######## block 1 ########
Figure 1. Routing congestion map (block 1).
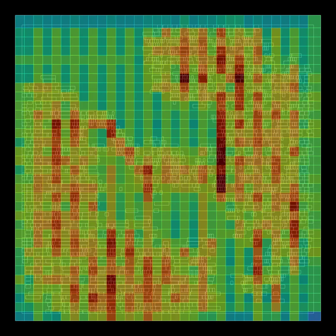

File: config.mk
export PLATFORM = sky130hd
export DESIGN_NAME = decryptor
export DESIGN_NICKNAME = d
export VERILOG_FILES = /design/src/rtl/decryptor.sv /design/src/rtl/encryptor.sv
export SDC_FILE = /design/constraint.sdc
export NUM_CORES = 1
export LEC_CHECK = 0
export ABC_AREA = 1
export CAP_MARGIN = 20
export CELL_PAD_IN_SITES_DETAIL_PLACEMENT = 0
export CELL_PAD_IN_SITES_GLOBAL_PLACEMENT = 1
export CORE_MARGIN = 5
export CORE_UTILIZATION = 34
export CTS_CLUSTER_SIZE = 40
export DETAILED_ROUTE_END_ITERATION = 12
export HOLD_SLACK_MARGIN = 0.03
export PLACE_DENSITY = 0.86
export SLEW_MARGIN = 20
export SYNTH_ARGS = -nofsm -noshare
export SYNTH_HDL_FRONTEND = slang
export SYNTH_SLANG_ARGS = --single-unit
File: constraint.sdc
create_clock -name clk -period 10.4 [get_ports clk]
set_input_delay 2.08 -clock clk [delete_from_list [all_inputs] [get_ports clk]]
set_output_delay 2.08 -clock clk [all_outputs]
set_load 0.005 [all_outputs]
File: src/rtl/decryptor.sv
// decryptor: encryptor with the direction fixed to decrypt.
module decryptor #(
  parameter int MSG_LEN = 22,
  parameter int SEC_LEN = 3
) (
  input  logic       clk,
  input  logic       rst,
  input  logic       start,
  input  logic [7:0] key      [0:SEC_LEN-1],
  input  logic [7:0] text_in  [0:MSG_LEN-1],
  output logic [7:0] text_out [0:MSG_LEN-1],
  output logic       busy,
  output logic       done
);
  encryptor #(.MSG_LEN(MSG_LEN), .SEC_LEN(SEC_LEN)) u (
    .clk(clk), .rst(rst), .start(start), .mode(1'b1), .key(key),
    .text_in(text_in), .text_out(text_out), .busy(busy), .done(done)
  );
endmodule

File: src/rtl/encryptor.sv
// encryptor: sequential Vigenere cipher over uppercase ASCII, one byte per clock.
module encryptor #(
  parameter int MSG_LEN = 22,
  parameter int SEC_LEN = 3
) (
  input  logic       clk,
  input  logic       rst,
  input  logic       start,
  input  logic       mode,
  input  logic [7:0] key      [0:SEC_LEN-1],
  input  logic [7:0] text_in  [0:MSG_LEN-1],
  output logic [7:0] text_out [0:MSG_LEN-1],
  output logic       busy,
  output logic       done
);
  localparam int IW = MSG_LEN > 1 ? $clog2(MSG_LEN) : 1;
  localparam int KW = SEC_LEN > 1 ? $clog2(SEC_LEN) : 1;
  typedef enum logic [1:0] {IDLE, RUN, DONE} state_t;
  state_t state, state_n;
  logic [IW-1:0] idx;
  logic [KW-1:0] kidx;
  logic mode_r;
  logic [7:0] key_r [0:SEC_LEN-1];
  logic [7:0] text_r [0:MSG_LEN-1];
  logic [7:0] c, s, sum, res;
  logic last;
  // Decrypt adds 26-s so both directions share one modular add.
  always_comb begin
    c = text_r[idx];
    s = key_r[kidx] % 8'd26;
    sum = (c - 8'd65) + (mode_r ? 8'd26 - s : s);
    res = (c >= 8'd65 && c <= 8'd90) ? 8'd65 + (sum >= 8'd26 ? sum - 8'd26 : sum) : c;
    last = idx == IW'(MSG_LEN - 1);
    state_n = state == IDLE ? (start ? RUN : IDLE) :
              state == RUN  ? (last ? DONE : RUN) : IDLE;
  end
  assign busy = state == RUN;
  assign done = state == DONE;
  always_ff @(posedge clk) begin
    if (rst) begin
      state <= IDLE;
      idx <= '0;
      kidx <= '0;
      text_out <= '{default: 8'd0};
    end else begin
      state <= state_n;
      if (state == IDLE && start) begin
        text_r <= text_in;
        key_r <= key;
        mode_r <= mode;
        text_out <= '{default: 8'd0};
        idx <= '0;
        kidx <= '0;
      end else if (state == RUN) begin
        text_out[idx] <= res;
        idx <= idx + 1'b1;
        kidx <= kidx == KW'(SEC_LEN - 1) ? '0 : kidx + 1'b1;
      end
    end
  end
endmodule

######## block 2 ########
--- src/rtl/leg_instr_writer.sv ---
// LEG instruction writer: packs decoded instruction fields into an opcode byte
// and streams opcode/arg1/arg2/dest into program RAM at an auto-incrementing address.
module leg_instr_writer #(
  parameter int          UUID      = 0,
  parameter string       NAME      = "",
  parameter logic [7:0]  BASE_ADDR = 8'd0
) (
  input  logic       clk,
  input  logic       rst,
  input  logic       in_valid,
  output logic       in_ready,
  input  logic [3:0] func,
  input  logic       imm_a,
  input  logic       imm_b,
  input  logic       cond,
  input  logic       lsl,
  input  logic       lsr,
  input  logic [7:0] arg1,
  input  logic [7:0] arg2,
  input  logic [7:0] dest,
  output logic       mem_we,
  output logic [7:0] mem_addr,
  output logic [7:0] mem_data,
  output logic       busy,
  output logic       err,
  output logic [7:0] count
);

  typedef enum logic [2:0] {
    S_IDLE = 3'd0,
    S_W0   = 3'd1,
    S_W1   = 3'd2,
    S_W2   = 3'd3,
    S_W3   = 3'd4
  } state_t;

  state_t     r_state;
  logic [7:0] r_ptr;
  logic [7:0] r_count;
  logic [7:0] r_op;
  logic [7:0] r_a1;
  logic [7:0] r_a2;
  logic [7:0] r_dst;
  logic       r_err;

  logic       w_accept;
  logic       w_illegal;
  logic       w_take;

  // Shift requests override the function nibble; bit 4 is always zero.
  function automatic logic [7:0] f_opcode(input logic [3:0] fn, input logic ia,
                                          input logic ib, input logic cd,
                                          input logic sl, input logic sr);
    logic [3:0] nib;
    nib = fn;
    if (sl)
      nib = 4'hA;
    else if (sr)
      nib = 4'hD;
    return {ia, ib, cd, 1'b0, nib};
  endfunction

  assign w_accept  = in_valid & in_ready;
  assign w_illegal = lsl & lsr;
  assign w_take    = w_accept & ~w_illegal;

  always_ff @(posedge clk) begin
    if (rst) begin
      r_state <= S_IDLE;
      r_ptr   <= BASE_ADDR;
      r_count <= 8'd0;
      r_op    <= 8'd0;
      r_a1    <= 8'd0;
      r_a2    <= 8'd0;
      r_dst   <= 8'd0;
      r_err   <= 1'b0;
    end else begin
      r_err <= w_accept & w_illegal;
      if (w_take) begin
        r_op  <= f_opcode(func, imm_a, imm_b, cond, lsl, lsr);
        r_a1  <= arg1;
        r_a2  <= arg2;
        r_dst <= dest;
      end
      // Every non-idle state writes one byte, so the pointer advances once per state.
      if (r_state != S_IDLE)
        r_ptr <= r_ptr + 8'd1;
      case (r_state)
        S_IDLE: if (w_take) r_state <= S_W0;
        S_W0:   r_state <= S_W1;
        S_W1:   r_state <= S_W2;
        S_W2:   r_state <= S_W3;
        S_W3: begin
          r_count <= r_count + 8'd1;
          r_state <= w_take ? S_W0 : S_IDLE;
        end
        default: r_state <= S_IDLE;
      endcase
    end
  end

  always_comb begin
    mem_data = 8'd0;
    case (r_state)
      S_W0:    mem_data = r_op;
      S_W1:    mem_data = r_a1;
      S_W2:    mem_data = r_a2;
      S_W3:    mem_data = r_dst;
      default: mem_data = 8'd0;
    endcase
  end

  assign in_ready = (r_state == S_IDLE) || (r_state == S_W3);
  assign mem_we   = (r_state != S_IDLE);
  assign busy     = (r_state != S_IDLE);
  assign mem_addr = r_ptr;
  assign err      = r_err;
  assign count    = r_count;

endmodule

--- config.mk ---
export PLATFORM = sky130hd
export DESIGN_NAME = leg_instr_writer
export DESIGN_NICKNAME = d
export VERILOG_FILES = /design/src/rtl/leg_instr_writer.sv
export SDC_FILE = /design/constraint.sdc
export NUM_CORES = 1
export LEC_CHECK = 0
export CAP_MARGIN = 40
export CORE_ASPECT_RATIO = 0.8
export CORE_MARGIN = 2
export CORE_UTILIZATION = 35
export DETAILED_ROUTE_END_ITERATION = 8
export GPL_TIMING_DRIVEN = 0
export MAX_ROUTING_LAYER = met4
export PLACE_DENSITY = 0.68
export SLEW_MARGIN = 20
export SYNTH_ARGS = -nofsm -noshare
export SYNTH_HDL_FRONTEND = slang
export SYNTH_SLANG_ARGS = --single-unit
--- constraint.sdc ---
create_clock -name clk -period 2.5 [get_ports clk]
set_input_delay 0.75 -clock clk [delete_from_list [all_inputs] [get_ports clk]]
set_output_delay 0.75 -clock clk [all_outputs]
set_load 0.02 [all_outputs]
######## block 3 ########
**src/rtl/mem_port_arbiter.sv**
```systemverilog
// mem_port_arbiter: shares one memory port between fetch (I) and load/store (D),
// D-priority with a starvation counter, one outstanding transaction, misalignment trapping.
module mem_port_arbiter #(
   parameter int XLEN         = 32,
   parameter int STARVE_LIMIT = 4
) (
   input  logic            clk,
   input  logic            rst,
   input  logic            i_req,
   input  logic [XLEN-1:0] i_addr,
   output logic            i_gnt,
   output logic            i_rvalid,
   output logic [XLEN-1:0] i_rdata,
   input  logic            d_req,
   input  logic            d_we,
   input  logic [1:0]      d_size,
   input  logic [XLEN-1:0] d_addr,
   input  logic [XLEN-1:0] d_wdata,
   output logic            d_gnt,
   output logic            d_rvalid,
   output logic [XLEN-1:0] d_rdata,
   output logic            d_err,
   output logic            m_req,
   output logic            m_we,
   output logic [XLEN-1:0] m_addr,
   output logic [3:0]      m_be,
   output logic [XLEN-1:0] m_wdata,
   input  logic            m_ready,
   input  logic            m_rvalid,
   input  logic [XLEN-1:0] m_rdata
);
   typedef enum logic [1:0] {IDLE, ISSUE, WAIT, ERR} state_t;
   state_t          state_q, state_d;
   logic            own_d_q, own_d_d;
   logic            err_ack_q, err_ack_d;
   logic [3:0]      starve_q, starve_d;
   logic            m_we_q, m_we_d;
   logic [XLEN-1:0] m_addr_q, m_addr_d, m_wdata_q, m_wdata_d;
   logic [3:0]      m_be_q, m_be_d;
   logic            i_win, d_win, d_mis;
   logic [3:0]      d_be;
   logic [XLEN-1:0] d_lane;
   assign i_win  = i_req && starve_q == 4'(STARVE_LIMIT);
   assign d_win  = d_req && !i_win;
   assign d_mis  = d_size == 2'b11 || (d_size == 2'b01 && d_addr[0]) || (d_size == 2'b10 && d_addr[1:0] != 2'b00);
   assign d_be   = d_size == 2'b00 ? 4'b0001 << d_addr[1:0] : d_size == 2'b01 ? 4'b0011 << d_addr[1:0] : 4'b1111;
   assign d_lane = d_size == 2'b00 ? XLEN'({4{d_wdata[7:0]}}) : d_size == 2'b01 ? XLEN'({2{d_wdata[15:0]}}) : d_wdata;
   assign m_req    = state_q == ISSUE;
   assign i_gnt    = m_req && !own_d_q && m_ready;
   assign d_gnt    = (m_req && own_d_q && m_ready) || (state_q == ERR && !err_ack_q);
   assign i_rvalid = state_q == WAIT && !own_d_q && m_rvalid;
   assign d_err    = state_q == ERR && err_ack_q;
   assign d_rvalid = (state_q == WAIT && own_d_q && m_rvalid) || d_err;
   // Read data is only driven while its rvalid is high so idle outputs stay 0.
   assign i_rdata  = i_rvalid ? m_rdata : '0;
   assign d_rdata  = d_rvalid && !d_err ? m_rdata : '0;
   assign m_we     = m_we_q;
   assign m_addr   = m_addr_q;
   assign m_be     = m_be_q;
   assign m_wdata  = m_wdata_q;
   always_comb begin
      state_d   = state_q;
      own_d_d   = own_d_q;
      err_ack_d = 1'b0;
      m_we_d    = m_we_q;
      m_addr_d  = m_addr_q;
      m_be_d    = m_be_q;
      m_wdata_d = m_wdata_q;
      starve_d  = i_gnt ? 4'd0 : d_gnt && i_req && starve_q != 4'(STARVE_LIMIT) ? starve_q + 4'd1 : starve_q;
      case (state_q)
         IDLE: begin
            if (d_win) begin
               own_d_d   = 1'b1;
               m_we_d    = d_we;
               m_addr_d  = {d_addr[XLEN-1:2], 2'b00};
               m_be_d    = d_be;
               m_wdata_d = d_lane;
               state_d   = d_mis ? ERR : ISSUE;
            end else if (i_req) begin
               own_d_d   = 1'b0;
               m_we_d    = 1'b0;
               m_addr_d  = {i_addr[XLEN-1:2], 2'b00};
               m_be_d    = 4'b1111;
               m_wdata_d = '0;
               state_d   = ISSUE;
            end
         end
         ISSUE: state_d = m_ready ? WAIT : ISSUE;
         WAIT:  state_d = m_rvalid ? IDLE : WAIT;
         ERR: begin
            err_ack_d = !err_ack_q;
            state_d   = err_ack_q ? IDLE : ERR;
         end
         default: state_d = IDLE;
      endcase
   end
   always_ff @(posedge clk or posedge rst) begin
      if (rst) begin
         state_q   <= IDLE;
         own_d_q   <= 1'b0;
         err_ack_q <= 1'b0;
         starve_q  <= 4'd0;
         m_we_q    <= 1'b0;
         m_addr_q  <= '0;
         m_be_q    <= 4'b0;
         m_wdata_q <= '0;
      end else begin
         state_q   <= state_d;
         own_d_q   <= own_d_d;
         err_ack_q <= err_ack_d;
         starve_q  <= starve_d;
         m_we_q    <= m_we_d;
         m_addr_q  <= m_addr_d;
         m_be_q    <= m_be_d;
         m_wdata_q <= m_wdata_d;
      end
   end
endmodule

```
**config.mk**
```make
export PLATFORM = sky130hd
export DESIGN_NAME = mem_port_arbiter
export DESIGN_NICKNAME = d
export VERILOG_FILES = /design/src/rtl/mem_port_arbiter.sv
export SDC_FILE = /design/constraint.sdc
export NUM_CORES = 1
export LEC_CHECK = 0
export CAP_MARGIN = 20
export CORE_ASPECT_RATIO = 0.5
export CORE_MARGIN = 3
export CORE_UTILIZATION = 40
export DETAILED_ROUTE_END_ITERATION = 6
export GPL_TIMING_DRIVEN = 0
export PLACE_DENSITY = 0.95
export SYNTH_ARGS = -nofsm -noshare
export SYNTH_HDL_FRONTEND = slang
export SYNTH_SLANG_ARGS = --single-unit
```
**constraint.sdc**
```tcl
create_clock -name clk -period 5.2 [get_ports clk]
set_input_delay 0.78 -clock clk [delete_from_list [all_inputs] [get_ports clk]]
set_output_delay 0.78 -clock clk [all_outputs]
set_load 0.01 [all_outputs]
```
######## block 4 ########
[src/rtl/fanin_pkg.sv]
// Shared constants, source-index type and index helper for the child fan-in arbiter.
package fanin_pkg;

  localparam int unsigned N_CHILD_DEFAULT = 5;
  localparam int unsigned DATA_W_DEFAULT  = 16;
  localparam int unsigned SRC_W_DEFAULT   = $clog2(N_CHILD_DEFAULT);
  localparam int unsigned CNT_W           = 16;

  typedef logic [SRC_W_DEFAULT-1:0] src_idx_t;

  // Successor of idx in a ring of n children.
  function automatic src_idx_t next_idx(input src_idx_t idx,
                                        input int unsigned n = N_CHILD_DEFAULT);
    int unsigned nxt;
    nxt = 32'(idx) + 32'd1;
    return (nxt >= n) ? '0 : src_idx_t'(nxt);
  endfunction

endpackage

[src/rtl/child_fanin_arbiter_if.sv]
// Bundle of the per-child input streams and the single tagged output stream.
interface child_fanin_arbiter_if
  import fanin_pkg::*;
#(
  parameter int unsigned N_CHILD = N_CHILD_DEFAULT,
  parameter int unsigned DATA_W  = DATA_W_DEFAULT,
  parameter int unsigned SRC_W   = $clog2(N_CHILD)
);

  logic [N_CHILD-1:0]        in_valid;
  logic [N_CHILD*DATA_W-1:0] in_data;
  logic [N_CHILD-1:0]        in_ready;
  logic                      out_valid;
  logic [DATA_W-1:0]         out_data;
  logic [SRC_W-1:0]          out_src;
  logic                      out_ready;

  // Arbiter side: consumes child streams, produces the merged stream.
  modport slave (
    input  in_valid, in_data, out_ready,
    output in_ready, out_valid, out_data, out_src
  );

  // Environment side: children and downstream consumer.
  modport master (
    output in_valid, in_data, out_ready,
    input  in_ready, out_valid, out_data, out_src
  );

endinterface

[src/rtl/child_fanin_arbiter_rr_pick.sv]
// Combinational round-robin pick: first requester at or after ptr, wrapping.
module rr_pick
  import fanin_pkg::*;
#(
  parameter int unsigned N_CHILD = N_CHILD_DEFAULT,
  parameter int unsigned SRC_W   = $clog2(N_CHILD)
) (
  input  logic [N_CHILD-1:0] req,
  input  logic [SRC_W-1:0]   ptr,
  output logic               found,
  output logic [SRC_W-1:0]   idx
);

  int unsigned j;

  // Scan from the farthest offset back to ptr so the nearest requester wins.
  always_comb begin
    found = 1'b0;
    idx   = '0;
    j     = 0;
    for (int k = N_CHILD - 1; k >= 0; k--) begin
      j = (32'(ptr) + 32'(k)) % N_CHILD;
      if (req[j]) begin
        found = 1'b1;
        idx   = SRC_W'(j);
      end
    end
  end

endmodule

[src/rtl/child_fanin_arbiter.sv]
// Five-way round-robin fan-in of child streams into one registered, source-tagged stream.
module child_fanin_arbiter
  import fanin_pkg::*;
#(
  parameter int unsigned N_CHILD = N_CHILD_DEFAULT,
  parameter int unsigned DATA_W  = DATA_W_DEFAULT,
  parameter int unsigned SRC_W   = $clog2(N_CHILD)
) (
  input  logic                    clk,
  input  logic                    rst,
  child_fanin_arbiter_if.slave    bus,
  output logic [CNT_W-1:0]        xfer_count
);

  logic [SRC_W-1:0] ptr;
  logic             found_c;
  logic [SRC_W-1:0] win_c;
  logic             slot_free_c;
  logic             take_c;
  logic             drain_c;

  rr_pick #(
    .N_CHILD (N_CHILD),
    .SRC_W   (SRC_W)
  ) u_pick (
    .req   (bus.in_valid),
    .ptr   (ptr),
    .found (found_c),
    .idx   (win_c)
  );

  // Slot frees when empty or being drained; reset blocks any grant.
  always_comb begin
    slot_free_c = !bus.out_valid || bus.out_ready;
    take_c      = found_c && slot_free_c && !rst;
    drain_c     = bus.out_valid && bus.out_ready;
  end

  // One-hot ready to the winner only.
  always_comb begin
    bus.in_ready = '0;
    if (take_c) begin
      bus.in_ready[win_c] = 1'b1;
    end
  end

  // Output slot and round-robin pointer.
  always_ff @(posedge clk) begin
    if (rst) begin
      bus.out_valid <= 1'b0;
      bus.out_data  <= '0;
      bus.out_src   <= '0;
      ptr           <= '0;
    end else if (take_c) begin
      bus.out_valid <= 1'b1;
      bus.out_data  <= bus.in_data[32'(win_c)*DATA_W +: DATA_W];
      bus.out_src   <= win_c;
      ptr           <= SRC_W'(next_idx(src_idx_t'(win_c), N_CHILD));
    end else if (drain_c) begin
      bus.out_valid <= 1'b0;
    end
  end

  // Saturating count of delivered words.
  always_ff @(posedge clk) begin
    if (rst) begin
      xfer_count <= '0;
    end else if (drain_c && (xfer_count != {CNT_W{1'b1}})) begin
      xfer_count <= xfer_count + CNT_W'(1);
    end
  end

endmodule
[src/flat_wrapper.sv]
// flat-port wrapper written by rule: the top's interface ports become plain ports
module child_fanin_arbiter_flat import fanin_pkg::*;
#(
  parameter int unsigned N_CHILD = N_CHILD_DEFAULT,
  parameter int unsigned DATA_W  = DATA_W_DEFAULT,
  parameter int unsigned SRC_W   = $clog2(N_CHILD)
)
  (clk, rst, xfer_count, bus_in_valid, bus_in_data, bus_out_ready, bus_in_ready, bus_out_valid, bus_out_data, bus_out_src);
  child_fanin_arbiter_if #(.N_CHILD(N_CHILD), .DATA_W(DATA_W), .SRC_W(SRC_W)) bus_i ();
  input  logic clk;
  input  logic rst;
  output logic [CNT_W-1:0] xfer_count;
  input wire logic [$bits(bus_i.in_valid)-1:0] bus_in_valid;
  input wire logic [$bits(bus_i.in_data)-1:0] bus_in_data;
  input wire logic [$bits(bus_i.out_ready)-1:0] bus_out_ready;
  output wire logic [$bits(bus_i.in_ready)-1:0] bus_in_ready;
  output wire logic [$bits(bus_i.out_valid)-1:0] bus_out_valid;
  output wire logic [$bits(bus_i.out_data)-1:0] bus_out_data;
  output wire logic [$bits(bus_i.out_src)-1:0] bus_out_src;
  assign bus_i.in_valid = bus_in_valid;
  assign bus_i.in_data = bus_in_data;
  assign bus_i.out_ready = bus_out_ready;
  assign bus_in_ready = bus_i.in_ready;
  assign bus_out_valid = bus_i.out_valid;
  assign bus_out_data = bus_i.out_data;
  assign bus_out_src = bus_i.out_src;
  child_fanin_arbiter #(.N_CHILD(N_CHILD), .DATA_W(DATA_W), .SRC_W(SRC_W)) u_core (.clk(clk), .rst(rst), .bus(bus_i), .xfer_count(xfer_count));
endmodule
[config.mk]
export PLATFORM = sky130hd
export DESIGN_NAME = child_fanin_arbiter_flat
export DESIGN_NICKNAME = d
export VERILOG_FILES = /design/src/rtl/fanin_pkg.sv /design/src/rtl/child_fanin_arbiter_if.sv /design/src/rtl/child_fanin_arbiter_rr_pick.sv /design/src/rtl/child_fanin_arbiter.sv /design/src/flat_wrapper.sv
export SDC_FILE = /design/constraint.sdc
export NUM_CORES = 1
export LEC_CHECK = 0
export CAP_MARGIN = 25
export CORE_MARGIN = 1.5
export CORE_UTILIZATION = 52
export DETAILED_ROUTE_END_ITERATION = 10
export HOLD_SLACK_MARGIN = 0.05
export PLACE_DENSITY = 0.95
export SYNTH_ARGS = -nofsm -noshare
export SYNTH_HDL_FRONTEND = slang
export SYNTH_SLANG_ARGS = --single-unit
export TNS_END_PERCENT = 1
[constraint.sdc]
create_clock -name clk -period 7.4 [get_ports clk]
set_input_delay 1.11 -clock clk [delete_from_list [all_inputs] [get_ports clk]]
set_output_delay 1.11 -clock clk [all_outputs]
set_load 0.005 [all_outputs]
Figure 2. Signal wires on met4 (block 4).
Supply wires on this layer in grey.
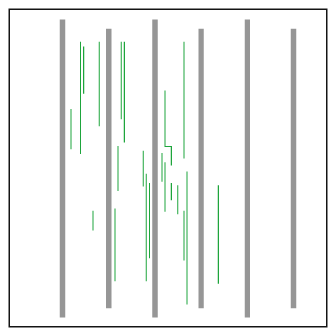
- longest straight run: 38.8 µm
- share of all routed wire: 3.2%
- wire length on this layer: 411 µm
- main direction: vertical
- nets with wire on the layer: 19

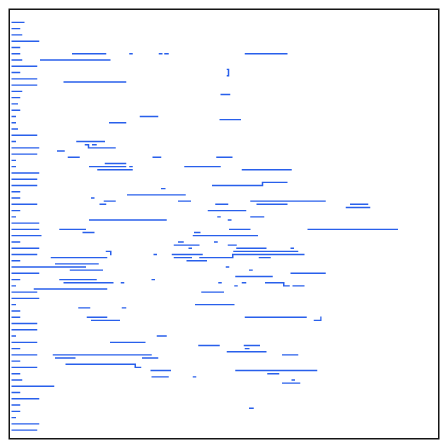
Figure 3: block 4, metal 3.
- nets with wire on the layer: 134
- longest straight run: 21.2 µm
- share of all routed wire: 6.3%

==> Changelog: implementation, block 4 <==
## Implementation

* RSZ-0062 raised after global routing: false
* Final Hold Fails at 0
* Worst hold stages at 2
* Comb. pwr at 1.76 mW
* Status: finished clean
* Grt ovf at 0
* Clk cell area share at 2.010%
* Synth mux share at 9.970%
* Placed Instance Area at 0.005479 mm²
* Via density per instance at 6.439
* Adder Share, Synth at 6.239%
* Startpoint types: register
* DRT antenna net count at 0
* Comb area share at 56.10%
* Worst slack, placed at 1303 ps
* Placed wire-length estimate at 9628 µm
* Worst path required time at 6290 ps
* Drt pass-1 iters at 5
* Type of the worst setup path: register to output port
* Tap cell count at 102
* Dominant flop cell: dfxtp_1
* Setup crit start: u_core.ptr[1]
* Top cell excl fill/tap: clkdlybuf4s50_1
* Share of the yosys chip area belonging to registers at 18.63%
* Simple share at 22.09%
* Nonclk buf count at 138
* CTS buffer count at 5
* Initial cell density of the core at 53.96%
* Average cell area after synthesis at 8.350 µm²
* Initial antenna violation count at 0
* Pwr Density at 399.8 mW/mm²
* Top Layer Used: met4
* Fmax at 0.1543 GHz
* Most instantiated cells after synthesis: nor2_1 (48), dfxtp_1 (39), nand2_1 (39)
* Final #Nets at 720
* Wire length on met2 at 6430 µm
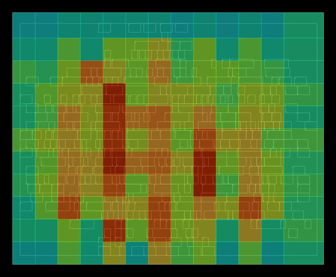
Figure 4: block 2, routing congestion map.
gr busiest metal: met2
met1 global-route usage: 25.32%
met3 Use GR: 3.340%

==> Changelog: implementation, block 2 <==
## Implementation

* Skew final at 7.270 ps
* Worst hold stages at 2
* HP Class: register to register
* Async SR Flop Fraction at 0%
* Comb area share at 37.37%
* Comb_multi_in at 201
* Total core area at 0.006409 mm²
* Initial DRC Count at 170
* Status: finished clean
* Slowest cell on the critical path: mux2_2
* Worst Slack Setup Final at 46.19 ps
* Internal Pwr Total at 1.293 mW
* Post-cts resize count at 57
* GP Congestion at 0.8750
* Top cells, area: dfxtp_1 (44%), o21ai_0 (9.3%), a21oi_1 (8.6%)
* Sequential power at 886 µW
* Total clock sinks at 51
* Placed wire-length estimate at 4670 µm
* Hold endpoint: r_op[7]
* Grt ovf at 0
* Crit. End Element: output port
* VDD IR max at 0.0002030 V
* Setup crit start: r_state[1]
* Dominant flop cell: dfxtp_1
* Clk network pwr share at 29.0%
* Vias in the first global route at 2235
* Nonclk buf count at 95
* Layout Cells excl Fill at 440
* Share of the yosys chip area belonging to registers at 44.11%
* Register area at 0.001022 mm²
* Psw at 500.6 µW
* Placed Cells incl. Taps at 426
* Inverters at 1
* Die H at 76.74 µm
* Synth flops at 51
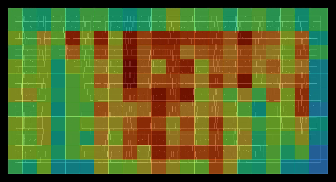
Figure 5: block 3, routing congestion map.
global-route usage over all layers: 25.84%
WL/cell: 18.50 µm
met1 global-route usage: 28.23%
Layout Utilization: 72.79%

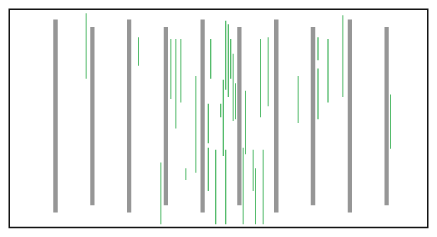
Figure 6: block 3, signal wires on met4.
Supply wires on this layer in grey.
- nets with wire on the layer: 32
- wire length on this layer: 692 µm
- share of all routed wire: 4.2%
- main direction: vertical
- longest straight run: 35.4 µm

==> Changelog: implementation, block 3 <==
## Implementation

* Final #Nets at 895
* Tmin final at 3626 ps
* Via density per instance at 5.311
* Dominant flop cell: dfrtp_1
* Async SR Flop Fraction at 100.0%
* Worst Slack Setup Final at 1574 ps
* R2R depth at 8
* OpenROAD warnings at 32
* Worst slack, placed at 1569 ps
* Status: finished clean
* Psw at 1.345 mW
* Worst skew pair latency at 340 ps
* Final Hold Fails at 0
* Largest net degree at the start of global routing at 61
* Placed Cells incl. Taps at 881
* Number of cells on the critical path at 6
* Ys cells at 470
* Clock network power at 659 µW
* Top Layout Cells: clkdlybuf4s50_1 (269), nor2_1 (102), dfrtp_1 (75)
* Top cells, area: dfrtp_1 (43%), and2_1 (9.4%), a221oi_2 (8.9%)
* Placed wire-length estimate at 12140 µm
* Synthesized cell area at 0.004370 mm²
* Leakage Power at 3.194 nW
* Number of fill cells at 714
* Flop share of the area at 24.77%
* Met2 usage at 46.90%
* Main logic family after synthesis: simple AND/OR/NAND/NOR gates
* Share of cells above drive strength 1 at 10.33%
* Skew final at 6.601 ps
* Nonclk buf count at 308
* Die H at 79.91 µm
* Met3 Use GR at 7.255%
* Wire length on met2 at 8490 µm
* Fin crit share at 69.73%
* VDD IR max at 0.0002054 V
* Top cell excl fill/tap: clkdlybuf4s50_1
* Clk cell area share at 4.029%
* Share of the yosys chip area belonging to registers at 42.94%
* Critical R2R Launch: starve_q[0]
* Worst hold stages at 2
* I/O pin cnt at 276
* Post-cts resize count at 0
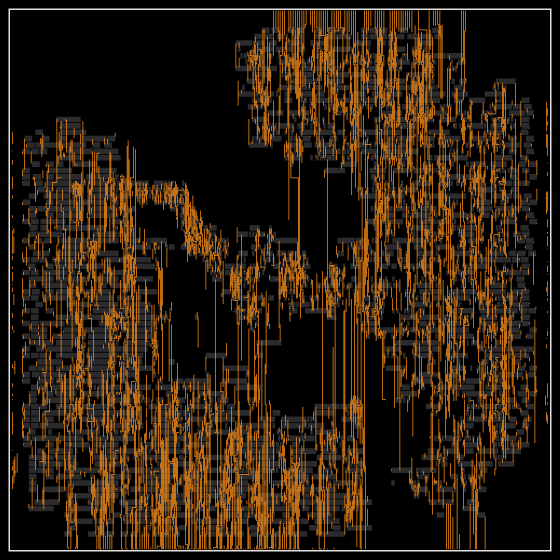
Figure 7: block 1, met2 routing.
- longest straight run: 82.3 µm
- nets with wire on the layer: 1924
- share of all routed wire: 48%

## Picture notes: Figure 1
met1 global-route usage: 23.53%
gr busiest metal: met2
met2 usage: 30.72%
Layout Utilization: 46.41%
WL/cell: 17.51 µm

==> Changelog: implementation, block 1 <==
## Implementation

* Status: finished clean
* Hold endpoint: u.idx[4]
* Share of cells above drive strength 1 at 5.683%
* Synthesized cell area at 0.01650 mm²
* Largest net degree at the start of global routing at 120
* Slowest cell on the critical path: nand2_1
* Layout Cells excl Fill at 2887
* Clock network power at 1.47 mW
* CP Max Fanout at 22
* CP peak stage delay at 590 ps
* CTS buffer count at 42
* EDFF count, synth at 200
* Type of the worst setup path: register to register
* Biggest Area Class: sequential cells
* I/O pin cnt at 381
* HP Class: register to register
* Worst path required time at 10780 ps
* Row count at 80
* Setup violators final at 0
* Crit path to: u.text_out[150]
* Final Cell Area at 0.02221 mm²
* Synth cell types at 47
* Synth warnings at 0
* R2R depth at 44
* Top cell excl fill/tap: nor2_1
* Comb area share at 24.42%
* Input/output buffers at 380
* Final Hold Fails at 0
* Top Layer Used: met4
* Async SR Flop Fraction at 0%
* Synth-to-Final Area Change at 34.60%
* Startpoint types: register
* Top Layout Cells: nor2_1 (450), clkdlybuf4s50_1 (380), inv_1 (241)
* First-pass GRT wire length at 76070 µm
* Hold_buf cts at 0
* Nonclk buf count at 402
* Hold Path Origin: u.idx[4]
* Number of diodes at 2

######## block 5 ########
**src/rtl/mpsoc_ahb3_pkg.sv**
```systemverilog
// Shared AHB3-Lite encodings and byte-enable helper for the per-node slave front-ends.
// Pure definitions; no state, no latency.
package mpsoc_ahb3_pkg;

  localparam logic [1:0] HTRANS_IDLE   = 2'b00;
  localparam logic [1:0] HTRANS_BUSY   = 2'b01;
  localparam logic [1:0] HTRANS_NONSEQ = 2'b10;
  localparam logic [1:0] HTRANS_SEQ    = 2'b11;

  localparam logic [2:0] HSIZE_BYTE  = 3'd0;
  localparam logic [2:0] HSIZE_HWORD = 3'd1;
  localparam logic [2:0] HSIZE_WORD  = 3'd2;
  localparam logic [2:0] HSIZE_DWORD = 3'd3;

  localparam logic HRESP_OKAY  = 1'b0;
  localparam logic HRESP_ERROR = 1'b1;

  // Lane mask for a transfer of 2^size bytes starting at addr_lsb; lanes beyond XLEN/8 are ignored by callers.
  function automatic logic [7:0] ahb3_byte_enable(input logic [2:0] size,
                                                  input logic [2:0] addr_lsb,
                                                  input int         xlen);
    logic [7:0] mask;
    logic [2:0] lsb;
    case (size)
      HSIZE_BYTE:  mask = 8'h01;
      HSIZE_HWORD: mask = 8'h03;
      HSIZE_WORD:  mask = 8'h0F;
      HSIZE_DWORD: mask = 8'hFF;
      default:     mask = 8'hFF;
    endcase
    lsb = (xlen == 64) ? addr_lsb : {1'b0, addr_lsb[1:0]};
    return mask << lsb;
  endfunction

endpackage

```
**src/rtl/mpsoc_ahb3_sram_ctrl.sv**
```systemverilog
// AHB3-Lite slave to single-port 1-cycle SRAM bridge with range/size/alignment checking.
// Data phase: read WAIT_STATES+2, write WAIT_STATES+1, error 2 cycles; stalls the bus via HREADYOUT.
module mpsoc_ahb3_sram_ctrl
  import mpsoc_ahb3_pkg::*;
#(
  parameter  int PLEN        = 32,
  parameter  int XLEN        = 32,
  parameter  int MEM_BYTES   = 1024,
  parameter  int WAIT_STATES = 0,
  localparam int MEM_ABITS   = $clog2(MEM_BYTES / (XLEN / 8))
) (
  input  logic                   clk,
  input  logic                   rst,
  input  logic                   HSEL,
  input  logic [PLEN-1:0]        HADDR,
  input  logic [XLEN-1:0]        HWDATA,
  input  logic                   HWRITE,
  input  logic [2:0]             HSIZE,
  input  logic [2:0]             HBURST,
  input  logic [3:0]             HPROT,
  input  logic [1:0]             HTRANS,
  input  logic                   HMASTLOCK,
  input  logic                   HREADY,
  output logic [XLEN-1:0]        HRDATA,
  output logic                   HREADYOUT,
  output logic                   HRESP,
  output logic                   mem_req,
  output logic                   mem_we,
  output logic [XLEN/8-1:0]      mem_be,
  output logic [MEM_ABITS-1:0]   mem_addr,
  output logic [XLEN-1:0]        mem_wdata,
  input  logic [XLEN-1:0]        mem_rdata
);

  localparam int BE_W = XLEN / 8;
  localparam int OFF  = $clog2(BE_W);

  typedef enum logic [2:0] {
    S_IDLE, S_WAIT, S_RD_ISSUE, S_RD_DATA, S_WR, S_ERR1, S_ERR2
  } state_t;

  state_t                r_state;
  state_t                w_nxt;
  logic                  r_hreadyout;
  logic                  r_hresp;
  logic                  r_mem_req;
  logic                  r_mem_we;
  logic                  r_write;
  logic [3:0]            r_cnt;
  logic [MEM_ABITS-1:0]  r_waddr;
  logic [BE_W-1:0]       r_be;
  logic [XLEN-1:0]       r_rdata;

  logic                  w_accept;
  logic                  w_range_err;
  logic                  w_size_err;
  logic                  w_misalign;
  logic                  w_err;
  logic [7:0]            w_be8;
  logic [BE_W-1:0]       w_be;
  logic                  w_unused;

  // Only a ready data phase (or none) can take a new address phase.
  assign w_accept    = HSEL & HREADY & HTRANS[1] & r_hreadyout;
  assign w_range_err = (HADDR >= PLEN'(MEM_BYTES));
  assign w_size_err  = (HSIZE > 3'(OFF));
  assign w_misalign  = |(HADDR[7:0] & ((8'd1 << HSIZE) - 8'd1));
  assign w_err       = w_range_err | w_size_err | w_misalign;
  assign w_be8       = ahb3_byte_enable(HSIZE, HADDR[2:0], XLEN);
  assign w_be        = w_be8[BE_W-1:0];
  assign w_unused    = ^{HBURST, HPROT, HMASTLOCK, w_be8};

  always_comb begin
    w_nxt = r_state;
    case (r_state)
      S_WAIT:     if (r_cnt == 4'd0) w_nxt = r_write ? S_WR : S_RD_ISSUE;
      S_RD_ISSUE: w_nxt = S_RD_DATA;
      S_ERR1:     w_nxt = S_ERR2;
      default: begin
        if (!w_accept)             w_nxt = S_IDLE;
        else if (w_err)            w_nxt = S_ERR1;
        else if (WAIT_STATES > 0)  w_nxt = S_WAIT;
        else                       w_nxt = HWRITE ? S_WR : S_RD_ISSUE;
      end
    endcase
  end

  always_ff @(posedge clk) begin
    if (rst) begin
      r_state     <= S_IDLE;
      r_hreadyout <= 1'b1;
      r_hresp     <= HRESP_OKAY;
      r_mem_req   <= 1'b0;
      r_mem_we    <= 1'b0;
      r_write     <= 1'b0;
      r_cnt       <= 4'd0;
      r_waddr     <= '0;
      r_be        <= '0;
      r_rdata     <= '0;
    end else begin
      r_state     <= w_nxt;
      r_hreadyout <= !(w_nxt inside {S_WAIT, S_RD_ISSUE, S_ERR1});
      r_hresp     <= (w_nxt == S_ERR1 || w_nxt == S_ERR2) ? HRESP_ERROR : HRESP_OKAY;
      r_mem_req   <= (w_nxt == S_RD_ISSUE) || (w_nxt == S_WR);
      r_mem_we    <= (w_nxt == S_WR);
      if (w_accept) begin
        r_write <= HWRITE;
        r_waddr <= HADDR[OFF +: MEM_ABITS];
        r_be    <= w_be;
        r_cnt   <= 4'((WAIT_STATES > 0) ? WAIT_STATES - 1 : 0);
      end else if (r_state == S_WAIT && r_cnt != 4'd0) begin
        r_cnt <= r_cnt - 4'd1;
      end
      if (r_state == S_RD_DATA) r_rdata <= mem_rdata;
    end
  end

  // Read data flows straight from the macro in RD_DATA and is held afterwards.
  assign HRDATA    = (r_state == S_RD_DATA) ? mem_rdata : r_rdata;
  assign HREADYOUT = r_hreadyout;
  assign HRESP     = r_hresp;
  assign mem_req   = r_mem_req;
  assign mem_we    = r_mem_we;
  assign mem_be    = r_mem_req ? r_be : '0;
  assign mem_addr  = r_waddr;
  assign mem_wdata = HWDATA;

endmodule

```
**config.mk**
```make
export PLATFORM = sky130hd
export DESIGN_NAME = mpsoc_ahb3_sram_ctrl
export DESIGN_NICKNAME = d
export VERILOG_FILES = /design/src/rtl/mpsoc_ahb3_pkg.sv /design/src/rtl/mpsoc_ahb3_sram_ctrl.sv
export SDC_FILE = /design/constraint.sdc
export NUM_CORES = 1
export LEC_CHECK = 0
export ABC_AREA = 1
export ABC_CLOCK_PERIOD_IN_PS = 2100
export CAP_MARGIN = 0
export CORE_ASPECT_RATIO = 1.75
export CORE_MARGIN = 3
export CORE_UTILIZATION = 39
export DETAILED_ROUTE_END_ITERATION = 6
export PLACE_DENSITY = 0.87
export SLEW_MARGIN = 15
export SYNTH_ARGS = -nofsm -noshare
export SYNTH_HDL_FRONTEND = slang
export SYNTH_SLANG_ARGS = --single-unit
```
**constraint.sdc**
```tcl
create_clock -name clk -period 2.1 [get_ports clk]
set_input_delay 0.42 -clock clk [delete_from_list [all_inputs] [get_ports clk]]
set_output_delay 0.42 -clock clk [all_outputs]
set_load 0.005 [all_outputs]
```
######## block 6 ########
## config.mk

```make
export PLATFORM = sky130hd
export DESIGN_NAME = lsu
export DESIGN_NICKNAME = d
export VERILOG_FILES = /design/src/rtl/lsu.sv
export SDC_FILE = /design/constraint.sdc
export NUM_CORES = 1
export LEC_CHECK = 0
export ABC_AREA = 1
export CAP_MARGIN = 20
export CORE_MARGIN = 2
export CORE_UTILIZATION = 46
export DETAILED_ROUTE_END_ITERATION = 8
export HOLD_SLACK_MARGIN = 0.03
export PLACE_DENSITY = 0.79
export SYNTH_ARGS = -nofsm -noshare
export SYNTH_HDL_FRONTEND = slang
export SYNTH_SLANG_ARGS = --single-unit
```

## constraint.sdc

```tcl
create_clock -name clk -period 2.1 [get_ports clk]
set_input_delay 0.42 -clock clk [delete_from_list [all_inputs] [get_ports clk]]
set_output_delay 0.42 -clock clk [all_outputs]
set_load 0.01 [all_outputs]
```

## src/rtl/lsu.sv

```systemverilog
// Load/store unit: data-memory initiator for the MEM stage.
// Ports: req_* (pipeline in), rsp_* (pipeline out), mem_* (data memory).
module lsu #(
  parameter int unsigned TIMEOUT = 16
) (
  input  logic        clk,
  input  logic        reset,
  input  logic        req_valid,
  output logic        req_ready,
  input  logic [2:0]  req_op,
  input  logic [31:0] req_addr,
  input  logic [31:0] req_wdata,
  input  logic [4:0]  req_rd,
  output logic        rsp_valid,
  input  logic        rsp_ready,
  output logic [31:0] rsp_rdata,
  output logic [4:0]  rsp_rd,
  output logic [1:0]  rsp_exc,
  output logic [31:0] mem_addr,
  output logic [31:0] mem_wdata,
  output logic [3:0]  mem_be,
  output logic        mem_we,
  output logic        mem_re,
  input  logic [31:0] mem_rdata,
  input  logic        mem_ack
);

  localparam logic [2:0] OP_LW  = 3'b000;
  localparam logic [2:0] OP_LH  = 3'b001;
  localparam logic [2:0] OP_LHU = 3'b010;
  localparam logic [2:0] OP_LB  = 3'b011;
  localparam logic [2:0] OP_LBU = 3'b100;
  localparam logic [2:0] OP_SW  = 3'b101;
  localparam logic [2:0] OP_SH  = 3'b110;
  localparam logic [2:0] OP_SB  = 3'b111;

  localparam logic [7:0] CNT_LAST = 8'(TIMEOUT - 1);

  typedef enum logic [1:0] {
    IDLE,
    ISSUE,
    RESP
  } state_t;

  state_t      state_q, state_d;
  logic [2:0]  op_q, op_d;
  logic [7:0]  cnt_q, cnt_d;
  logic        rsp_valid_q, rsp_valid_d;
  logic [31:0] rsp_rdata_q, rsp_rdata_d;
  logic [4:0]  rsp_rd_q, rsp_rd_d;
  logic [1:0]  rsp_exc_q, rsp_exc_d;
  logic [31:0] mem_addr_q, mem_addr_d;
  logic [31:0] mem_wdata_q, mem_wdata_d;
  logic [3:0]  mem_be_q, mem_be_d;
  logic        mem_we_q, mem_we_d;
  logic        mem_re_q, mem_re_d;

  logic        req_st;
  logic        req_mis;
  logic [3:0]  req_be;
  logic [31:0] req_wd;
  logic        op_st;
  logic [31:0] ld_sh;
  logic [7:0]  ld_b;
  logic [15:0] ld_h;
  logic [31:0] ld_data;

  assign req_st = req_op[2] & (|req_op[1:0]);
  assign op_st  = op_q[2] & (|op_q[1:0]);

  always_comb begin
    req_mis = 1'b0;
    unique case (1'b1)
      (req_op == OP_LW) || (req_op == OP_SW):
        req_mis = |req_addr[1:0];
      (req_op == OP_LH) || (req_op == OP_LHU) ||
      (req_op == OP_SH):
        req_mis = req_addr[0];
      default: req_mis = 1'b0;
    endcase
  end

  always_comb begin
    req_be = 4'b0000;
    req_wd = req_wdata;
    unique case (1'b1)
      req_op == OP_SW: req_be = 4'b1111;
      req_op == OP_SH: begin
        req_be = req_addr[1] ? 4'b1100 : 4'b0011;
        req_wd = {2{req_wdata[15:0]}};
      end
      req_op == OP_SB: begin
        req_be = 4'b0001 << req_addr[1:0];
        req_wd = {4{req_wdata[7:0]}};
      end
      default: req_be = 4'b0000;
    endcase
  end

  // Lane select uses the latched address still on mem_addr.
  assign ld_sh = mem_rdata >> {mem_addr_q[1:0], 3'b000};
  assign ld_b  = ld_sh[7:0];
  assign ld_h  = mem_addr_q[1] ? mem_rdata[31:16]
                               : mem_rdata[15:0];

  always_comb begin
    case (op_q)
      OP_LH:   ld_data = {{16{ld_h[15]}}, ld_h};
      OP_LHU:  ld_data = {16'h0, ld_h};
      OP_LB:   ld_data = {{24{ld_b[7]}}, ld_b};
      OP_LBU:  ld_data = {24'h0, ld_b};
      default: ld_data = mem_rdata;
    endcase
  end

  always_comb begin
    state_d     = state_q;
    op_d        = op_q;
    cnt_d       = cnt_q;
    rsp_valid_d = rsp_valid_q;
    rsp_rdata_d = rsp_rdata_q;
    rsp_rd_d    = rsp_rd_q;
    rsp_exc_d   = rsp_exc_q;
    mem_addr_d  = mem_addr_q;
    mem_wdata_d = mem_wdata_q;
    mem_be_d    = mem_be_q;
    mem_we_d    = mem_we_q;
    mem_re_d    = mem_re_q;
    case (state_q)
      IDLE: begin
        if (req_valid) begin
          op_d        = req_op;
          rsp_rd_d    = req_rd;
          rsp_rdata_d = 32'h0;
          if (req_mis) begin
            rsp_valid_d = 1'b1;
            rsp_exc_d   = req_st ? 2'b10 : 2'b01;
            state_d     = RESP;
          end else begin
            rsp_exc_d   = 2'b00;
            mem_addr_d  = req_addr;
            mem_wdata_d = req_wd;
            mem_be_d    = req_be;
            mem_we_d    = req_st;
            mem_re_d    = ~req_st;
            cnt_d       = 8'h0;
            state_d     = ISSUE;
          end
        end
      end
      ISSUE: begin
        // An ack in the expiry cycle still completes normally.
        if (mem_ack || cnt_q == CNT_LAST) begin
          rsp_valid_d = 1'b1;
          mem_we_d    = 1'b0;
          mem_re_d    = 1'b0;
          mem_be_d    = 4'b0000;
          state_d     = RESP;
          if (mem_ack) begin
            rsp_exc_d   = 2'b00;
            rsp_rdata_d = op_st ? 32'h0 : ld_data;
          end else begin
            rsp_exc_d   = 2'b11;
            rsp_rdata_d = 32'h0;
          end
        end else begin
          cnt_d = cnt_q + 8'h1;
        end
      end
      RESP: begin
        if (rsp_ready) begin
          rsp_valid_d = 1'b0;
          state_d     = IDLE;
        end
      end
      default: state_d = IDLE;
    endcase
  end

  always_ff @(posedge clk or negedge reset) begin
    if (!reset) begin
      state_q     <= IDLE;
      op_q        <= 3'b000;
      cnt_q       <= 8'h0;
      rsp_valid_q <= 1'b0;
      rsp_rdata_q <= 32'h0;
      rsp_rd_q    <= 5'h0;
      rsp_exc_q   <= 2'b00;
      mem_addr_q  <= 32'h0;
      mem_wdata_q <= 32'h0;
      mem_be_q    <= 4'b0000;
      mem_we_q    <= 1'b0;
      mem_re_q    <= 1'b0;
    end else begin
      state_q     <= state_d;
      op_q        <= op_d;
      cnt_q       <= cnt_d;
      rsp_valid_q <= rsp_valid_d;
      rsp_rdata_q <= rsp_rdata_d;
      rsp_rd_q    <= rsp_rd_d;
      rsp_exc_q   <= rsp_exc_d;
      mem_addr_q  <= mem_addr_d;
      mem_wdata_q <= mem_wdata_d;
      mem_be_q    <= mem_be_d;
      mem_we_q    <= mem_we_d;
      mem_re_q    <= mem_re_d;
    end
  end

  assign req_ready = (state_q == IDLE);
  assign rsp_valid = rsp_valid_q;
  assign rsp_rdata = rsp_rdata_q;
  assign rsp_rd    = rsp_rd_q;
  assign rsp_exc   = rsp_exc_q;
  assign mem_addr  = mem_addr_q;
  assign mem_wdata = mem_wdata_q;
  assign mem_be    = mem_be_q;
  assign mem_we    = mem_we_q;
  assign mem_re    = mem_re_q;

endmodule

```

######## block 7 ########
<file path="src/rtl/cpu_id.sv">
// rtl/cpu_id.sv - RISC-V instruction decode stage with RAW hazard stall (optional WB bypass: CPU_ID_BYPASS_EN)
module cpu_id (
    input  logic        clk_i,
    input  logic        reset_i,
    input  logic        halt_i,
    input  logic [31:0] pc_i,
    input  logic [31:0] ir_i,
    input  logic        jmp_valid_async_i,
    output logic        ready_async_o,
    output logic [4:0]  rs1_addr_o,
    output logic [4:0]  rs2_addr_o,
    input  logic [31:0] rs1_data_i,
    input  logic [31:0] rs2_data_i,
    input  logic [4:0]  ex_wb_addr_async_i,
    input  logic [4:0]  ma_wb_addr_async_i,
    input  logic [4:0]  wb_wb_addr_async_i,
    input  logic        ex_wb_valid_async_i,
    input  logic        ma_wb_valid_async_i,
    input  logic        wb_wb_valid_async_i,
    input  logic [31:0] wb_wb_data_async_i,
    output logic [31:0] pc_o,
    output logic [31:0] ir_o,
    output logic [31:0] rs1_data_o,
    output logic [31:0] rs2_data_o,
    output logic [31:0] imm_o,
    output logic [4:0]  rd_o,
    output logic        wb_valid_o
);

    localparam logic [31:0] NOP_PC = 32'h0000_0000;
    localparam logic [31:0] NOP_IR = 32'h0000_0013;

    localparam logic [6:0] OPC_LUI    = 7'b0110111;
    localparam logic [6:0] OPC_AUIPC  = 7'b0010111;
    localparam logic [6:0] OPC_JAL    = 7'b1101111;
    localparam logic [6:0] OPC_JALR   = 7'b1100111;
    localparam logic [6:0] OPC_BRANCH = 7'b1100011;
    localparam logic [6:0] OPC_LOAD   = 7'b0000011;
    localparam logic [6:0] OPC_STORE  = 7'b0100011;
    localparam logic [6:0] OPC_OP_IMM = 7'b0010011;
    localparam logic [6:0] OPC_OP     = 7'b0110011;
    localparam logic [6:0] OPC_SYSTEM = 7'b1110011;

    logic        use_rs1;
    logic        use_rs2;
    logic        writes_rd;
    logic [31:0] imm;

    always_comb begin
        use_rs1   = 1'b0;
        use_rs2   = 1'b0;
        writes_rd = 1'b0;
        imm       = 32'h0;
        case (ir_i[6:0])
            OPC_LUI, OPC_AUIPC: begin
                writes_rd = 1'b1;
                imm       = {ir_i[31:12], 12'b0};
            end
            OPC_JAL: begin
                writes_rd = 1'b1;
                imm       = {{12{ir_i[31]}}, ir_i[19:12], ir_i[20], ir_i[30:21], 1'b0};
            end
            OPC_JALR, OPC_LOAD, OPC_OP_IMM, OPC_SYSTEM: begin
                use_rs1   = 1'b1;
                writes_rd = 1'b1;
                imm       = {{20{ir_i[31]}}, ir_i[31:20]};
            end
            OPC_BRANCH: begin
                use_rs1 = 1'b1;
                use_rs2 = 1'b1;
                imm     = {{19{ir_i[31]}}, ir_i[31], ir_i[7], ir_i[30:25], ir_i[11:8], 1'b0};
            end
            OPC_STORE: begin
                use_rs1 = 1'b1;
                use_rs2 = 1'b1;
                imm     = {{20{ir_i[31]}}, ir_i[31:25], ir_i[11:7]};
            end
            OPC_OP: begin
                use_rs1   = 1'b1;
                use_rs2   = 1'b1;
                writes_rd = 1'b1;
            end
            default: ;
        endcase
    end

    assign rs1_addr_o = ir_i[19:15];
    assign rs2_addr_o = ir_i[24:20];

    // x0 is never a real dependency, so it is masked out before any address match
    logic live1, live2;
    assign live1 = use_rs1 && (rs1_addr_o != 5'd0);
    assign live2 = use_rs2 && (rs2_addr_o != 5'd0);

    logic em1, em2, wm1, wm2;
    assign em1 = (ex_wb_valid_async_i && ex_wb_addr_async_i == rs1_addr_o)
              || (ma_wb_valid_async_i && ma_wb_addr_async_i == rs1_addr_o);
    assign em2 = (ex_wb_valid_async_i && ex_wb_addr_async_i == rs2_addr_o)
              || (ma_wb_valid_async_i && ma_wb_addr_async_i == rs2_addr_o);
    assign wm1 = wb_wb_valid_async_i && wb_wb_addr_async_i == rs1_addr_o;
    assign wm2 = wb_wb_valid_async_i && wb_wb_addr_async_i == rs2_addr_o;

    logic hazard, byp1, byp2;
`ifdef CPU_ID_BYPASS_EN
    // a WB-only match is forwarded; any younger EX/MA match still wins and stalls
    assign byp1   = live1 && wm1 && !em1;
    assign byp2   = live2 && wm2 && !em2;
    assign hazard = (live1 && em1) || (live2 && em2);
`else
    assign byp1   = 1'b0;
    assign byp2   = 1'b0;
    assign hazard = (live1 && (em1 || wm1)) || (live2 && (em2 || wm2));
`endif

    logic [31:0] op1, op2;
    assign op1 = byp1 ? wb_wb_data_async_i : rs1_data_i;
    assign op2 = byp2 ? wb_wb_data_async_i : rs2_data_i;

    assign ready_async_o = !reset_i && !halt_i && !hazard;

    always_ff @(posedge clk_i) begin
        if (reset_i || (!halt_i && (jmp_valid_async_i || hazard))) begin
            pc_o       <= NOP_PC;
            ir_o       <= NOP_IR;
            rs1_data_o <= 32'h0;
            rs2_data_o <= 32'h0;
            imm_o      <= 32'h0;
            rd_o       <= 5'd0;
            wb_valid_o <= 1'b0;
        end else if (!halt_i) begin
            pc_o       <= pc_i;
            ir_o       <= ir_i;
            rs1_data_o <= op1;
            rs2_data_o <= op2;
            imm_o      <= imm;
            rd_o       <= writes_rd ? ir_i[11:7] : 5'd0;
            wb_valid_o <= writes_rd && (ir_i[11:7] != 5'd0);
        end
    end

endmodule

</file>
<file path="config.mk">
export PLATFORM = sky130hd
export DESIGN_NAME = cpu_id
export DESIGN_NICKNAME = d
export VERILOG_FILES = /design/src/rtl/cpu_id.sv
export SDC_FILE = /design/constraint.sdc
export NUM_CORES = 1
export LEC_CHECK = 0
export ABC_CLOCK_PERIOD_IN_PS = 3650
export CAP_MARGIN = 20
export CORE_AREA = 2 2 140 142
export CTS_BUF_LIST = sky130_fd_sc_hd__clkbuf_4 sky130_fd_sc_hd__clkbuf_8
export CTS_CLUSTER_DIAMETER = 120
export DETAILED_ROUTE_END_ITERATION = 6
export DIE_AREA = 0 0 142 144
export PLACE_DENSITY = 0.76
export REMOVE_ABC_BUFFERS = 1
export SLEW_MARGIN = 40
export SYNTH_ARGS = -nofsm -noshare
export SYNTH_HDL_FRONTEND = slang
export SYNTH_SLANG_ARGS = --single-unit
</file>
<file path="constraint.sdc">
create_clock -name clk_i -period 3.65 [get_ports clk_i]
set_input_delay 0.73 -clock clk_i [delete_from_list [all_inputs] [get_ports clk_i]]
set_output_delay 0.73 -clock clk_i [all_outputs]
set_load 0.02 [all_outputs]
</file>
Figure 8. Metal 3 (block 5).
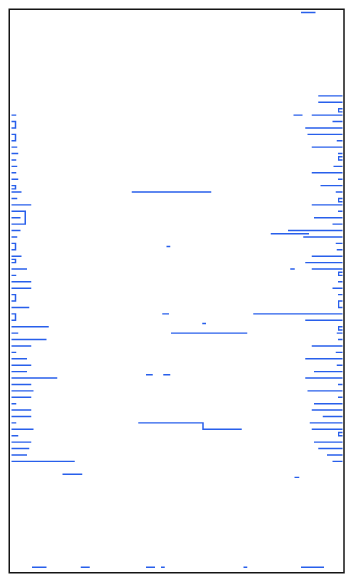
- wire length on this layer: 476 µm
- nets with wire on the layer: 100
- main direction: horizontal

==> Changelog: implementation, block 5 <==
## Implementation

* CTS buffer count at 5
* Post-cts resize count at 68
* Vias in the first global route at 2819
* Tmin final at 2195 ps
* Input/output buffers at 120
* Placed Instance Area at 0.003941 mm²
* Fin crit share at 104.5%
* Failing checks: setup timing
* Setup violators final at 2
* Net Count, Synth at 540
* Inverters at 91
* Worst Slack Setup Final at -94.80 ps
* Setup crit start: r_state[2]
* CP Max Fanout at 16
* Met2 usage at 37.50%
* Status: complete, but fails checks
* GP Congestion at 0.8378
* Die width at 70.68 µm
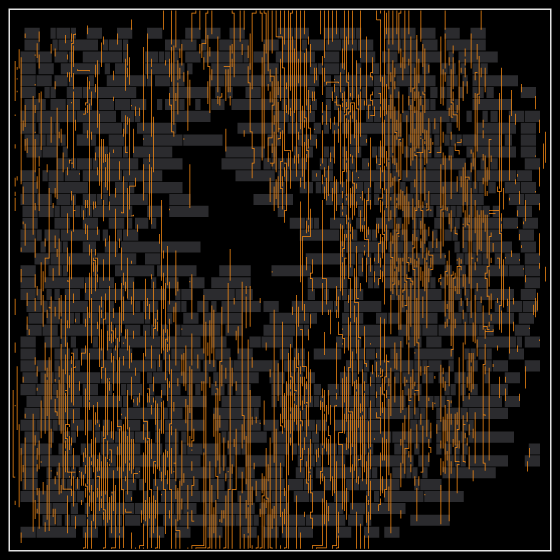
Figure 9: block 6, met2 routing.
- wire length on this layer: 8550 µm
- share of all routed wire: 47%
- main direction: vertical
- longest straight run: 51.7 µm

==> Changelog: implementation, block 6 <==
## Implementation

* Synth flops at 123
* Status: finished clean
* Crit path to: req_ready
* Synth warnings at 0
* Tap cell count at 180
* Placed Instance Area at 0.009054 mm²
* Comb area share at 28.51%
* Skew final at 7.868 ps
* Input/output buffers at 219
* CTS clk-pin slew, worst paths at 50 ps
* Fin crit share at 95.58%
* Global-route usage over all layers at 25.20%
* Clock tree from TritonCTS: done
* First-pass GRT wire length at 29450 µm
* Met3 routed WL at 1740 µm
* Crit. End Element: output port
* Critical path's top delay family: buffers and inverters
* Setup violators final at 0
* Crit path DAT at 1590 ps
* R2r endpoint: mem_addr[6]
* Most instantiated cells after synthesis: nand2_1 (247), inv_1 (124), dfrtp_1 (123)
* Syn Inst Count at 836
* Row count at 43
* Die Size at 0.01528 mm²
* Comb_multi_in at 547
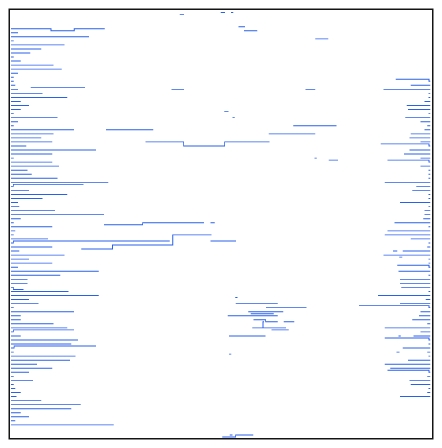
Figure 10: block 7, metal 3.
- nets with wire on the layer: 199
- share of all routed wire: 9.7%

==> Changelog: implementation, block 7 <==
## Implementation

* Final Cell Area at 0.01066 mm²
* Worst skew pair latency at 450 ps
* First-pass GRT wire length at 30500 µm
* Fmax at 0.2935 GHz
* Inverters at 12
* Psw at 1.229 mW
* Skew final at 0 ps
* RSZ-0062 raised after global routing: false
* Leakage Power at 4.227 nW
* Top cells, area: dfxtp_1 (48%), mux2i_1 (18%), nor2_1 (8.0%)
* Die H at 144 µm
* R2R depth at 2
* Number of diodes at 0
* Share of cells above drive strength 1 at 6.947%
* Comb_multi_in at 460
* Met3 routed WL at 1932 µm
* Post-cts resize count at 1
* Total clock sinks at 166
* Die width at 142 µm
* Wire length on met2 at 9491 µm
* Status: finished clean
* Max H-tree Level at 4
* CP peak stage delay at 590 ps
* WL/cell at 15.80 µm
* Grt ovf at 0
* Most instantiated cells after synthesis: dfxtp_1 (166), nor2_1 (147), mux2i_1 (125)

######## block 8 ########
**src/rtl/four_bit_adder.sv**
```systemverilog
// ---------------------------------------------------------------------------
// four_bit_adder
//
// Registered WIDTH-bit binary adder with carry-in. This is the arithmetic
// building block for the SAP datapath.
//
// The sum is produced by a structural ripple-carry chain of full adders, each
// built from XOR/AND/OR terms. A behavioural A+B+C is computed alongside it
// from the same inputs. The two results are compared every cycle, so any
// divergence in the gate-level chain shows up on MISMATCH. MISMATCH stays 0 in
// a healthy build. It is a live self-check and must not be tied off.
//
// There is no handshake and no state machine: the block samples its inputs on
// every rising CLK edge and presents the result one cycle later.
//
// Ports:
//   CLK      in   1      rising-edge clock
//   CLR_N    in   1      asynchronous active-low clear of all outputs
//   A        in   WIDTH  operand A, unsigned
//   B        in   WIDTH  operand B, unsigned
//   C        in   1      carry-in
//   SUM      out  WIDTH  registered low WIDTH bits of A+B+C
//   CARRY    out  1      registered carry-out (bit WIDTH of A+B+C)
//   MISMATCH out  1      registered flag, structural != behavioural
// ---------------------------------------------------------------------------
module four_bit_adder #(
  parameter int WIDTH = 4
) (
  input  logic             CLK,
  input  logic             CLR_N,
  input  logic [WIDTH-1:0] A,
  input  logic [WIDTH-1:0] B,
  input  logic             C,
  output logic [WIDTH-1:0] SUM,
  output logic             CARRY,
  output logic             MISMATCH
);

  // Ripple chain: carry[0] is the external carry-in, and carry[WIDTH] is the
  // structural carry-out.
  logic [WIDTH:0]   carry;
  logic [WIDTH-1:0] s_struct;
  logic [WIDTH:0]   struct_result;
  logic [WIDTH:0]   beh_result;

  assign carry[0] = C;

  for (genvar i = 0; i < WIDTH; i++) begin : g_fa
    logic p;  // propagate term, shared by the sum and the carry
    assign p            = A[i] ^ B[i];
    assign s_struct[i]  = p ^ carry[i];
    assign carry[i + 1] = (A[i] & B[i]) | (carry[i] & p);
  end

  assign struct_result = {carry[WIDTH], s_struct};

  // Independent arithmetic path. The operands are zero-extended so the
  // carry-out lands in bit WIDTH.
  assign beh_result = {1'b0, A} + {1'b0, B} + {{WIDTH{1'b0}}, C};

  always_ff @(posedge CLK or negedge CLR_N) begin
    if (!CLR_N) begin
      SUM      <= '0;
      CARRY    <= 1'b0;
      MISMATCH <= 1'b0;
    end else begin
      SUM      <= struct_result[WIDTH-1:0];
      CARRY    <= struct_result[WIDTH];
      MISMATCH <= (struct_result != beh_result);
    end
  end

endmodule

```
**config.mk**
```make
export PLATFORM = sky130hd
export DESIGN_NAME = four_bit_adder
export DESIGN_NICKNAME = d
export VERILOG_FILES = /design/src/rtl/four_bit_adder.sv
export SDC_FILE = /design/constraint.sdc
export NUM_CORES = 1
export LEC_CHECK = 0
export ABC_AREA = 1
export CORE_AREA = 3 3 40 42
export DETAILED_ROUTE_END_ITERATION = 10
export DIE_AREA = 0 0 43 45
export PLACE_DENSITY = 0.65
export SETUP_SLACK_MARGIN = 0.4
export SYNTH_ARGS = -nofsm -noshare
export SYNTH_HDL_FRONTEND = slang
export SYNTH_SLANG_ARGS = --single-unit
```
**constraint.sdc**
```tcl
create_clock -name CLK -period 0.8 [get_ports CLK]
set_input_delay 0.24 -clock CLK [delete_from_list [all_inputs] [get_ports CLK]]
set_output_delay 0.24 -clock CLK [all_outputs]
set_load 0.05 [all_outputs]
```
######## block 9 ########
`config.mk`:
```
export PLATFORM = sky130hd
export DESIGN_NAME = rompack_loader_arb_flat
export DESIGN_NICKNAME = d
export VERILOG_FILES = /design/src/rtl/rompack_loader_arb_pkg.sv /design/src/rtl/rompack_loader_arb_if.sv /design/src/rtl/rompack_loader_arb_wr_fifo.sv /design/src/rtl/rompack_loader_arb.sv /design/src/flat_wrapper.sv
export SDC_FILE = /design/constraint.sdc
export NUM_CORES = 1
export LEC_CHECK = 0
export CAP_MARGIN = 20
export CORE_MARGIN = 3
export CORE_UTILIZATION = 58
export CTS_CLUSTER_DIAMETER = 60
export DETAILED_ROUTE_END_ITERATION = 8
export PLACE_DENSITY_LB_ADDON = 0.05
export SLEW_MARGIN = 20
export SYNTH_ARGS = -nofsm -noshare
export SYNTH_HDL_FRONTEND = slang
export SYNTH_SLANG_ARGS = --single-unit
```
`constraint.sdc`:
```
create_clock -name clk_sys -period 4.35 [get_ports clk_sys]
set_input_delay 0.6525 -clock clk_sys [delete_from_list [all_inputs] [get_ports clk_sys]]
set_output_delay 0.6525 -clock clk_sys [all_outputs]
set_load 0.05 [all_outputs]
```
`src/rtl/rompack_loader_arb_pkg.sv`:
```
// Shared types and constants for the PMD85 ROM-pack loader/arbiter.
//   ROMPACK_ADDR_W : ROM-pack address width (32 KB pack)
//   ROMPACK_INDEX  : hps_io download index that targets the ROM pack
//   rp_state_t     : load FSM states
//   rp_wr_t        : one buffered download byte {addr, data}
package pmd85_rompack_pkg;

   localparam int unsigned ROMPACK_ADDR_W = 15;
   localparam logic [7:0]  ROMPACK_INDEX  = 8'd1;

   typedef enum logic [1:0] {
      IDLE,
      LOAD,
      DRAIN
   } rp_state_t;

   typedef struct packed {
      logic [ROMPACK_ADDR_W-1:0] addr;
      logic [7:0]                data;
   } rp_wr_t;

endpackage

```
`src/rtl/rompack_loader_arb_if.sv`:
```
// Bus bundle between hps_io download port, core read port and ROM-pack RAM.
//   ioctl_* : download stream in, ioctl_wait stall out
//   rd_*    : core read request/ack handshake
//   mem_*   : single-port byte RAM port (1-cycle read latency)
// Modport slave is the loader/arbiter view; master is the environment view.
interface rompack_loader_arb_if #(
   parameter int unsigned ADDR_W = 15
) ();

   logic              ioctl_download;
   logic [7:0]        ioctl_index;
   logic              ioctl_wr;
   logic [24:0]       ioctl_addr;
   logic [7:0]        ioctl_dout;
   logic              ioctl_wait;

   logic              rd_req;
   logic [ADDR_W-1:0] rd_addr;
   logic              rd_ack;
   logic [7:0]        rd_data;

   logic [ADDR_W-1:0] mem_addr;
   logic [7:0]        mem_wdata;
   logic              mem_we;
   logic [7:0]        mem_rdata;

   modport slave (
      input  ioctl_download, ioctl_index, ioctl_wr, ioctl_addr, ioctl_dout,
      output ioctl_wait,
      input  rd_req, rd_addr,
      output rd_ack, rd_data,
      output mem_addr, mem_wdata, mem_we,
      input  mem_rdata
   );

   modport master (
      output ioctl_download, ioctl_index, ioctl_wr, ioctl_addr, ioctl_dout,
      input  ioctl_wait,
      output rd_req, rd_addr,
      input  rd_ack, rd_data,
      input  mem_addr, mem_wdata, mem_we,
      output mem_rdata
   );

endinterface

```
`src/rtl/rompack_loader_arb_wr_fifo.sv`:
```
// Write buffer for download bytes.
//   clk, rst   : clock, asynchronous active-high reset
//   flush      : synchronous empty (wins over push/pop)
//   push/push_data, pop/head : enqueue / dequeue, head is the oldest entry
//   count, full, empty : occupancy
module rompack_wr_fifo
   import pmd85_rompack_pkg::*;
#(
   parameter int unsigned FIFO_DEPTH = 4
) (
   input  logic                          clk,
   input  logic                          rst,
   input  logic                          flush,
   input  logic                          push,
   input  rp_wr_t                        push_data,
   input  logic                          pop,
   output rp_wr_t                        head,
   output logic [$clog2(FIFO_DEPTH):0]   count,
   output logic                          full,
   output logic                          empty
);

   localparam int unsigned PW = $clog2(FIFO_DEPTH);

   rp_wr_t         store [FIFO_DEPTH];
   logic [PW-1:0]  wr_ptr;
   logic [PW-1:0]  rd_ptr;
   logic           do_push;
   logic           do_pop;

   assign full    = (count == (PW+1)'(FIFO_DEPTH));
   assign empty   = (count == '0);
   assign do_push = push && !full && !flush;
   assign do_pop  = pop && !empty && !flush;
   assign head    = store[rd_ptr];

   always_ff @(posedge clk) begin
      if (do_push) store[wr_ptr] <= push_data;
   end

   always_ff @(posedge clk or posedge rst) begin
      if (rst) begin
         wr_ptr <= '0;
         rd_ptr <= '0;
         count  <= '0;
      end else if (flush) begin
         wr_ptr <= '0;
         rd_ptr <= '0;
         count  <= '0;
      end else begin
         if (do_push) wr_ptr <= wr_ptr + 1'b1;
         if (do_pop)  rd_ptr <= rd_ptr + 1'b1;
         case ({do_push, do_pop})
            2'b10:   count <= count + 1'b1;
            2'b01:   count <= count - 1'b1;
            default: count <= count;
         endcase
      end
   end

endmodule

```
`src/rtl/rompack_loader_arb.sv`:
```
// PMD85 ROM-pack loader and RAM arbiter.
//   clk_sys, reset : system clock, asynchronous active-high reset
//   bus            : ioctl download, core read port and RAM port (slave view)
//   pack_valid     : a complete pack has been loaded
//   pack_size      : highest written address + 1 (saturates at 2^ADDR_W)
//   overflow       : sticky, a byte was dropped during the current load
//   led_busy       : load or drain in progress
module rompack_loader_arb
   import pmd85_rompack_pkg::*;
#(
   parameter int unsigned ADDR_W     = ROMPACK_ADDR_W,
   parameter int unsigned FIFO_DEPTH = 4,
   parameter logic [7:0]  ROM_INDEX  = ROMPACK_INDEX
) (
   input  logic                clk_sys,
   input  logic                reset,
   rompack_loader_arb_if.slave bus,
   output logic                pack_valid,
   output logic [ADDR_W:0]     pack_size,
   output logic                overflow,
   output logic                led_busy
);

   localparam int unsigned CW = $clog2(FIFO_DEPTH) + 1;
   localparam logic [CW-1:0] HI_WATER = CW'(FIFO_DEPTH - 1);

   rp_state_t     state, state_n;
   logic          dl_prev, dl_now, dl_start, flush;
   logic          in_range, wr_take, push, drop;
   logic          fifo_full, fifo_empty, pop;
   logic [CW-1:0] fifo_count, count_n;
   rp_wr_t        fifo_head, push_data;
   logic [ADDR_W:0] wr_end;

   logic rd_armed, rd_ph1, rd_ph2, ff_pend;
   logic rd_issue, rd_hit, rd_grant, rd_ff, pop_first;

   assign dl_now    = bus.ioctl_download && (bus.ioctl_index == ROM_INDEX);
   assign dl_start  = dl_now && !dl_prev;
   assign flush     = dl_start && (state == IDLE);
   assign in_range  = (bus.ioctl_addr[24:ADDR_W] == '0);
   assign wr_take   = (state == LOAD) && bus.ioctl_wr;
   assign push      = wr_take && in_range && !fifo_full;
   assign drop      = wr_take && !push;
   assign push_data = '{addr: bus.ioctl_addr[ADDR_W-1:0], data: bus.ioctl_dout};
   assign wr_end    = {1'b0, bus.ioctl_addr[ADDR_W-1:0]} + 1'b1;

   // A read is taken once per request: rd_armed drops on issue and only
   // re-arms after rd_req has been seen low.
   assign rd_issue  = bus.rd_req && rd_armed && !(rd_ph1 || rd_ph2 || ff_pend);
   assign rd_hit    = ({1'b0, bus.rd_addr} < pack_size);
   assign pop_first = (fifo_count >= HI_WATER);
   assign rd_grant  = rd_issue && rd_hit && !pop_first;
   assign rd_ff     = rd_issue && !rd_hit;
   assign pop       = !fifo_empty && !rd_grant;

   rompack_wr_fifo #(
      .FIFO_DEPTH (FIFO_DEPTH)
   ) u_fifo (
      .clk       (clk_sys),
      .rst       (reset),
      .flush     (flush),
      .push      (push),
      .push_data (push_data),
      .pop       (pop),
      .head      (fifo_head),
      .count     (fifo_count),
      .full      (fifo_full),
      .empty     (fifo_empty)
   );

   always_comb begin
      count_n = fifo_count;
      if (push) count_n = count_n + 1'b1;
      if (pop)  count_n = count_n - 1'b1;
      if (flush) count_n = '0;
   end

   always_comb begin
      state_n = state;
      case (state)
         IDLE:    if (dl_start) state_n = LOAD;
         LOAD:    if (!bus.ioctl_download) state_n = DRAIN;
         // The last popped byte is in flight while mem_we is high.
         DRAIN:   if (fifo_empty && !bus.mem_we) state_n = IDLE;
         default: state_n = IDLE;
      endcase
   end

   // Load FSM and status outputs. dl_prev resets high so a download already
   // active when reset is released needs a fresh rising edge.
   always_ff @(posedge clk_sys or posedge reset) begin
      if (reset) begin
         state          <= IDLE;
         dl_prev        <= 1'b1;
         led_busy       <= 1'b0;
         bus.ioctl_wait <= 1'b0;
         pack_valid     <= 1'b0;
         pack_size      <= '0;
         overflow       <= 1'b0;
      end else begin
         state          <= state_n;
         dl_prev        <= dl_now;
         led_busy       <= (state_n != IDLE);
         bus.ioctl_wait <= (state_n == LOAD) && (count_n >= HI_WATER);
         if (flush) begin
            pack_valid <= 1'b0;
            pack_size  <= '0;
            overflow   <= 1'b0;
         end
         if (push && (wr_end > pack_size)) pack_size <= wr_end;
         if (drop) overflow <= 1'b1;
         if ((state == DRAIN) && (state_n == IDLE)) pack_valid <= 1'b1;
      end
   end

   // Memory port and read pipeline: grant (k) -> RAM samples (k+1) -> ack (k+2).
   always_ff @(posedge clk_sys or posedge reset) begin
      if (reset) begin
         rd_armed      <= 1'b1;
         rd_ph1        <= 1'b0;
         rd_ph2        <= 1'b0;
         ff_pend       <= 1'b0;
         bus.rd_ack    <= 1'b0;
         bus.rd_data   <= 8'hFF;
         bus.mem_addr  <= '0;
         bus.mem_wdata <= '0;
         bus.mem_we    <= 1'b0;
      end else begin
         bus.rd_ack <= 1'b0;
         bus.mem_we <= 1'b0;
         if (!bus.rd_req) rd_armed <= 1'b1;
         if (rd_issue)    rd_armed <= 1'b0;
         rd_ph1  <= rd_grant;
         rd_ph2  <= rd_ph1;
         ff_pend <= rd_ff;
         if (rd_ph2) begin
            bus.rd_data <= bus.mem_rdata;
            bus.rd_ack  <= 1'b1;
         end
         if (ff_pend) begin
            bus.rd_data <= 8'hFF;
            bus.rd_ack  <= 1'b1;
         end
         if (rd_grant) begin
            bus.mem_addr <= bus.rd_addr;
         end else if (pop) begin
            bus.mem_addr  <= fifo_head.addr;
            bus.mem_wdata <= fifo_head.data;
            bus.mem_we    <= 1'b1;
         end
      end
   end

endmodule
```
`src/flat_wrapper.sv`:
```
// flat-port wrapper written by rule: the top's interface ports become plain ports
module rompack_loader_arb_flat import pmd85_rompack_pkg::*;
#(
   parameter int unsigned ADDR_W     = ROMPACK_ADDR_W,
   parameter int unsigned FIFO_DEPTH = 4,
   parameter logic [7:0]  ROM_INDEX  = ROMPACK_INDEX
)
  (clk_sys, reset, pack_valid, pack_size, overflow, led_busy, bus_ioctl_download, bus_ioctl_index, bus_ioctl_wr, bus_ioctl_addr, bus_ioctl_dout, bus_ioctl_wait, bus_rd_req, bus_rd_addr, bus_rd_ack, bus_rd_data, bus_mem_addr, bus_mem_wdata, bus_mem_we, bus_mem_rdata);
  rompack_loader_arb_if #(.ADDR_W(ADDR_W)) bus_i ();
  input  logic clk_sys;
  input  logic reset;
  output logic pack_valid;
  output logic [ADDR_W:0] pack_size;
  output logic overflow;
  output logic led_busy;
  input wire logic [$bits(bus_i.ioctl_download)-1:0] bus_ioctl_download;
  input wire logic [$bits(bus_i.ioctl_index)-1:0] bus_ioctl_index;
  input wire logic [$bits(bus_i.ioctl_wr)-1:0] bus_ioctl_wr;
  input wire logic [$bits(bus_i.ioctl_addr)-1:0] bus_ioctl_addr;
  input wire logic [$bits(bus_i.ioctl_dout)-1:0] bus_ioctl_dout;
  output wire logic [$bits(bus_i.ioctl_wait)-1:0] bus_ioctl_wait;
  input wire logic [$bits(bus_i.rd_req)-1:0] bus_rd_req;
  input wire logic [$bits(bus_i.rd_addr)-1:0] bus_rd_addr;
  output wire logic [$bits(bus_i.rd_ack)-1:0] bus_rd_ack;
  output wire logic [$bits(bus_i.rd_data)-1:0] bus_rd_data;
  output wire logic [$bits(bus_i.mem_addr)-1:0] bus_mem_addr;
  output wire logic [$bits(bus_i.mem_wdata)-1:0] bus_mem_wdata;
  output wire logic [$bits(bus_i.mem_we)-1:0] bus_mem_we;
  input wire logic [$bits(bus_i.mem_rdata)-1:0] bus_mem_rdata;
  assign bus_i.ioctl_download = bus_ioctl_download;
  assign bus_i.ioctl_index = bus_ioctl_index;
  assign bus_i.ioctl_wr = bus_ioctl_wr;
  assign bus_i.ioctl_addr = bus_ioctl_addr;
  assign bus_i.ioctl_dout = bus_ioctl_dout;
  assign bus_ioctl_wait = bus_i.ioctl_wait;
  assign bus_i.rd_req = bus_rd_req;
  assign bus_i.rd_addr = bus_rd_addr;
  assign bus_rd_ack = bus_i.rd_ack;
  assign bus_rd_data = bus_i.rd_data;
  assign bus_mem_addr = bus_i.mem_addr;
  assign bus_mem_wdata = bus_i.mem_wdata;
  assign bus_mem_we = bus_i.mem_we;
  assign bus_i.mem_rdata = bus_mem_rdata;
  rompack_loader_arb #(.ADDR_W(ADDR_W), .FIFO_DEPTH(FIFO_DEPTH), .ROM_INDEX(ROM_INDEX)) u_core (.clk_sys(clk_sys), .reset(reset), .bus(bus_i), .pack_valid(pack_valid), .pack_size(pack_size), .overflow(overflow), .led_busy(led_busy));
endmodule
```
######## block 10 ########
<file path="src/rtl/except_detect_mem_pipe_if.sv">
// MEM-stage exception detector bundle.
// Upstream request, downstream result and status signals.
interface except_detect_mem_pipe_if #(
    parameter int ADDR_W = 32,
    parameter int EXC_W  = 32,
    parameter int CNT_W  = 8
);
    logic              in_valid;
    logic              in_ready;
    logic [EXC_W-1:0]  excepttype_i;
    logic [ADDR_W-1:0] access_addr_i;
    logic              load_en_i;
    logic              store_en_i;
    logic [1:0]        size_i;
    logic              unalign_ok_i;
    logic              branch_state_i;
    logic [ADDR_W-1:0] branch_target_i;
    logic [ADDR_W-1:0] pc_i;
    logic              out_valid;
    logic              out_ready;
    logic [EXC_W-1:0]  excepttype_o;
    logic [ADDR_W-1:0] badvaddr_o;
    logic [4:0]        exc_code_o;
    logic [ADDR_W-1:0] epc_o;
    logic              exc_taken_o;
    logic [CNT_W-1:0]  exc_count_o;

    modport master (
        output in_valid, excepttype_i, access_addr_i, load_en_i,
        output store_en_i, size_i, unalign_ok_i, branch_state_i,
        output branch_target_i, pc_i, out_ready,
        input  in_ready, out_valid, excepttype_o, badvaddr_o,
        input  exc_code_o, epc_o, exc_taken_o, exc_count_o
    );

    modport slave (
        input  in_valid, excepttype_i, access_addr_i, load_en_i,
        input  store_en_i, size_i, unalign_ok_i, branch_state_i,
        input  branch_target_i, pc_i, out_ready,
        output in_ready, out_valid, excepttype_o, badvaddr_o,
        output exc_code_o, epc_o, exc_taken_o, exc_count_o
    );
endinterface

</file>
<file path="src/rtl/except_detect_mem_pipe.sv">
// MEM-stage address-exception detector with registered output.
// Locks after handing off an exception until the pipeline flush.
module except_detect_mem_pipe #(
    parameter int ADDR_W      = 32,
    parameter int EXC_W       = 32,
    parameter int BIT_ADEL_IF = 4,
    parameter int BIT_ADEL_LD = 5,
    parameter int BIT_ADES    = 6,
    parameter bit DW_EN       = 1'b0,
    parameter int CNT_W       = 8
) (
    input  logic                    clk,
    input  logic                    resetn,
    input  logic                    flush,
    except_detect_mem_pipe_if.slave bus
);
    typedef enum logic {RUN = 1'b0, LOCK = 1'b1} state_t;

    state_t            r_state;
    state_t            w_state_nxt;
    logic              r_valid;
    logic [EXC_W-1:0]  r_exc;
    logic [ADDR_W-1:0] r_badv;
    logic [4:0]        r_code;
    logic [ADDR_W-1:0] r_epc;
    logic              r_taken;
    logic [CNT_W-1:0]  r_cnt;

    logic [2:0]        w_mask;
    logic              w_mis;
    logic              w_ld;
    logic              w_st;
    logic              w_ifm;
    logic [EXC_W-1:0]  w_exc;
    logic [ADDR_W-1:0] w_badv;
    logic [4:0]        w_code;
    logic              w_in_ready;
    logic              w_handoff;
    logic              w_load;

    // Alignment mask from access size; size 3 is dword only when enabled
    always_comb begin
        w_mask = 3'b000;
        unique case (bus.size_i)
            2'd0: w_mask = 3'b000;
            2'd1: w_mask = 3'b001;
            2'd2: w_mask = 3'b011;
            2'd3: w_mask = DW_EN ? 3'b111 : 3'b011;
        endcase
    end

    assign w_mis = (|(bus.access_addr_i[2:0] & w_mask)) & ~bus.unalign_ok_i;
    assign w_ld  = bus.load_en_i & w_mis;
    assign w_st  = bus.store_en_i & ~bus.load_en_i & w_mis;
    assign w_ifm = bus.branch_state_i & (|bus.branch_target_i[1:0]);

    // Overwrite the three address-error bits, pass all others through
    always_comb begin
        w_exc              = bus.excepttype_i;
        w_exc[BIT_ADEL_IF] = w_ifm;
        w_exc[BIT_ADEL_LD] = w_ld;
        w_exc[BIT_ADES]    = w_st;
    end

    // Faulting address and ExcCode: fetch target beats load beats store
    always_comb begin
        w_badv = '0;
        w_code = 5'd0;
        priority case (1'b1)
            w_ifm: begin
                w_badv = bus.branch_target_i;
                w_code = 5'd4;
            end
            w_ld: begin
                w_badv = bus.access_addr_i;
                w_code = 5'd4;
            end
            w_st: begin
                w_badv = bus.access_addr_i;
                w_code = 5'd5;
            end
            default: begin
                w_badv = '0;
                w_code = 5'd0;
            end
        endcase
    end

    // State register
    always_ff @(posedge clk or negedge resetn) begin
        if (!resetn) r_state <= RUN;
        else         r_state <= w_state_nxt;
    end

    // Next state: lock on exception hand-off, only flush unlocks
    always_comb begin
        w_state_nxt = r_state;
        if (flush)          w_state_nxt = RUN;
        else if (w_handoff) w_state_nxt = LOCK;
    end

    // Handshake outputs; inputs arriving with a hand-off or flush are dropped
    always_comb begin
        w_in_ready = (r_state == LOCK) | ~r_valid | bus.out_ready;
        w_handoff  = r_valid & bus.out_ready & (|r_exc);
        w_load     = bus.in_valid & w_in_ready & (r_state == RUN)
                   & ~flush & ~w_handoff;
    end

    // Output register, valid flag, hand-off pulse and saturating counter
    always_ff @(posedge clk or negedge resetn) begin
        if (!resetn) begin
            r_valid <= 1'b0;
            r_exc   <= '0;
            r_badv  <= '0;
            r_code  <= 5'd0;
            r_epc   <= '0;
            r_taken <= 1'b0;
            r_cnt   <= '0;
        end else begin
            r_taken <= w_handoff;
            if (w_handoff && (r_cnt != {CNT_W{1'b1}}))
                r_cnt <= r_cnt + {{(CNT_W-1){1'b0}}, 1'b1};
            if (w_load) begin
                r_exc  <= w_exc;
                r_badv <= w_badv;
                r_code <= w_code;
                r_epc  <= bus.pc_i;
            end
            if (flush)               r_valid <= 1'b0;
            else if (w_load)         r_valid <= 1'b1;
            else if (bus.out_ready)  r_valid <= 1'b0;
            else if (r_state == LOCK) r_valid <= 1'b0;
        end
    end

    assign bus.in_ready     = w_in_ready;
    assign bus.out_valid    = r_valid;
    assign bus.excepttype_o = r_exc;
    assign bus.badvaddr_o   = r_badv;
    assign bus.exc_code_o   = r_code;
    assign bus.epc_o        = r_epc;
    assign bus.exc_taken_o  = r_taken;
    assign bus.exc_count_o  = r_cnt;
endmodule

</file>
<file path="src/flat_wrapper.sv">
// flat-port wrapper written by rule: the top's interface ports become plain ports
module except_detect_mem_pipe_flat 
#(
    parameter int ADDR_W      = 32,
    parameter int EXC_W       = 32,
    parameter int BIT_ADEL_IF = 4,
    parameter int BIT_ADEL_LD = 5,
    parameter int BIT_ADES    = 6,
    parameter bit DW_EN       = 1'b0,
    parameter int CNT_W       = 8
)
  (clk, resetn, flush, bus_in_valid, bus_excepttype_i, bus_access_addr_i, bus_load_en_i, bus_store_en_i, bus_size_i, bus_unalign_ok_i, bus_branch_state_i, bus_branch_target_i, bus_pc_i, bus_out_ready, bus_in_ready, bus_out_valid, bus_excepttype_o, bus_badvaddr_o, bus_exc_code_o, bus_epc_o, bus_exc_taken_o, bus_exc_count_o);
  except_detect_mem_pipe_if #(.ADDR_W(ADDR_W), .EXC_W(EXC_W), .CNT_W(CNT_W)) bus_i ();
  input  logic clk;
  input  logic resetn;
  input  logic flush;
  input wire logic [$bits(bus_i.in_valid)-1:0] bus_in_valid;
  input wire logic [$bits(bus_i.excepttype_i)-1:0] bus_excepttype_i;
  input wire logic [$bits(bus_i.access_addr_i)-1:0] bus_access_addr_i;
  input wire logic [$bits(bus_i.load_en_i)-1:0] bus_load_en_i;
  input wire logic [$bits(bus_i.store_en_i)-1:0] bus_store_en_i;
  input wire logic [$bits(bus_i.size_i)-1:0] bus_size_i;
  input wire logic [$bits(bus_i.unalign_ok_i)-1:0] bus_unalign_ok_i;
  input wire logic [$bits(bus_i.branch_state_i)-1:0] bus_branch_state_i;
  input wire logic [$bits(bus_i.branch_target_i)-1:0] bus_branch_target_i;
  input wire logic [$bits(bus_i.pc_i)-1:0] bus_pc_i;
  input wire logic [$bits(bus_i.out_ready)-1:0] bus_out_ready;
  output wire logic [$bits(bus_i.in_ready)-1:0] bus_in_ready;
  output wire logic [$bits(bus_i.out_valid)-1:0] bus_out_valid;
  output wire logic [$bits(bus_i.excepttype_o)-1:0] bus_excepttype_o;
  output wire logic [$bits(bus_i.badvaddr_o)-1:0] bus_badvaddr_o;
  output wire logic [$bits(bus_i.exc_code_o)-1:0] bus_exc_code_o;
  output wire logic [$bits(bus_i.epc_o)-1:0] bus_epc_o;
  output wire logic [$bits(bus_i.exc_taken_o)-1:0] bus_exc_taken_o;
  output wire logic [$bits(bus_i.exc_count_o)-1:0] bus_exc_count_o;
  assign bus_i.in_valid = bus_in_valid;
  assign bus_i.excepttype_i = bus_excepttype_i;
  assign bus_i.access_addr_i = bus_access_addr_i;
  assign bus_i.load_en_i = bus_load_en_i;
  assign bus_i.store_en_i = bus_store_en_i;
  assign bus_i.size_i = bus_size_i;
  assign bus_i.unalign_ok_i = bus_unalign_ok_i;
  assign bus_i.branch_state_i = bus_branch_state_i;
  assign bus_i.branch_target_i = bus_branch_target_i;
  assign bus_i.pc_i = bus_pc_i;
  assign bus_i.out_ready = bus_out_ready;
  assign bus_in_ready = bus_i.in_ready;
  assign bus_out_valid = bus_i.out_valid;
  assign bus_excepttype_o = bus_i.excepttype_o;
  assign bus_badvaddr_o = bus_i.badvaddr_o;
  assign bus_exc_code_o = bus_i.exc_code_o;
  assign bus_epc_o = bus_i.epc_o;
  assign bus_exc_taken_o = bus_i.exc_taken_o;
  assign bus_exc_count_o = bus_i.exc_count_o;
  except_detect_mem_pipe #(.ADDR_W(ADDR_W), .EXC_W(EXC_W), .BIT_ADEL_IF(BIT_ADEL_IF), .BIT_ADEL_LD(BIT_ADEL_LD), .BIT_ADES(BIT_ADES), .DW_EN(DW_EN), .CNT_W(CNT_W)) u_core (.clk(clk), .resetn(resetn), .flush(flush), .bus(bus_i));
endmodule
</file>
<file path="config.mk">
export PLATFORM = sky130hd
export DESIGN_NAME = except_detect_mem_pipe_flat
export DESIGN_NICKNAME = d
export VERILOG_FILES = /design/src/rtl/except_detect_mem_pipe_if.sv /design/src/rtl/except_detect_mem_pipe.sv /design/src/flat_wrapper.sv
export SDC_FILE = /design/constraint.sdc
export NUM_CORES = 1
export LEC_CHECK = 0
export CORE_MARGIN = 2
export CORE_UTILIZATION = 24
export DETAILED_ROUTE_END_ITERATION = 8
export PLACE_DENSITY = 0.6
export SLEW_MARGIN = 20
export SYNTH_ARGS = -nofsm -noshare
export SYNTH_HDL_FRONTEND = slang
export SYNTH_SLANG_ARGS = --single-unit
</file>
<file path="constraint.sdc">
create_clock -name clk -period 2.6 [get_ports clk]
set_input_delay 0.52 -clock clk [delete_from_list [all_inputs] [get_ports clk]]
set_output_delay 0.52 -clock clk [all_outputs]
set_load 0.005 [all_outputs]
</file>
######## block 11 ########
**src/rtl/if_stage.sv**
```systemverilog
// if_stage: fetch PC register and IF/ID pipeline latch with stall, redirect and fetch/squash counters.
module if_stage #(
  parameter int          ADDR_WIDTH = 12,
  parameter logic [31:0] RESET_PC   = 32'h0000_0000,
  parameter logic [31:0] NOP_WORD   = 32'h0000_0000
) (
  input  logic                  clock,
  input  logic                  reset_n,
  input  logic                  stall,
  input  logic                  redirect_valid,
  input  logic [31:0]           redirect_pc,
  output logic [ADDR_WIDTH-1:0] imem_addr,
  input  logic [31:0]           imem_rdata,
  output logic [31:0]           pc,
  output logic [31:0]           ifid_instr,
  output logic [31:0]           ifid_pc_plus1,
  output logic                  ifid_valid,
  output logic [31:0]           fetch_count,
  output logic [15:0]           squash_count
);
  logic [31:0] pc_q, pc_d, instr_q, instr_d, pp1_q, pp1_d, fcnt_q, fcnt_d;
  logic [15:0] scnt_q, scnt_d;
  logic        valid_q, valid_d;
  logic [31:0] pc_inc;
  assign pc_inc = pc_q + 32'd1;
  // Redirect outranks stall; imem_rdata is only selected on a normal edge so X cannot leak in.
  always_comb begin
    pc_d    = redirect_valid ? redirect_pc : stall ? pc_q    : pc_inc;
    instr_d = redirect_valid ? NOP_WORD    : stall ? instr_q : imem_rdata;
    pp1_d   = redirect_valid ? 32'd0       : stall ? pp1_q   : pc_inc;
    valid_d = redirect_valid ? 1'b0        : stall ? valid_q : 1'b1;
    fcnt_d  = (redirect_valid || stall) ? fcnt_q : fcnt_q + 32'd1;
    scnt_d  = (redirect_valid && scnt_q != 16'hFFFF) ? scnt_q + 16'd1 : scnt_q;
  end
  always_ff @(posedge clock or negedge reset_n) begin
    if (!reset_n) begin
      pc_q    <= RESET_PC;
      instr_q <= NOP_WORD;
      pp1_q   <= 32'd0;
      valid_q <= 1'b0;
      fcnt_q  <= 32'd0;
      scnt_q  <= 16'd0;
    end else begin
      pc_q    <= pc_d;
      instr_q <= instr_d;
      pp1_q   <= pp1_d;
      valid_q <= valid_d;
      fcnt_q  <= fcnt_d;
      scnt_q  <= scnt_d;
    end
  end
  assign imem_addr     = pc_q[ADDR_WIDTH-1:0];
  assign pc            = pc_q;
  assign ifid_instr    = instr_q;
  assign ifid_pc_plus1 = pp1_q;
  assign ifid_valid    = valid_q;
  assign fetch_count   = fcnt_q;
  assign squash_count  = scnt_q;
endmodule

```
**config.mk**
```make
export PLATFORM = sky130hd
export DESIGN_NAME = if_stage
export DESIGN_NICKNAME = d
export VERILOG_FILES = /design/src/rtl/if_stage.sv
export SDC_FILE = /design/constraint.sdc
export NUM_CORES = 1
export LEC_CHECK = 0
export CORE_MARGIN = 4
export CORE_UTILIZATION = 47
export DETAILED_ROUTE_END_ITERATION = 12
export GPL_ROUTABILITY_DRIVEN = 0
export PLACE_DENSITY_LB_ADDON = 0.05
export SLEW_MARGIN = 15
export SYNTH_ARGS = -nofsm -noshare
export SYNTH_HDL_FRONTEND = slang
export SYNTH_SLANG_ARGS = --single-unit
```
**constraint.sdc**
```tcl
create_clock -name clock -period 2.25 [get_ports clock]
set_clock_uncertainty 0.15 [all_clocks]
set_input_delay 0.45 -clock clock [delete_from_list [all_inputs] [get_ports clock]]
set_output_delay 0.45 -clock clock [all_outputs]
set_load 0.05 [all_outputs]
```
Figure 11. Signal wires on met4 (block 9).
Supply wires on this layer in grey.
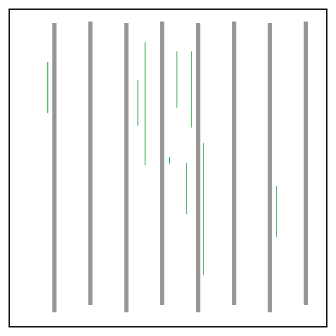
- share of all routed wire: 1.3%
- longest straight run: 49.6 µm

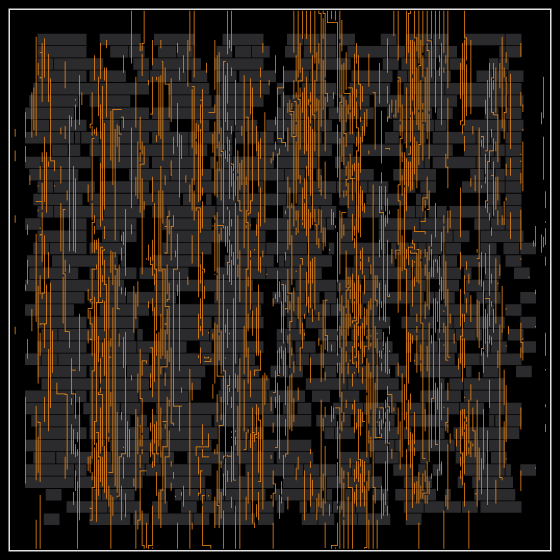
Figure 12: block 9, met2 routing.
- share of all routed wire: 48%
- longest straight run: 66.9 µm

==> Changelog: implementation, block 9 <==
## Implementation

* R2R depth at 12
* Comb pwr share at 37.3%
* Largest reg by FF count: u_core.u_fifo.store
* Fmax at 0.2740 GHz
* Slowest cell on the critical path: clkdlybuf4s50_1
* # Max-Cap Violations at 0
* DRT antenna net count at 0
* Clock network power at 1.50 mW
* Met1 global-route usage at 35.33%
* Yosys xor share at 2.232%
* Setup violators final at 0
* Share of cells above drive strength 1 at 17.56%
* Placed wire-length estimate at 11930 µm
* Total vias in the final route at 4885
* Fin crit share at 83.91%
* First-pass GRT wire length at 27170 µm
* Status: finished clean
* R2r endpoint: u_core.u_fifo.count[1]
* Biggest Area Class: sequential cells
* AND-OR/OR-AND Cells, Area Fraction at 5.990%
* Setup TNS Final at 0 ps
* DRC at 0
* Sequential power at 2.05 mW
* Gr busiest metal: met2
* Largest net degree at the start of global routing at 47
* I/O pin cnt at 122
* Tmin final at 3650 ps
* Pwr top: combinational logic
* Worst path required time at 4650 ps
* Sw Share at 36.10%
* Layout Utilization at 77.22%
* Register area at 0.004453 mm²
* Pwr Density at 595.7 mW/mm²
* Inverters at 30
* Async SR Flop Fraction at 42.14%
* Net Count, Synth at 631
* Critical R2R Launch: u_core.pack_size[13]
* Final wirelength at 17250 µm
* Most instantiated cells after synthesis: edfxtp_1 (92), dfrtp_1 (57), ha_1 (41), nor2_1 (41), inv_1 (30)
* Top cells, area: edfxtp_1 (37%), dfrtp_1 (19%), mux4_2 (6.9%)
* Hold_ws at 390.8 ps
* WL/cell at 20.54 µm
* Flop share of the area at 46.84%
* Slew @ Worst Pin at 840.9 ps
* Average cell area after synthesis at 14.31 µm²
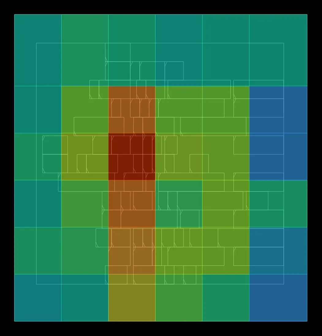
Figure 13: block 8, routing congestion map.
met3 Use GR: 2.789%
met2 usage: 16.77%
met1 global-route usage: 10.22%
gr busiest metal: met2

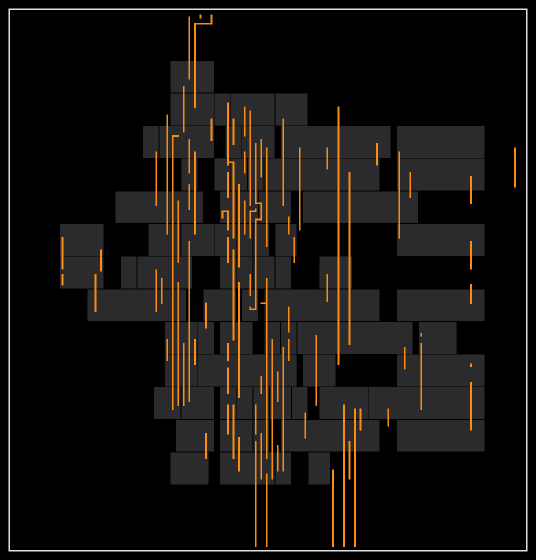
Figure 14: block 8, met2 routing.
- share of all routed wire: 55%
- longest straight run: 22.8 µm
- main direction: vertical
- nets with wire on the layer: 77
- wire length on this layer: 426 µm

==> Changelog: implementation, block 8 <==
## Implementation

* Synthesized cell area at 385.4 µm²
* Met3 routed WL at 55 µm
* Largest reg by FF count: SUM
* Worst Slack Setup Final at -1313 ps
* Die H at 45 µm
* Final Hold Fails at 6
* Die width at 43 µm
* CLK BUF at 4
* Number of diodes at 0
* Failing checks: hold timing, setup timing
* Setup violators final at 11
* Total core area at 0.001285 mm²
* Flop count at 6
* Simple share at 17.53%
* Input/output buffers at 16
* Clock tree from TritonCTS: done
* Count leader, synth: inv_1
* Crit path to: MISMATCH
* Inverters at 12
* Hold_ws at -41.93 ps
* Max-slew violations at 0
* Type of the worst setup path: input pin to register
* Sw Share at 34.88%
* Critical path's top delay family: adder cells
* HP Class: input pin to asynchronous set/reset pin
* Status: complete, but fails checks
* Placed Cells incl. Taps at 75
* Fmax at 0.4733 GHz
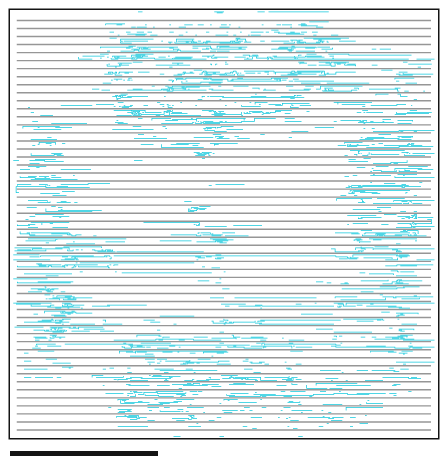
Figure 15: block 10, the metal 1 layer.
Scale bar: 50 µm. Supply wires on this layer in grey.
- nets with wire on the layer: 636
- wire length on this layer: 5830 µm
- share of all routed wire: 39%

==> Changelog: implementation, block 10 <==
## Implementation

* Most instantiated cells after synthesis: dfrtp_1 (109), a22oi_1 (64), mux2_2 (57)
* DRT antenna net count at 0
* Synthesized cell area at 0.004771 mm²
* Crit path DAT at 1860 ps
* Clock network power at 1.40 mW
* Comb. pwr at 1.71 mW
* Layout Cells excl Fill at 877
* I/O pin cnt at 251
* Status: finished clean
* Comb_multi_in at 226
* Post-cts resize count at 0
* Critical R2R Launch: u_core.bus.excepttype_o[25]
* Data buffer area share at 33.94%
* Yosys xor share at 1.101%
* Top cell excl fill/tap: clkdlybuf4s50_1
* Sw Share at 26.26%
* Initial antenna violation count at 1
* CP Max Fanout at 2
* Max-slew violations at 0
* Metal-1 WL at 5831 µm
* Slew Limit Headroom at 59.74%
* Largest net degree at the start of global routing at 43
* Top cell type by total area after synthesis: dfrtp_1
* RSZ-0062 raised after global routing: false
* Worst Slack Setup Final at 224.0 ps
* Sequential share of power at 43.0%
* Pwr Density at 701.0 mW/mm²
* Slowest cell on the critical path: or3b_2
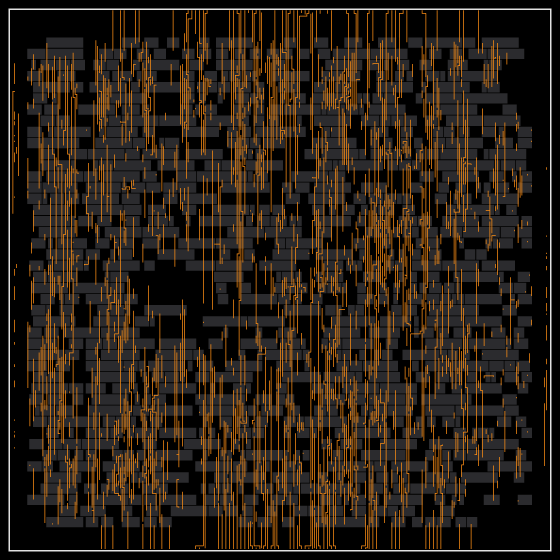
Figure 16: block 11, met2 routing.
- main direction: vertical
- share of all routed wire: 49%
- nets with wire on the layer: 836
- longest straight run: 59.7 µm

==> Changelog: implementation, block 11 <==
## Implementation

* Status: finished clean
* CTS clk-pin slew, worst paths at 60 ps
* Hold Path Origin: redirect_valid
* Die Size at 0.01735 mm²
* Top Layer Used: met4
* Share of the yosys chip area belonging to registers at 50.43%
* Number of diodes at 0
* Drt pass-1 iters at 4
* Final Hold Fails at 0
* I/O pin cnt at 225
* WL/cell at 17.29 µm
* Slew Limit Headroom at 62.11%
* Via density per instance at 5.329
* Synth mux share at 5.512%
* Comb pwr share at 27.0%
* Placed Instance Area at 0.009499 mm²
* Met2 usage at 37.59%
* Hold endpoint: ifid_instr[0]
* Max-slew violations at 0
* Pwr top: sequential cells
* Crit path DAT at 1610 ps
* Die H at 131.7 µm
* Total vias in the final route at 5937
* Main logic family after synthesis: simple AND/OR/NAND/NOR gates
* Hold_ws at 151.7 ps

######## block 12 ########
Figure 17. Signal wires on met4 (block 12).
Supply wires on this layer in grey.
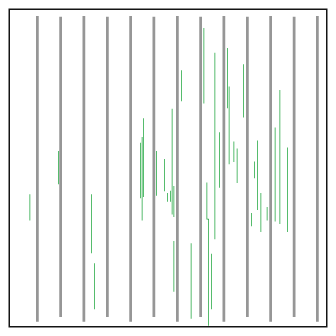

==> src/rtl/wm_block_scheduler_pkg.sv <==
// Shared types and constants for the watermark block scheduler.
// Holds the FSM state type, the pixel-bank layout and the configuration legality check.
package wm_block_scheduler_pkg;

    localparam int AMBA_ADDR_DEPTH = 20;
    localparam int DATA_DEPTH      = 8;
    localparam int BLOCK_DEPTH     = 7;
    localparam int DIM_DEPTH       = 10;
    localparam int PIX_BASE        = 10;
    localparam int SPAN_W          = 2 * BLOCK_DEPTH;

    // Parameter words occupying bank addresses 1..9.
    localparam int ADDR_IWHITE = 1;
    localparam int ADDR_NP     = 2;
    localparam int ADDR_NW     = 3;
    localparam int ADDR_M      = 4;
    localparam int ADDR_BTHR   = 5;
    localparam int ADDR_AMIN   = 6;
    localparam int ADDR_AMAX   = 7;
    localparam int ADDR_BMIN   = 8;
    localparam int ADDR_BMAX   = 9;

    typedef enum logic [2:0] {
        ST_IDLE,
        ST_STAT,
        ST_WAIT_STAT,
        ST_MIX,
        ST_DRAIN,
        ST_DONE
    } sched_state_e;

    // A grid that is empty or wider than the image cannot be walked.
    function automatic logic cfg_illegal(input logic [DIM_DEPTH-1:0]   np,
                                         input logic [BLOCK_DEPTH-1:0] m,
                                         input logic [BLOCK_DEPTH-1:0] blk);
        logic [SPAN_W-1:0] span;
        span = SPAN_W'(m) * SPAN_W'(blk);
        return (m == '0) || (blk == '0) || (span > SPAN_W'(np));
    endfunction

endpackage

==> src/rtl/wm_pix_addr_gen.sv <==
// Raster address generator: c/r within a block, bx/by across blocks.
// Rows advance by adding Np to a running base, so no multiply sits in the per-pixel path.
module wm_pix_addr_gen
    import wm_block_scheduler_pkg::*;
(
    input  logic                       clk,
    input  logic                       rst_n,
    input  logic                       i_init,
    input  logic                       i_adv,
    input  logic                       i_next_block,
    input  logic [DIM_DEPTH-1:0]       i_np,
    input  logic [BLOCK_DEPTH-1:0]     i_m,
    input  logic [BLOCK_DEPTH-1:0]     i_blk,
    output logic [AMBA_ADDR_DEPTH-1:0] o_addr_p,
    output logic [AMBA_ADDR_DEPTH-1:0] o_addr_w,
    output logic                       o_last_pix,
    output logic                       o_last_blk
);

    localparam int AW = AMBA_ADDR_DEPTH;
    localparam logic [BLOCK_DEPTH-1:0] ONE = BLOCK_DEPTH'(1);

    logic [DIM_DEPTH-1:0]   r_np;
    logic [BLOCK_DEPTH-1:0] r_m, r_blk;
    logic [BLOCK_DEPTH-1:0] r_c, r_r, r_bx, r_by;
    logic [AW-1:0]          r_col_base, r_row_base, r_blkrow_base, r_next_blkrow, r_np_sq;

    logic [AW-1:0]          w_np_ext, w_blk_ext;
    logic [BLOCK_DEPTH-1:0] w_blk_max, w_m_max;

    assign w_np_ext  = AW'(r_np);
    assign w_blk_ext = AW'(r_blk);
    assign w_blk_max = r_blk - ONE;
    assign w_m_max   = r_m - ONE;

    assign o_addr_p   = r_row_base + r_col_base + AW'(r_c);
    assign o_addr_w   = o_addr_p + r_np_sq;
    assign o_last_pix = (r_c == w_blk_max) && (r_r == w_blk_max);
    assign o_last_blk = (r_bx == w_m_max) && (r_by == w_m_max);

    always_ff @(posedge clk or negedge rst_n) begin
        if (!rst_n) begin
            r_np          <= '0;
            r_m           <= '0;
            r_blk         <= '0;
            r_c           <= '0;
            r_r           <= '0;
            r_bx          <= '0;
            r_by          <= '0;
            r_col_base    <= '0;
            r_row_base    <= '0;
            r_blkrow_base <= '0;
            r_next_blkrow <= '0;
            r_np_sq       <= '0;
        end else if (i_init) begin
            r_np          <= i_np;
            r_m           <= i_m;
            r_blk         <= i_blk;
            r_c           <= '0;
            r_r           <= '0;
            r_bx          <= '0;
            r_by          <= '0;
            r_col_base    <= '0;
            r_row_base    <= AW'(PIX_BASE);
            r_blkrow_base <= AW'(PIX_BASE);
            r_next_blkrow <= AW'(PIX_BASE);
            r_np_sq       <= AW'(i_np) * AW'(i_np);
        end else if (i_adv) begin
            if (r_c == w_blk_max) begin
                r_c <= '0;
                if (r_r == w_blk_max) begin
                    // End of a pass: rewind to the block's top row, remember the next block row.
                    r_r           <= '0;
                    r_row_base    <= r_blkrow_base;
                    r_next_blkrow <= r_row_base + w_np_ext;
                end else begin
                    r_r        <= r_r + ONE;
                    r_row_base <= r_row_base + w_np_ext;
                end
            end else begin
                r_c <= r_c + ONE;
            end
        end else if (i_next_block) begin
            if (r_bx == w_m_max) begin
                r_bx          <= '0;
                r_by          <= r_by + ONE;
                r_col_base    <= '0;
                r_blkrow_base <= r_next_blkrow;
                r_row_base    <= r_next_blkrow;
            end else begin
                r_bx       <= r_bx + ONE;
                r_col_base <= r_col_base + w_blk_ext;
            end
        end
    end

endmodule

==> src/rtl/wm_block_scheduler.sv <==
// Per-block sequencer: statistics pass, wait for alpha/beta, then mix pass, over all M*M blocks.
// Valid/last strobes are delayed one cycle to line up with the bank's registered read data.
module wm_block_scheduler
    import wm_block_scheduler_pkg::*;
(
    input  logic                       clk,
    input  logic                       rst_n,
    input  logic                       i_start,
    input  logic [DIM_DEPTH-1:0]       i_np,
    input  logic [BLOCK_DEPTH-1:0]     i_m,
    input  logic [BLOCK_DEPTH-1:0]     i_blk,
    output logic                       o_rd_en,
    output logic [AMBA_ADDR_DEPTH-1:0] o_rd_addr_p,
    output logic [AMBA_ADDR_DEPTH-1:0] o_rd_addr_w,
    output logic                       o_stat_valid,
    output logic                       o_stat_last,
    input  logic                       i_stat_done,
    input  logic                       i_mix_ready,
    output logic                       o_mix_valid,
    output logic                       o_mix_last,
    output logic                       o_busy,
    output logic                       o_image_done,
    output logic                       o_cfg_err
);

    sched_state_e r_state, w_state_next;
    logic r_cfg_err, w_cfg_err_next;
    logic r_stat_valid, r_stat_last, r_mix_valid, r_mix_last;
    logic w_init, w_adv, w_next_block, w_stat_rd, w_mix_rd, w_illegal;
    logic w_last_pix, w_last_blk;

    assign w_illegal = cfg_illegal(i_np, i_m, i_blk);

    wm_pix_addr_gen u_addr_gen (
        .clk          (clk),
        .rst_n        (rst_n),
        .i_init       (w_init),
        .i_adv        (w_adv),
        .i_next_block (w_next_block),
        .i_np         (i_np),
        .i_m          (i_m),
        .i_blk        (i_blk),
        .o_addr_p     (o_rd_addr_p),
        .o_addr_w     (o_rd_addr_w),
        .o_last_pix   (w_last_pix),
        .o_last_blk   (w_last_blk)
    );

    always_comb begin
        w_state_next   = r_state;
        w_cfg_err_next = r_cfg_err;
        w_init         = 1'b0;
        w_adv          = 1'b0;
        w_next_block   = 1'b0;
        w_stat_rd      = 1'b0;
        w_mix_rd       = 1'b0;
        case (r_state)
            ST_IDLE, ST_DONE: begin
                if (i_start) begin
                    w_cfg_err_next = w_illegal;
                    if (w_illegal) begin
                        w_state_next = ST_DONE;
                    end else begin
                        w_init       = 1'b1;
                        w_state_next = ST_STAT;
                    end
                end
            end
            ST_STAT: begin
                w_stat_rd = 1'b1;
                w_adv     = 1'b1;
                if (w_last_pix) w_state_next = ST_WAIT_STAT;
            end
            ST_WAIT_STAT: begin
                if (i_stat_done) w_state_next = ST_MIX;
            end
            ST_MIX: begin
                // The mixer's lookahead ready gates both the read and the address step.
                w_mix_rd = i_mix_ready;
                w_adv    = i_mix_ready;
                if (i_mix_ready && w_last_pix) w_state_next = ST_DRAIN;
            end
            ST_DRAIN: begin
                if (w_last_blk) begin
                    w_state_next = ST_DONE;
                end else begin
                    w_next_block = 1'b1;
                    w_state_next = ST_STAT;
                end
            end
            default: w_state_next = ST_IDLE;
        endcase
    end

    always_ff @(posedge clk or negedge rst_n) begin
        if (!rst_n) begin
            r_state      <= ST_IDLE;
            r_cfg_err    <= 1'b0;
            r_stat_valid <= 1'b0;
            r_stat_last  <= 1'b0;
            r_mix_valid  <= 1'b0;
            r_mix_last   <= 1'b0;
        end else begin
            r_state      <= w_state_next;
            r_cfg_err    <= w_cfg_err_next;
            r_stat_valid <= w_stat_rd;
            r_stat_last  <= w_stat_rd && w_last_pix;
            r_mix_valid  <= w_mix_rd;
            r_mix_last   <= w_mix_rd && w_last_pix;
        end
    end

    assign o_rd_en      = w_stat_rd || w_mix_rd;
    assign o_stat_valid = r_stat_valid;
    assign o_stat_last  = r_stat_last;
    assign o_mix_valid  = r_mix_valid;
    assign o_mix_last   = r_mix_last;
    assign o_busy       = (r_state != ST_IDLE) && (r_state != ST_DONE);
    assign o_image_done = (r_state == ST_DONE);
    assign o_cfg_err    = r_cfg_err;

endmodule

==> config.mk <==
export PLATFORM = sky130hd
export DESIGN_NAME = wm_block_scheduler
export DESIGN_NICKNAME = d
export VERILOG_FILES = /design/src/rtl/wm_block_scheduler_pkg.sv /design/src/rtl/wm_pix_addr_gen.sv /design/src/rtl/wm_block_scheduler.sv
export SDC_FILE = /design/constraint.sdc
export NUM_CORES = 1
export LEC_CHECK = 0
export ABC_AREA = 1
export CORE_MARGIN = 2
export CORE_UTILIZATION = 50
export CTS_CLUSTER_DIAMETER = 150
export DETAILED_ROUTE_END_ITERATION = 10
export PLACE_DENSITY_LB_ADDON = 0.12
export SYNTH_ARGS = -nofsm -noshare
export SYNTH_HDL_FRONTEND = slang
export SYNTH_SLANG_ARGS = --single-unit
==> constraint.sdc <==
create_clock -name clk -period 7.2 [get_ports clk]
set_clock_uncertainty 0.05 [all_clocks]
set_input_delay 1.8 -clock clk [delete_from_list [all_inputs] [get_ports clk]]
set_output_delay 1.8 -clock clk [all_outputs]
set_load 0.005 [all_outputs]
######## block 13 ########
File: src/rtl/hamming74_encoder_tx.sv
`default_nettype none
// hamming74_encoder_tx: splits each accepted byte into two nibbles and emits each
// nibble as a Hamming(7,4) codeword over a valid/ready handshake.
module hamming74_encoder_tx #(
  parameter int HI_FIRST   = 0,
  parameter int GAP_CYCLES = 2,
  parameter int CNT_W      = 16
) (
  input  logic             clock,
  input  logic             reset,
  input  logic             in_valid,
  input  logic [7:0]       in_data,
  output logic             in_ready,
  output logic [6:0]       io_out,
  output logic             out_valid,
  input  logic             out_ready,
  output logic [CNT_W-1:0] byte_count,
  output logic             busy
);

  typedef enum logic [1:0] {
    IDLE  = 2'd0,
    SEND0 = 2'd1,
    SEND1 = 2'd2,
    GAP   = 2'd3
  } state_t;

  localparam logic [3:0] GAP_LAST = 4'(GAP_CYCLES > 0 ? GAP_CYCLES - 1 : 0);

  state_t           state_q, state_d;
  logic [7:0]       data_q, data_d;
  logic [6:0]       io_out_q, io_out_d;
  logic             out_valid_q, out_valid_d;
  logic             in_ready_q, in_ready_d;
  logic [CNT_W-1:0] byte_count_q, byte_count_d;
  logic [3:0]       gap_q, gap_d;

  // Bit order is Hamming positions 7..1: {d4,d3,d2,p4,d1,p2,p1}.
  function automatic logic [6:0] encode(input logic [3:0] n);
    return {n[3], n[2], n[1], n[1] ^ n[2] ^ n[3],
            n[0], n[0] ^ n[2] ^ n[3], n[0] ^ n[1] ^ n[3]};
  endfunction

  function automatic logic [3:0] first_nibble(input logic [7:0] b);
    return (HI_FIRST != 0) ? b[7:4] : b[3:0];
  endfunction

  function automatic logic [3:0] second_nibble(input logic [7:0] b);
    return (HI_FIRST != 0) ? b[3:0] : b[7:4];
  endfunction

  always_comb begin
    state_d      = state_q;
    data_d       = data_q;
    io_out_d     = io_out_q;
    out_valid_d  = out_valid_q;
    in_ready_d   = in_ready_q;
    byte_count_d = byte_count_q;
    gap_d        = gap_q;
    case (state_q)
      IDLE: begin
        if (in_valid && in_ready_q) begin
          data_d      = in_data;
          io_out_d    = encode(first_nibble(in_data));
          out_valid_d = 1'b1;
          in_ready_d  = 1'b0;
          state_d     = SEND0;
        end
      end
      SEND0: begin
        if (out_ready) begin
          io_out_d = encode(second_nibble(data_q));
          state_d  = SEND1;
        end
      end
      SEND1: begin
        if (out_ready) begin
          byte_count_d = byte_count_q + 1'b1;
          out_valid_d  = 1'b0;
          gap_d        = 4'd0;
          if (GAP_CYCLES == 0) begin
            in_ready_d = 1'b1;
            state_d    = IDLE;
          end else begin
            state_d = GAP;
          end
        end
      end
      GAP: begin
        if (gap_q == GAP_LAST) begin
          gap_d      = 4'd0;
          in_ready_d = 1'b1;
          state_d    = IDLE;
        end else begin
          gap_d = gap_q + 4'd1;
        end
      end
      default: begin
        in_ready_d  = 1'b1;
        out_valid_d = 1'b0;
        state_d     = IDLE;
      end
    endcase
  end

  always_ff @(posedge clock) begin
    if (reset) begin
      state_q      <= IDLE;
      data_q       <= 8'd0;
      io_out_q     <= 7'd0;
      out_valid_q  <= 1'b0;
      in_ready_q   <= 1'b1;
      byte_count_q <= '0;
      gap_q        <= 4'd0;
    end else begin
      state_q      <= state_d;
      data_q       <= data_d;
      io_out_q     <= io_out_d;
      out_valid_q  <= out_valid_d;
      in_ready_q   <= in_ready_d;
      byte_count_q <= byte_count_d;
      gap_q        <= gap_d;
    end
  end

  assign in_ready   = in_ready_q;
  assign io_out     = io_out_q;
  assign out_valid  = out_valid_q;
  assign byte_count = byte_count_q;
  assign busy       = (state_q != IDLE);

endmodule
`default_nettype wire

File: config.mk
export PLATFORM = sky130hd
export DESIGN_NAME = hamming74_encoder_tx
export DESIGN_NICKNAME = d
export VERILOG_FILES = /design/src/rtl/hamming74_encoder_tx.sv
export SDC_FILE = /design/constraint.sdc
export NUM_CORES = 1
export LEC_CHECK = 0
export ABC_AREA = 1
export CAP_MARGIN = 20
export CELL_PAD_IN_SITES_DETAIL_PLACEMENT = 1
export CELL_PAD_IN_SITES_GLOBAL_PLACEMENT = 2
export CORE_MARGIN = 10
export CORE_UTILIZATION = 27
export DETAILED_ROUTE_END_ITERATION = 10
export PLACE_DENSITY = 0.76
export REMOVE_ABC_BUFFERS = 1
export SLEW_MARGIN = 30
export SYNTH_ARGS = -nofsm -noshare
export SYNTH_HDL_FRONTEND = slang
export SYNTH_SLANG_ARGS = --single-unit
File: constraint.sdc
create_clock -name clock -period 1.94 [get_ports clock]
set_input_delay 0.291 -clock clock [delete_from_list [all_inputs] [get_ports clock]]
set_output_delay 0.291 -clock clock [all_outputs]
set_load 0.05 [all_outputs]
Figure 18. Metal 3 (block 13).
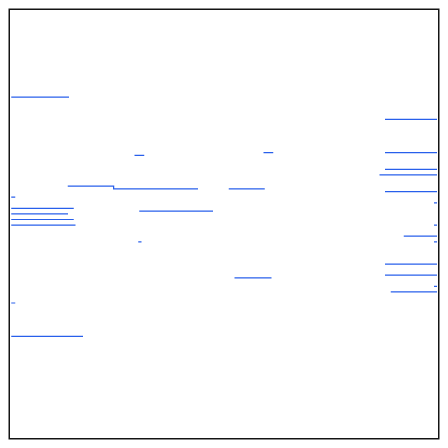
- nets with wire on the layer: 22
- wire length on this layer: 272 µm
- longest straight run: 20.5 µm
- main direction: horizontal
- share of all routed wire: 5.0%

==> Changelog: implementation, block 13 <==
## Implementation

* Status: finished clean
* Hold endpoint: io_out[2]
* Slew @ Worst Pin at 515.1 ps
* Skew final at 8.425 ps
* Data buffer area share at 16.28%
* Placed Instance Area at 0.002447 mm²
* Met3 routed WL at 271 µm
* CLK BUF at 8
* Setup crit start: byte_count[2]
* Hold Path Origin: io_out[2]
* Startpoint types: register
* Sw Share at 43.87%
* Share of the yosys chip area belonging to registers at 36.29%
* Yosys xor share at 2.268%
* Average cell area after synthesis at 6.657 µm²
* CTS Buffer Depth at 2
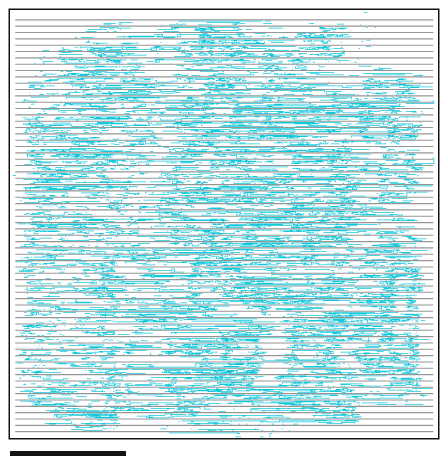
Figure 19: block 12, the metal 1 layer.
Scale bar: 50 µm. Supply wires on this layer in grey.
- nets with wire on the layer: 2469
- wire length on this layer: 20.6 mm
- longest straight run: 63.5 µm
- share of all routed wire: 45%
- main direction: horizontal

## Picture notes: Figure 17
- wire length on this layer: 1150 µm
- nets with wire on the layer: 30
- longest straight run: 108 µm

==> Changelog: implementation, block 12 <==
## Implementation

* CTS buffer count at 17
* Global-route usage over all layers at 27.72%
* CTS clk-pin slew, worst paths at 60 ps
* Worst slack, placed at -275.8 ps
* Flop share of the area at 21.41%
* Max-slew violations at 0
* R2R depth at 13
* Max H-tree Level at 4
* GP Congestion at 0.9174
* Inverters at 331
* Post-cts resize count at 0
* Row count at 65
* Number of diodes at 0
* Tap cell count at 402
* Setup TNS Final at 0 ps
* CP Buf/Inv Count at 3
* Worst path required time at 5350 ps
* Fmax at 0.1437 GHz
* Status: finished clean
* Final Hold Fails at 0
* Critical path, cell by cell: fa_1 -> ha_1 -> nand2_1 -> nor2_1 -> a21oi_2 -> o31ai_2 -> buf_4 -> a21oi_2 -> o21ai_0 -> xor2_1 -> buf_4 -> ha_1 -> nand2_1 -> nor2_1 -> a221oi_1 -> nand3_1 -> xnor2_2 -> xnor2_1 -> clkdlybuf4s50_1
* # Max-Cap Violations at 0
* Die Size at 0.03376 mm²
* Share of the yosys chip area belonging to registers at 24.48%
* Layout Cells excl Fill at 2758
* Psw at 4.036 mW
* Drt pass-1 iters at 5

==> layout pictures side by side <==
Routing congestion map.
(a)
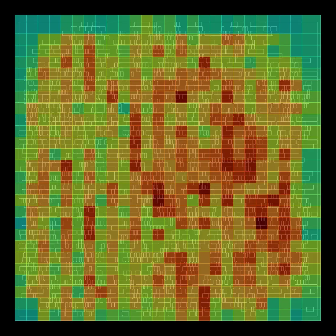
(b)
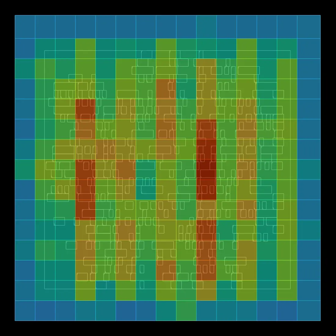
- most wire per cell: (a)
- highest utilization: (a)
| from | picture |
|---|---|
| block 12 | (a) |
| block 13 | (b) |



==> screenshots <==
The metal 1 layer.
image #1
Scale bar: 50 µm. Supply wires on this layer in grey.
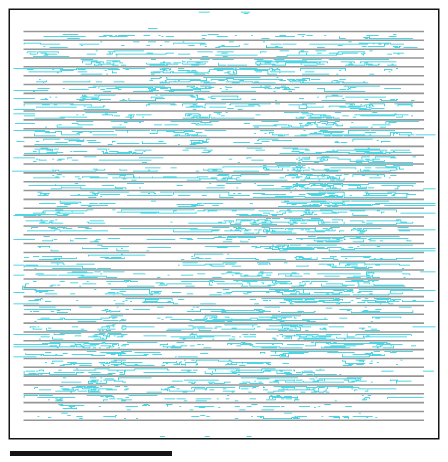
image #2
Scale bar: 10 µm. Supply wires on this layer in grey.
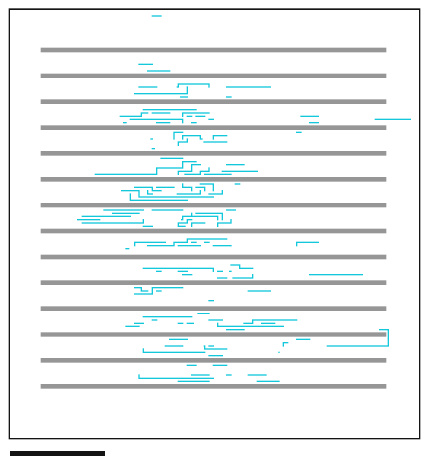
image #3
Scale bar: 20 µm. Supply wires on this layer in grey.
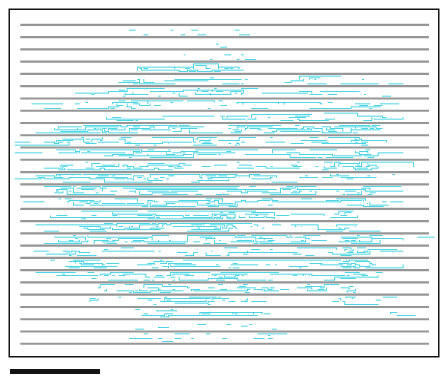
image #4
Scale bar: 20 µm. Supply wires on this layer in grey.
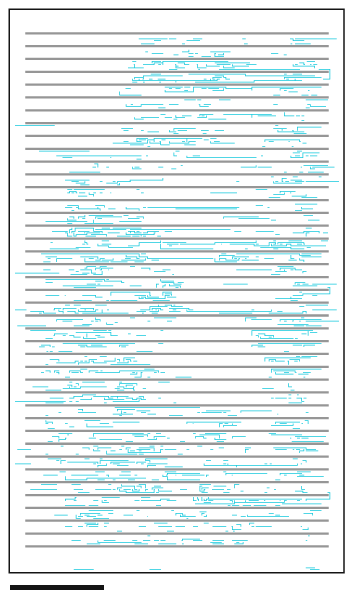
image #5
Scale bar: 50 µm. Supply wires on this layer in grey.
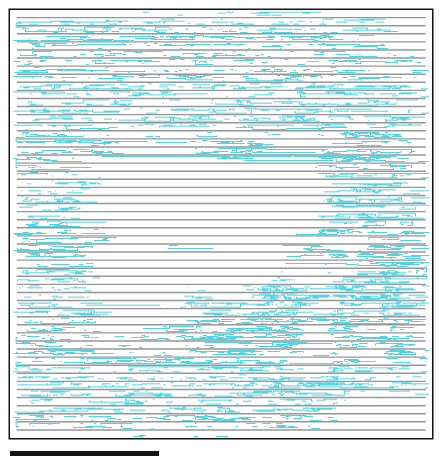
image #6
Scale bar: 20 µm. Supply wires on this layer in grey.
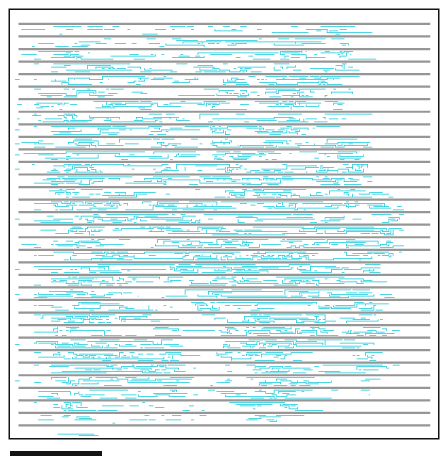
The one with the largest die is image #5.
The one with the smallest die is image #2.
- block 11 = image #1
- block 5 = image #4
- block 4 = image #6
- block 8 = image #2
- block 7 = image #5
- block 2 = image #3


==> screenshots <==
Met2 routing.
panel A
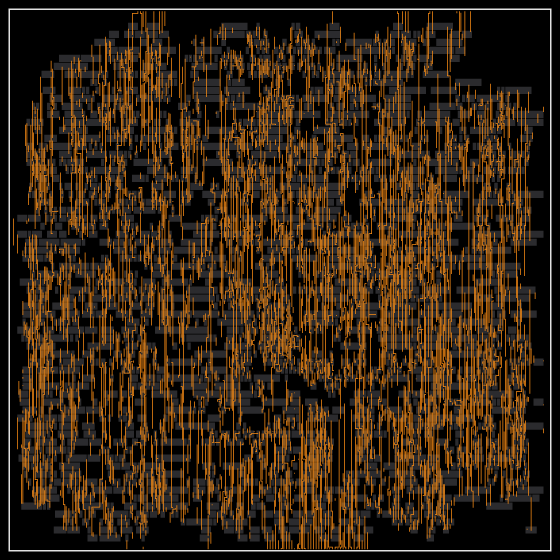
panel B
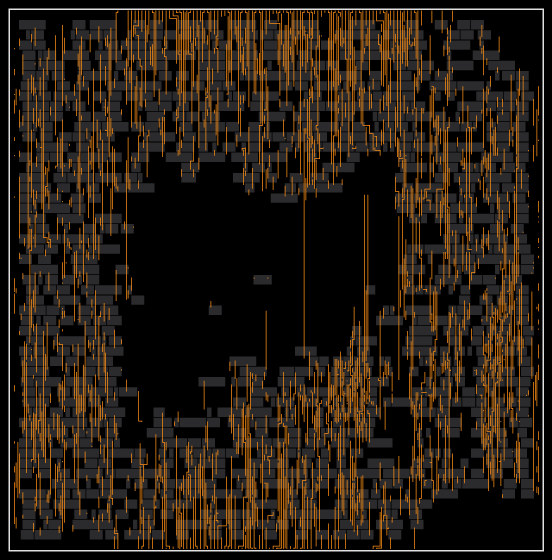
panel C
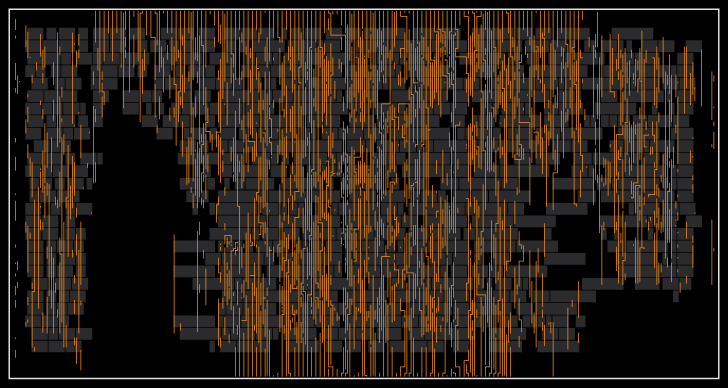
panel D
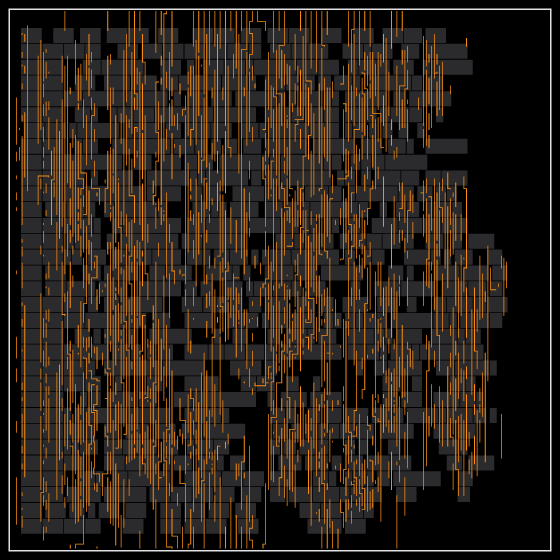
panel E
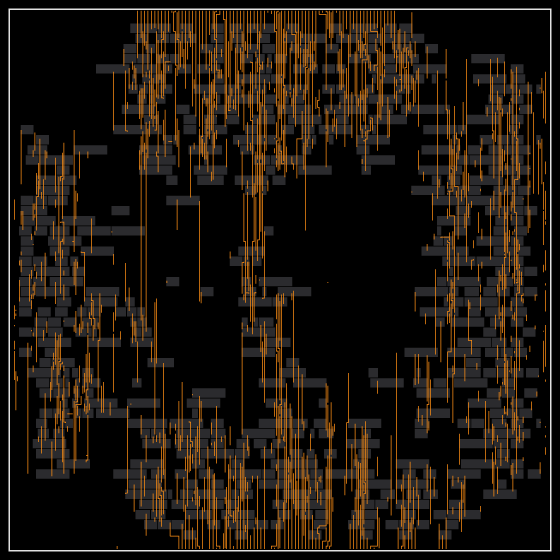
panel F
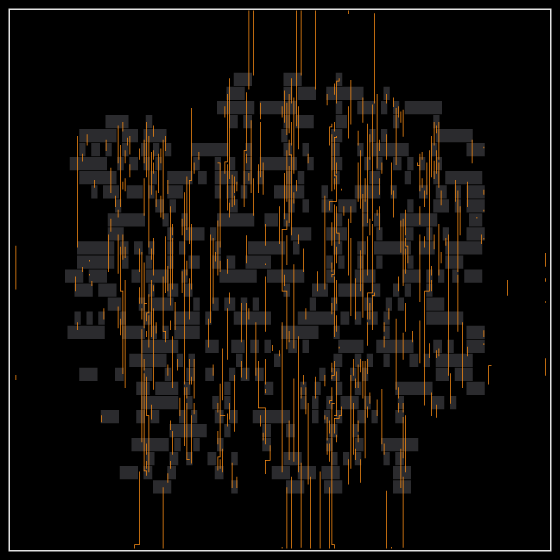
panel B: block 7
panel F: block 13
panel C: block 3
panel E: block 10
panel A: block 12
panel D: block 4

Key to panel D:
- nets with wire on the layer: 645
- main direction: vertical
- share of all routed wire: 51%
- wire length on this layer: 6430 µm
- longest straight run: 35.9 µm

Power figures rest on the tool's default switching activity, not on a simulated workload.
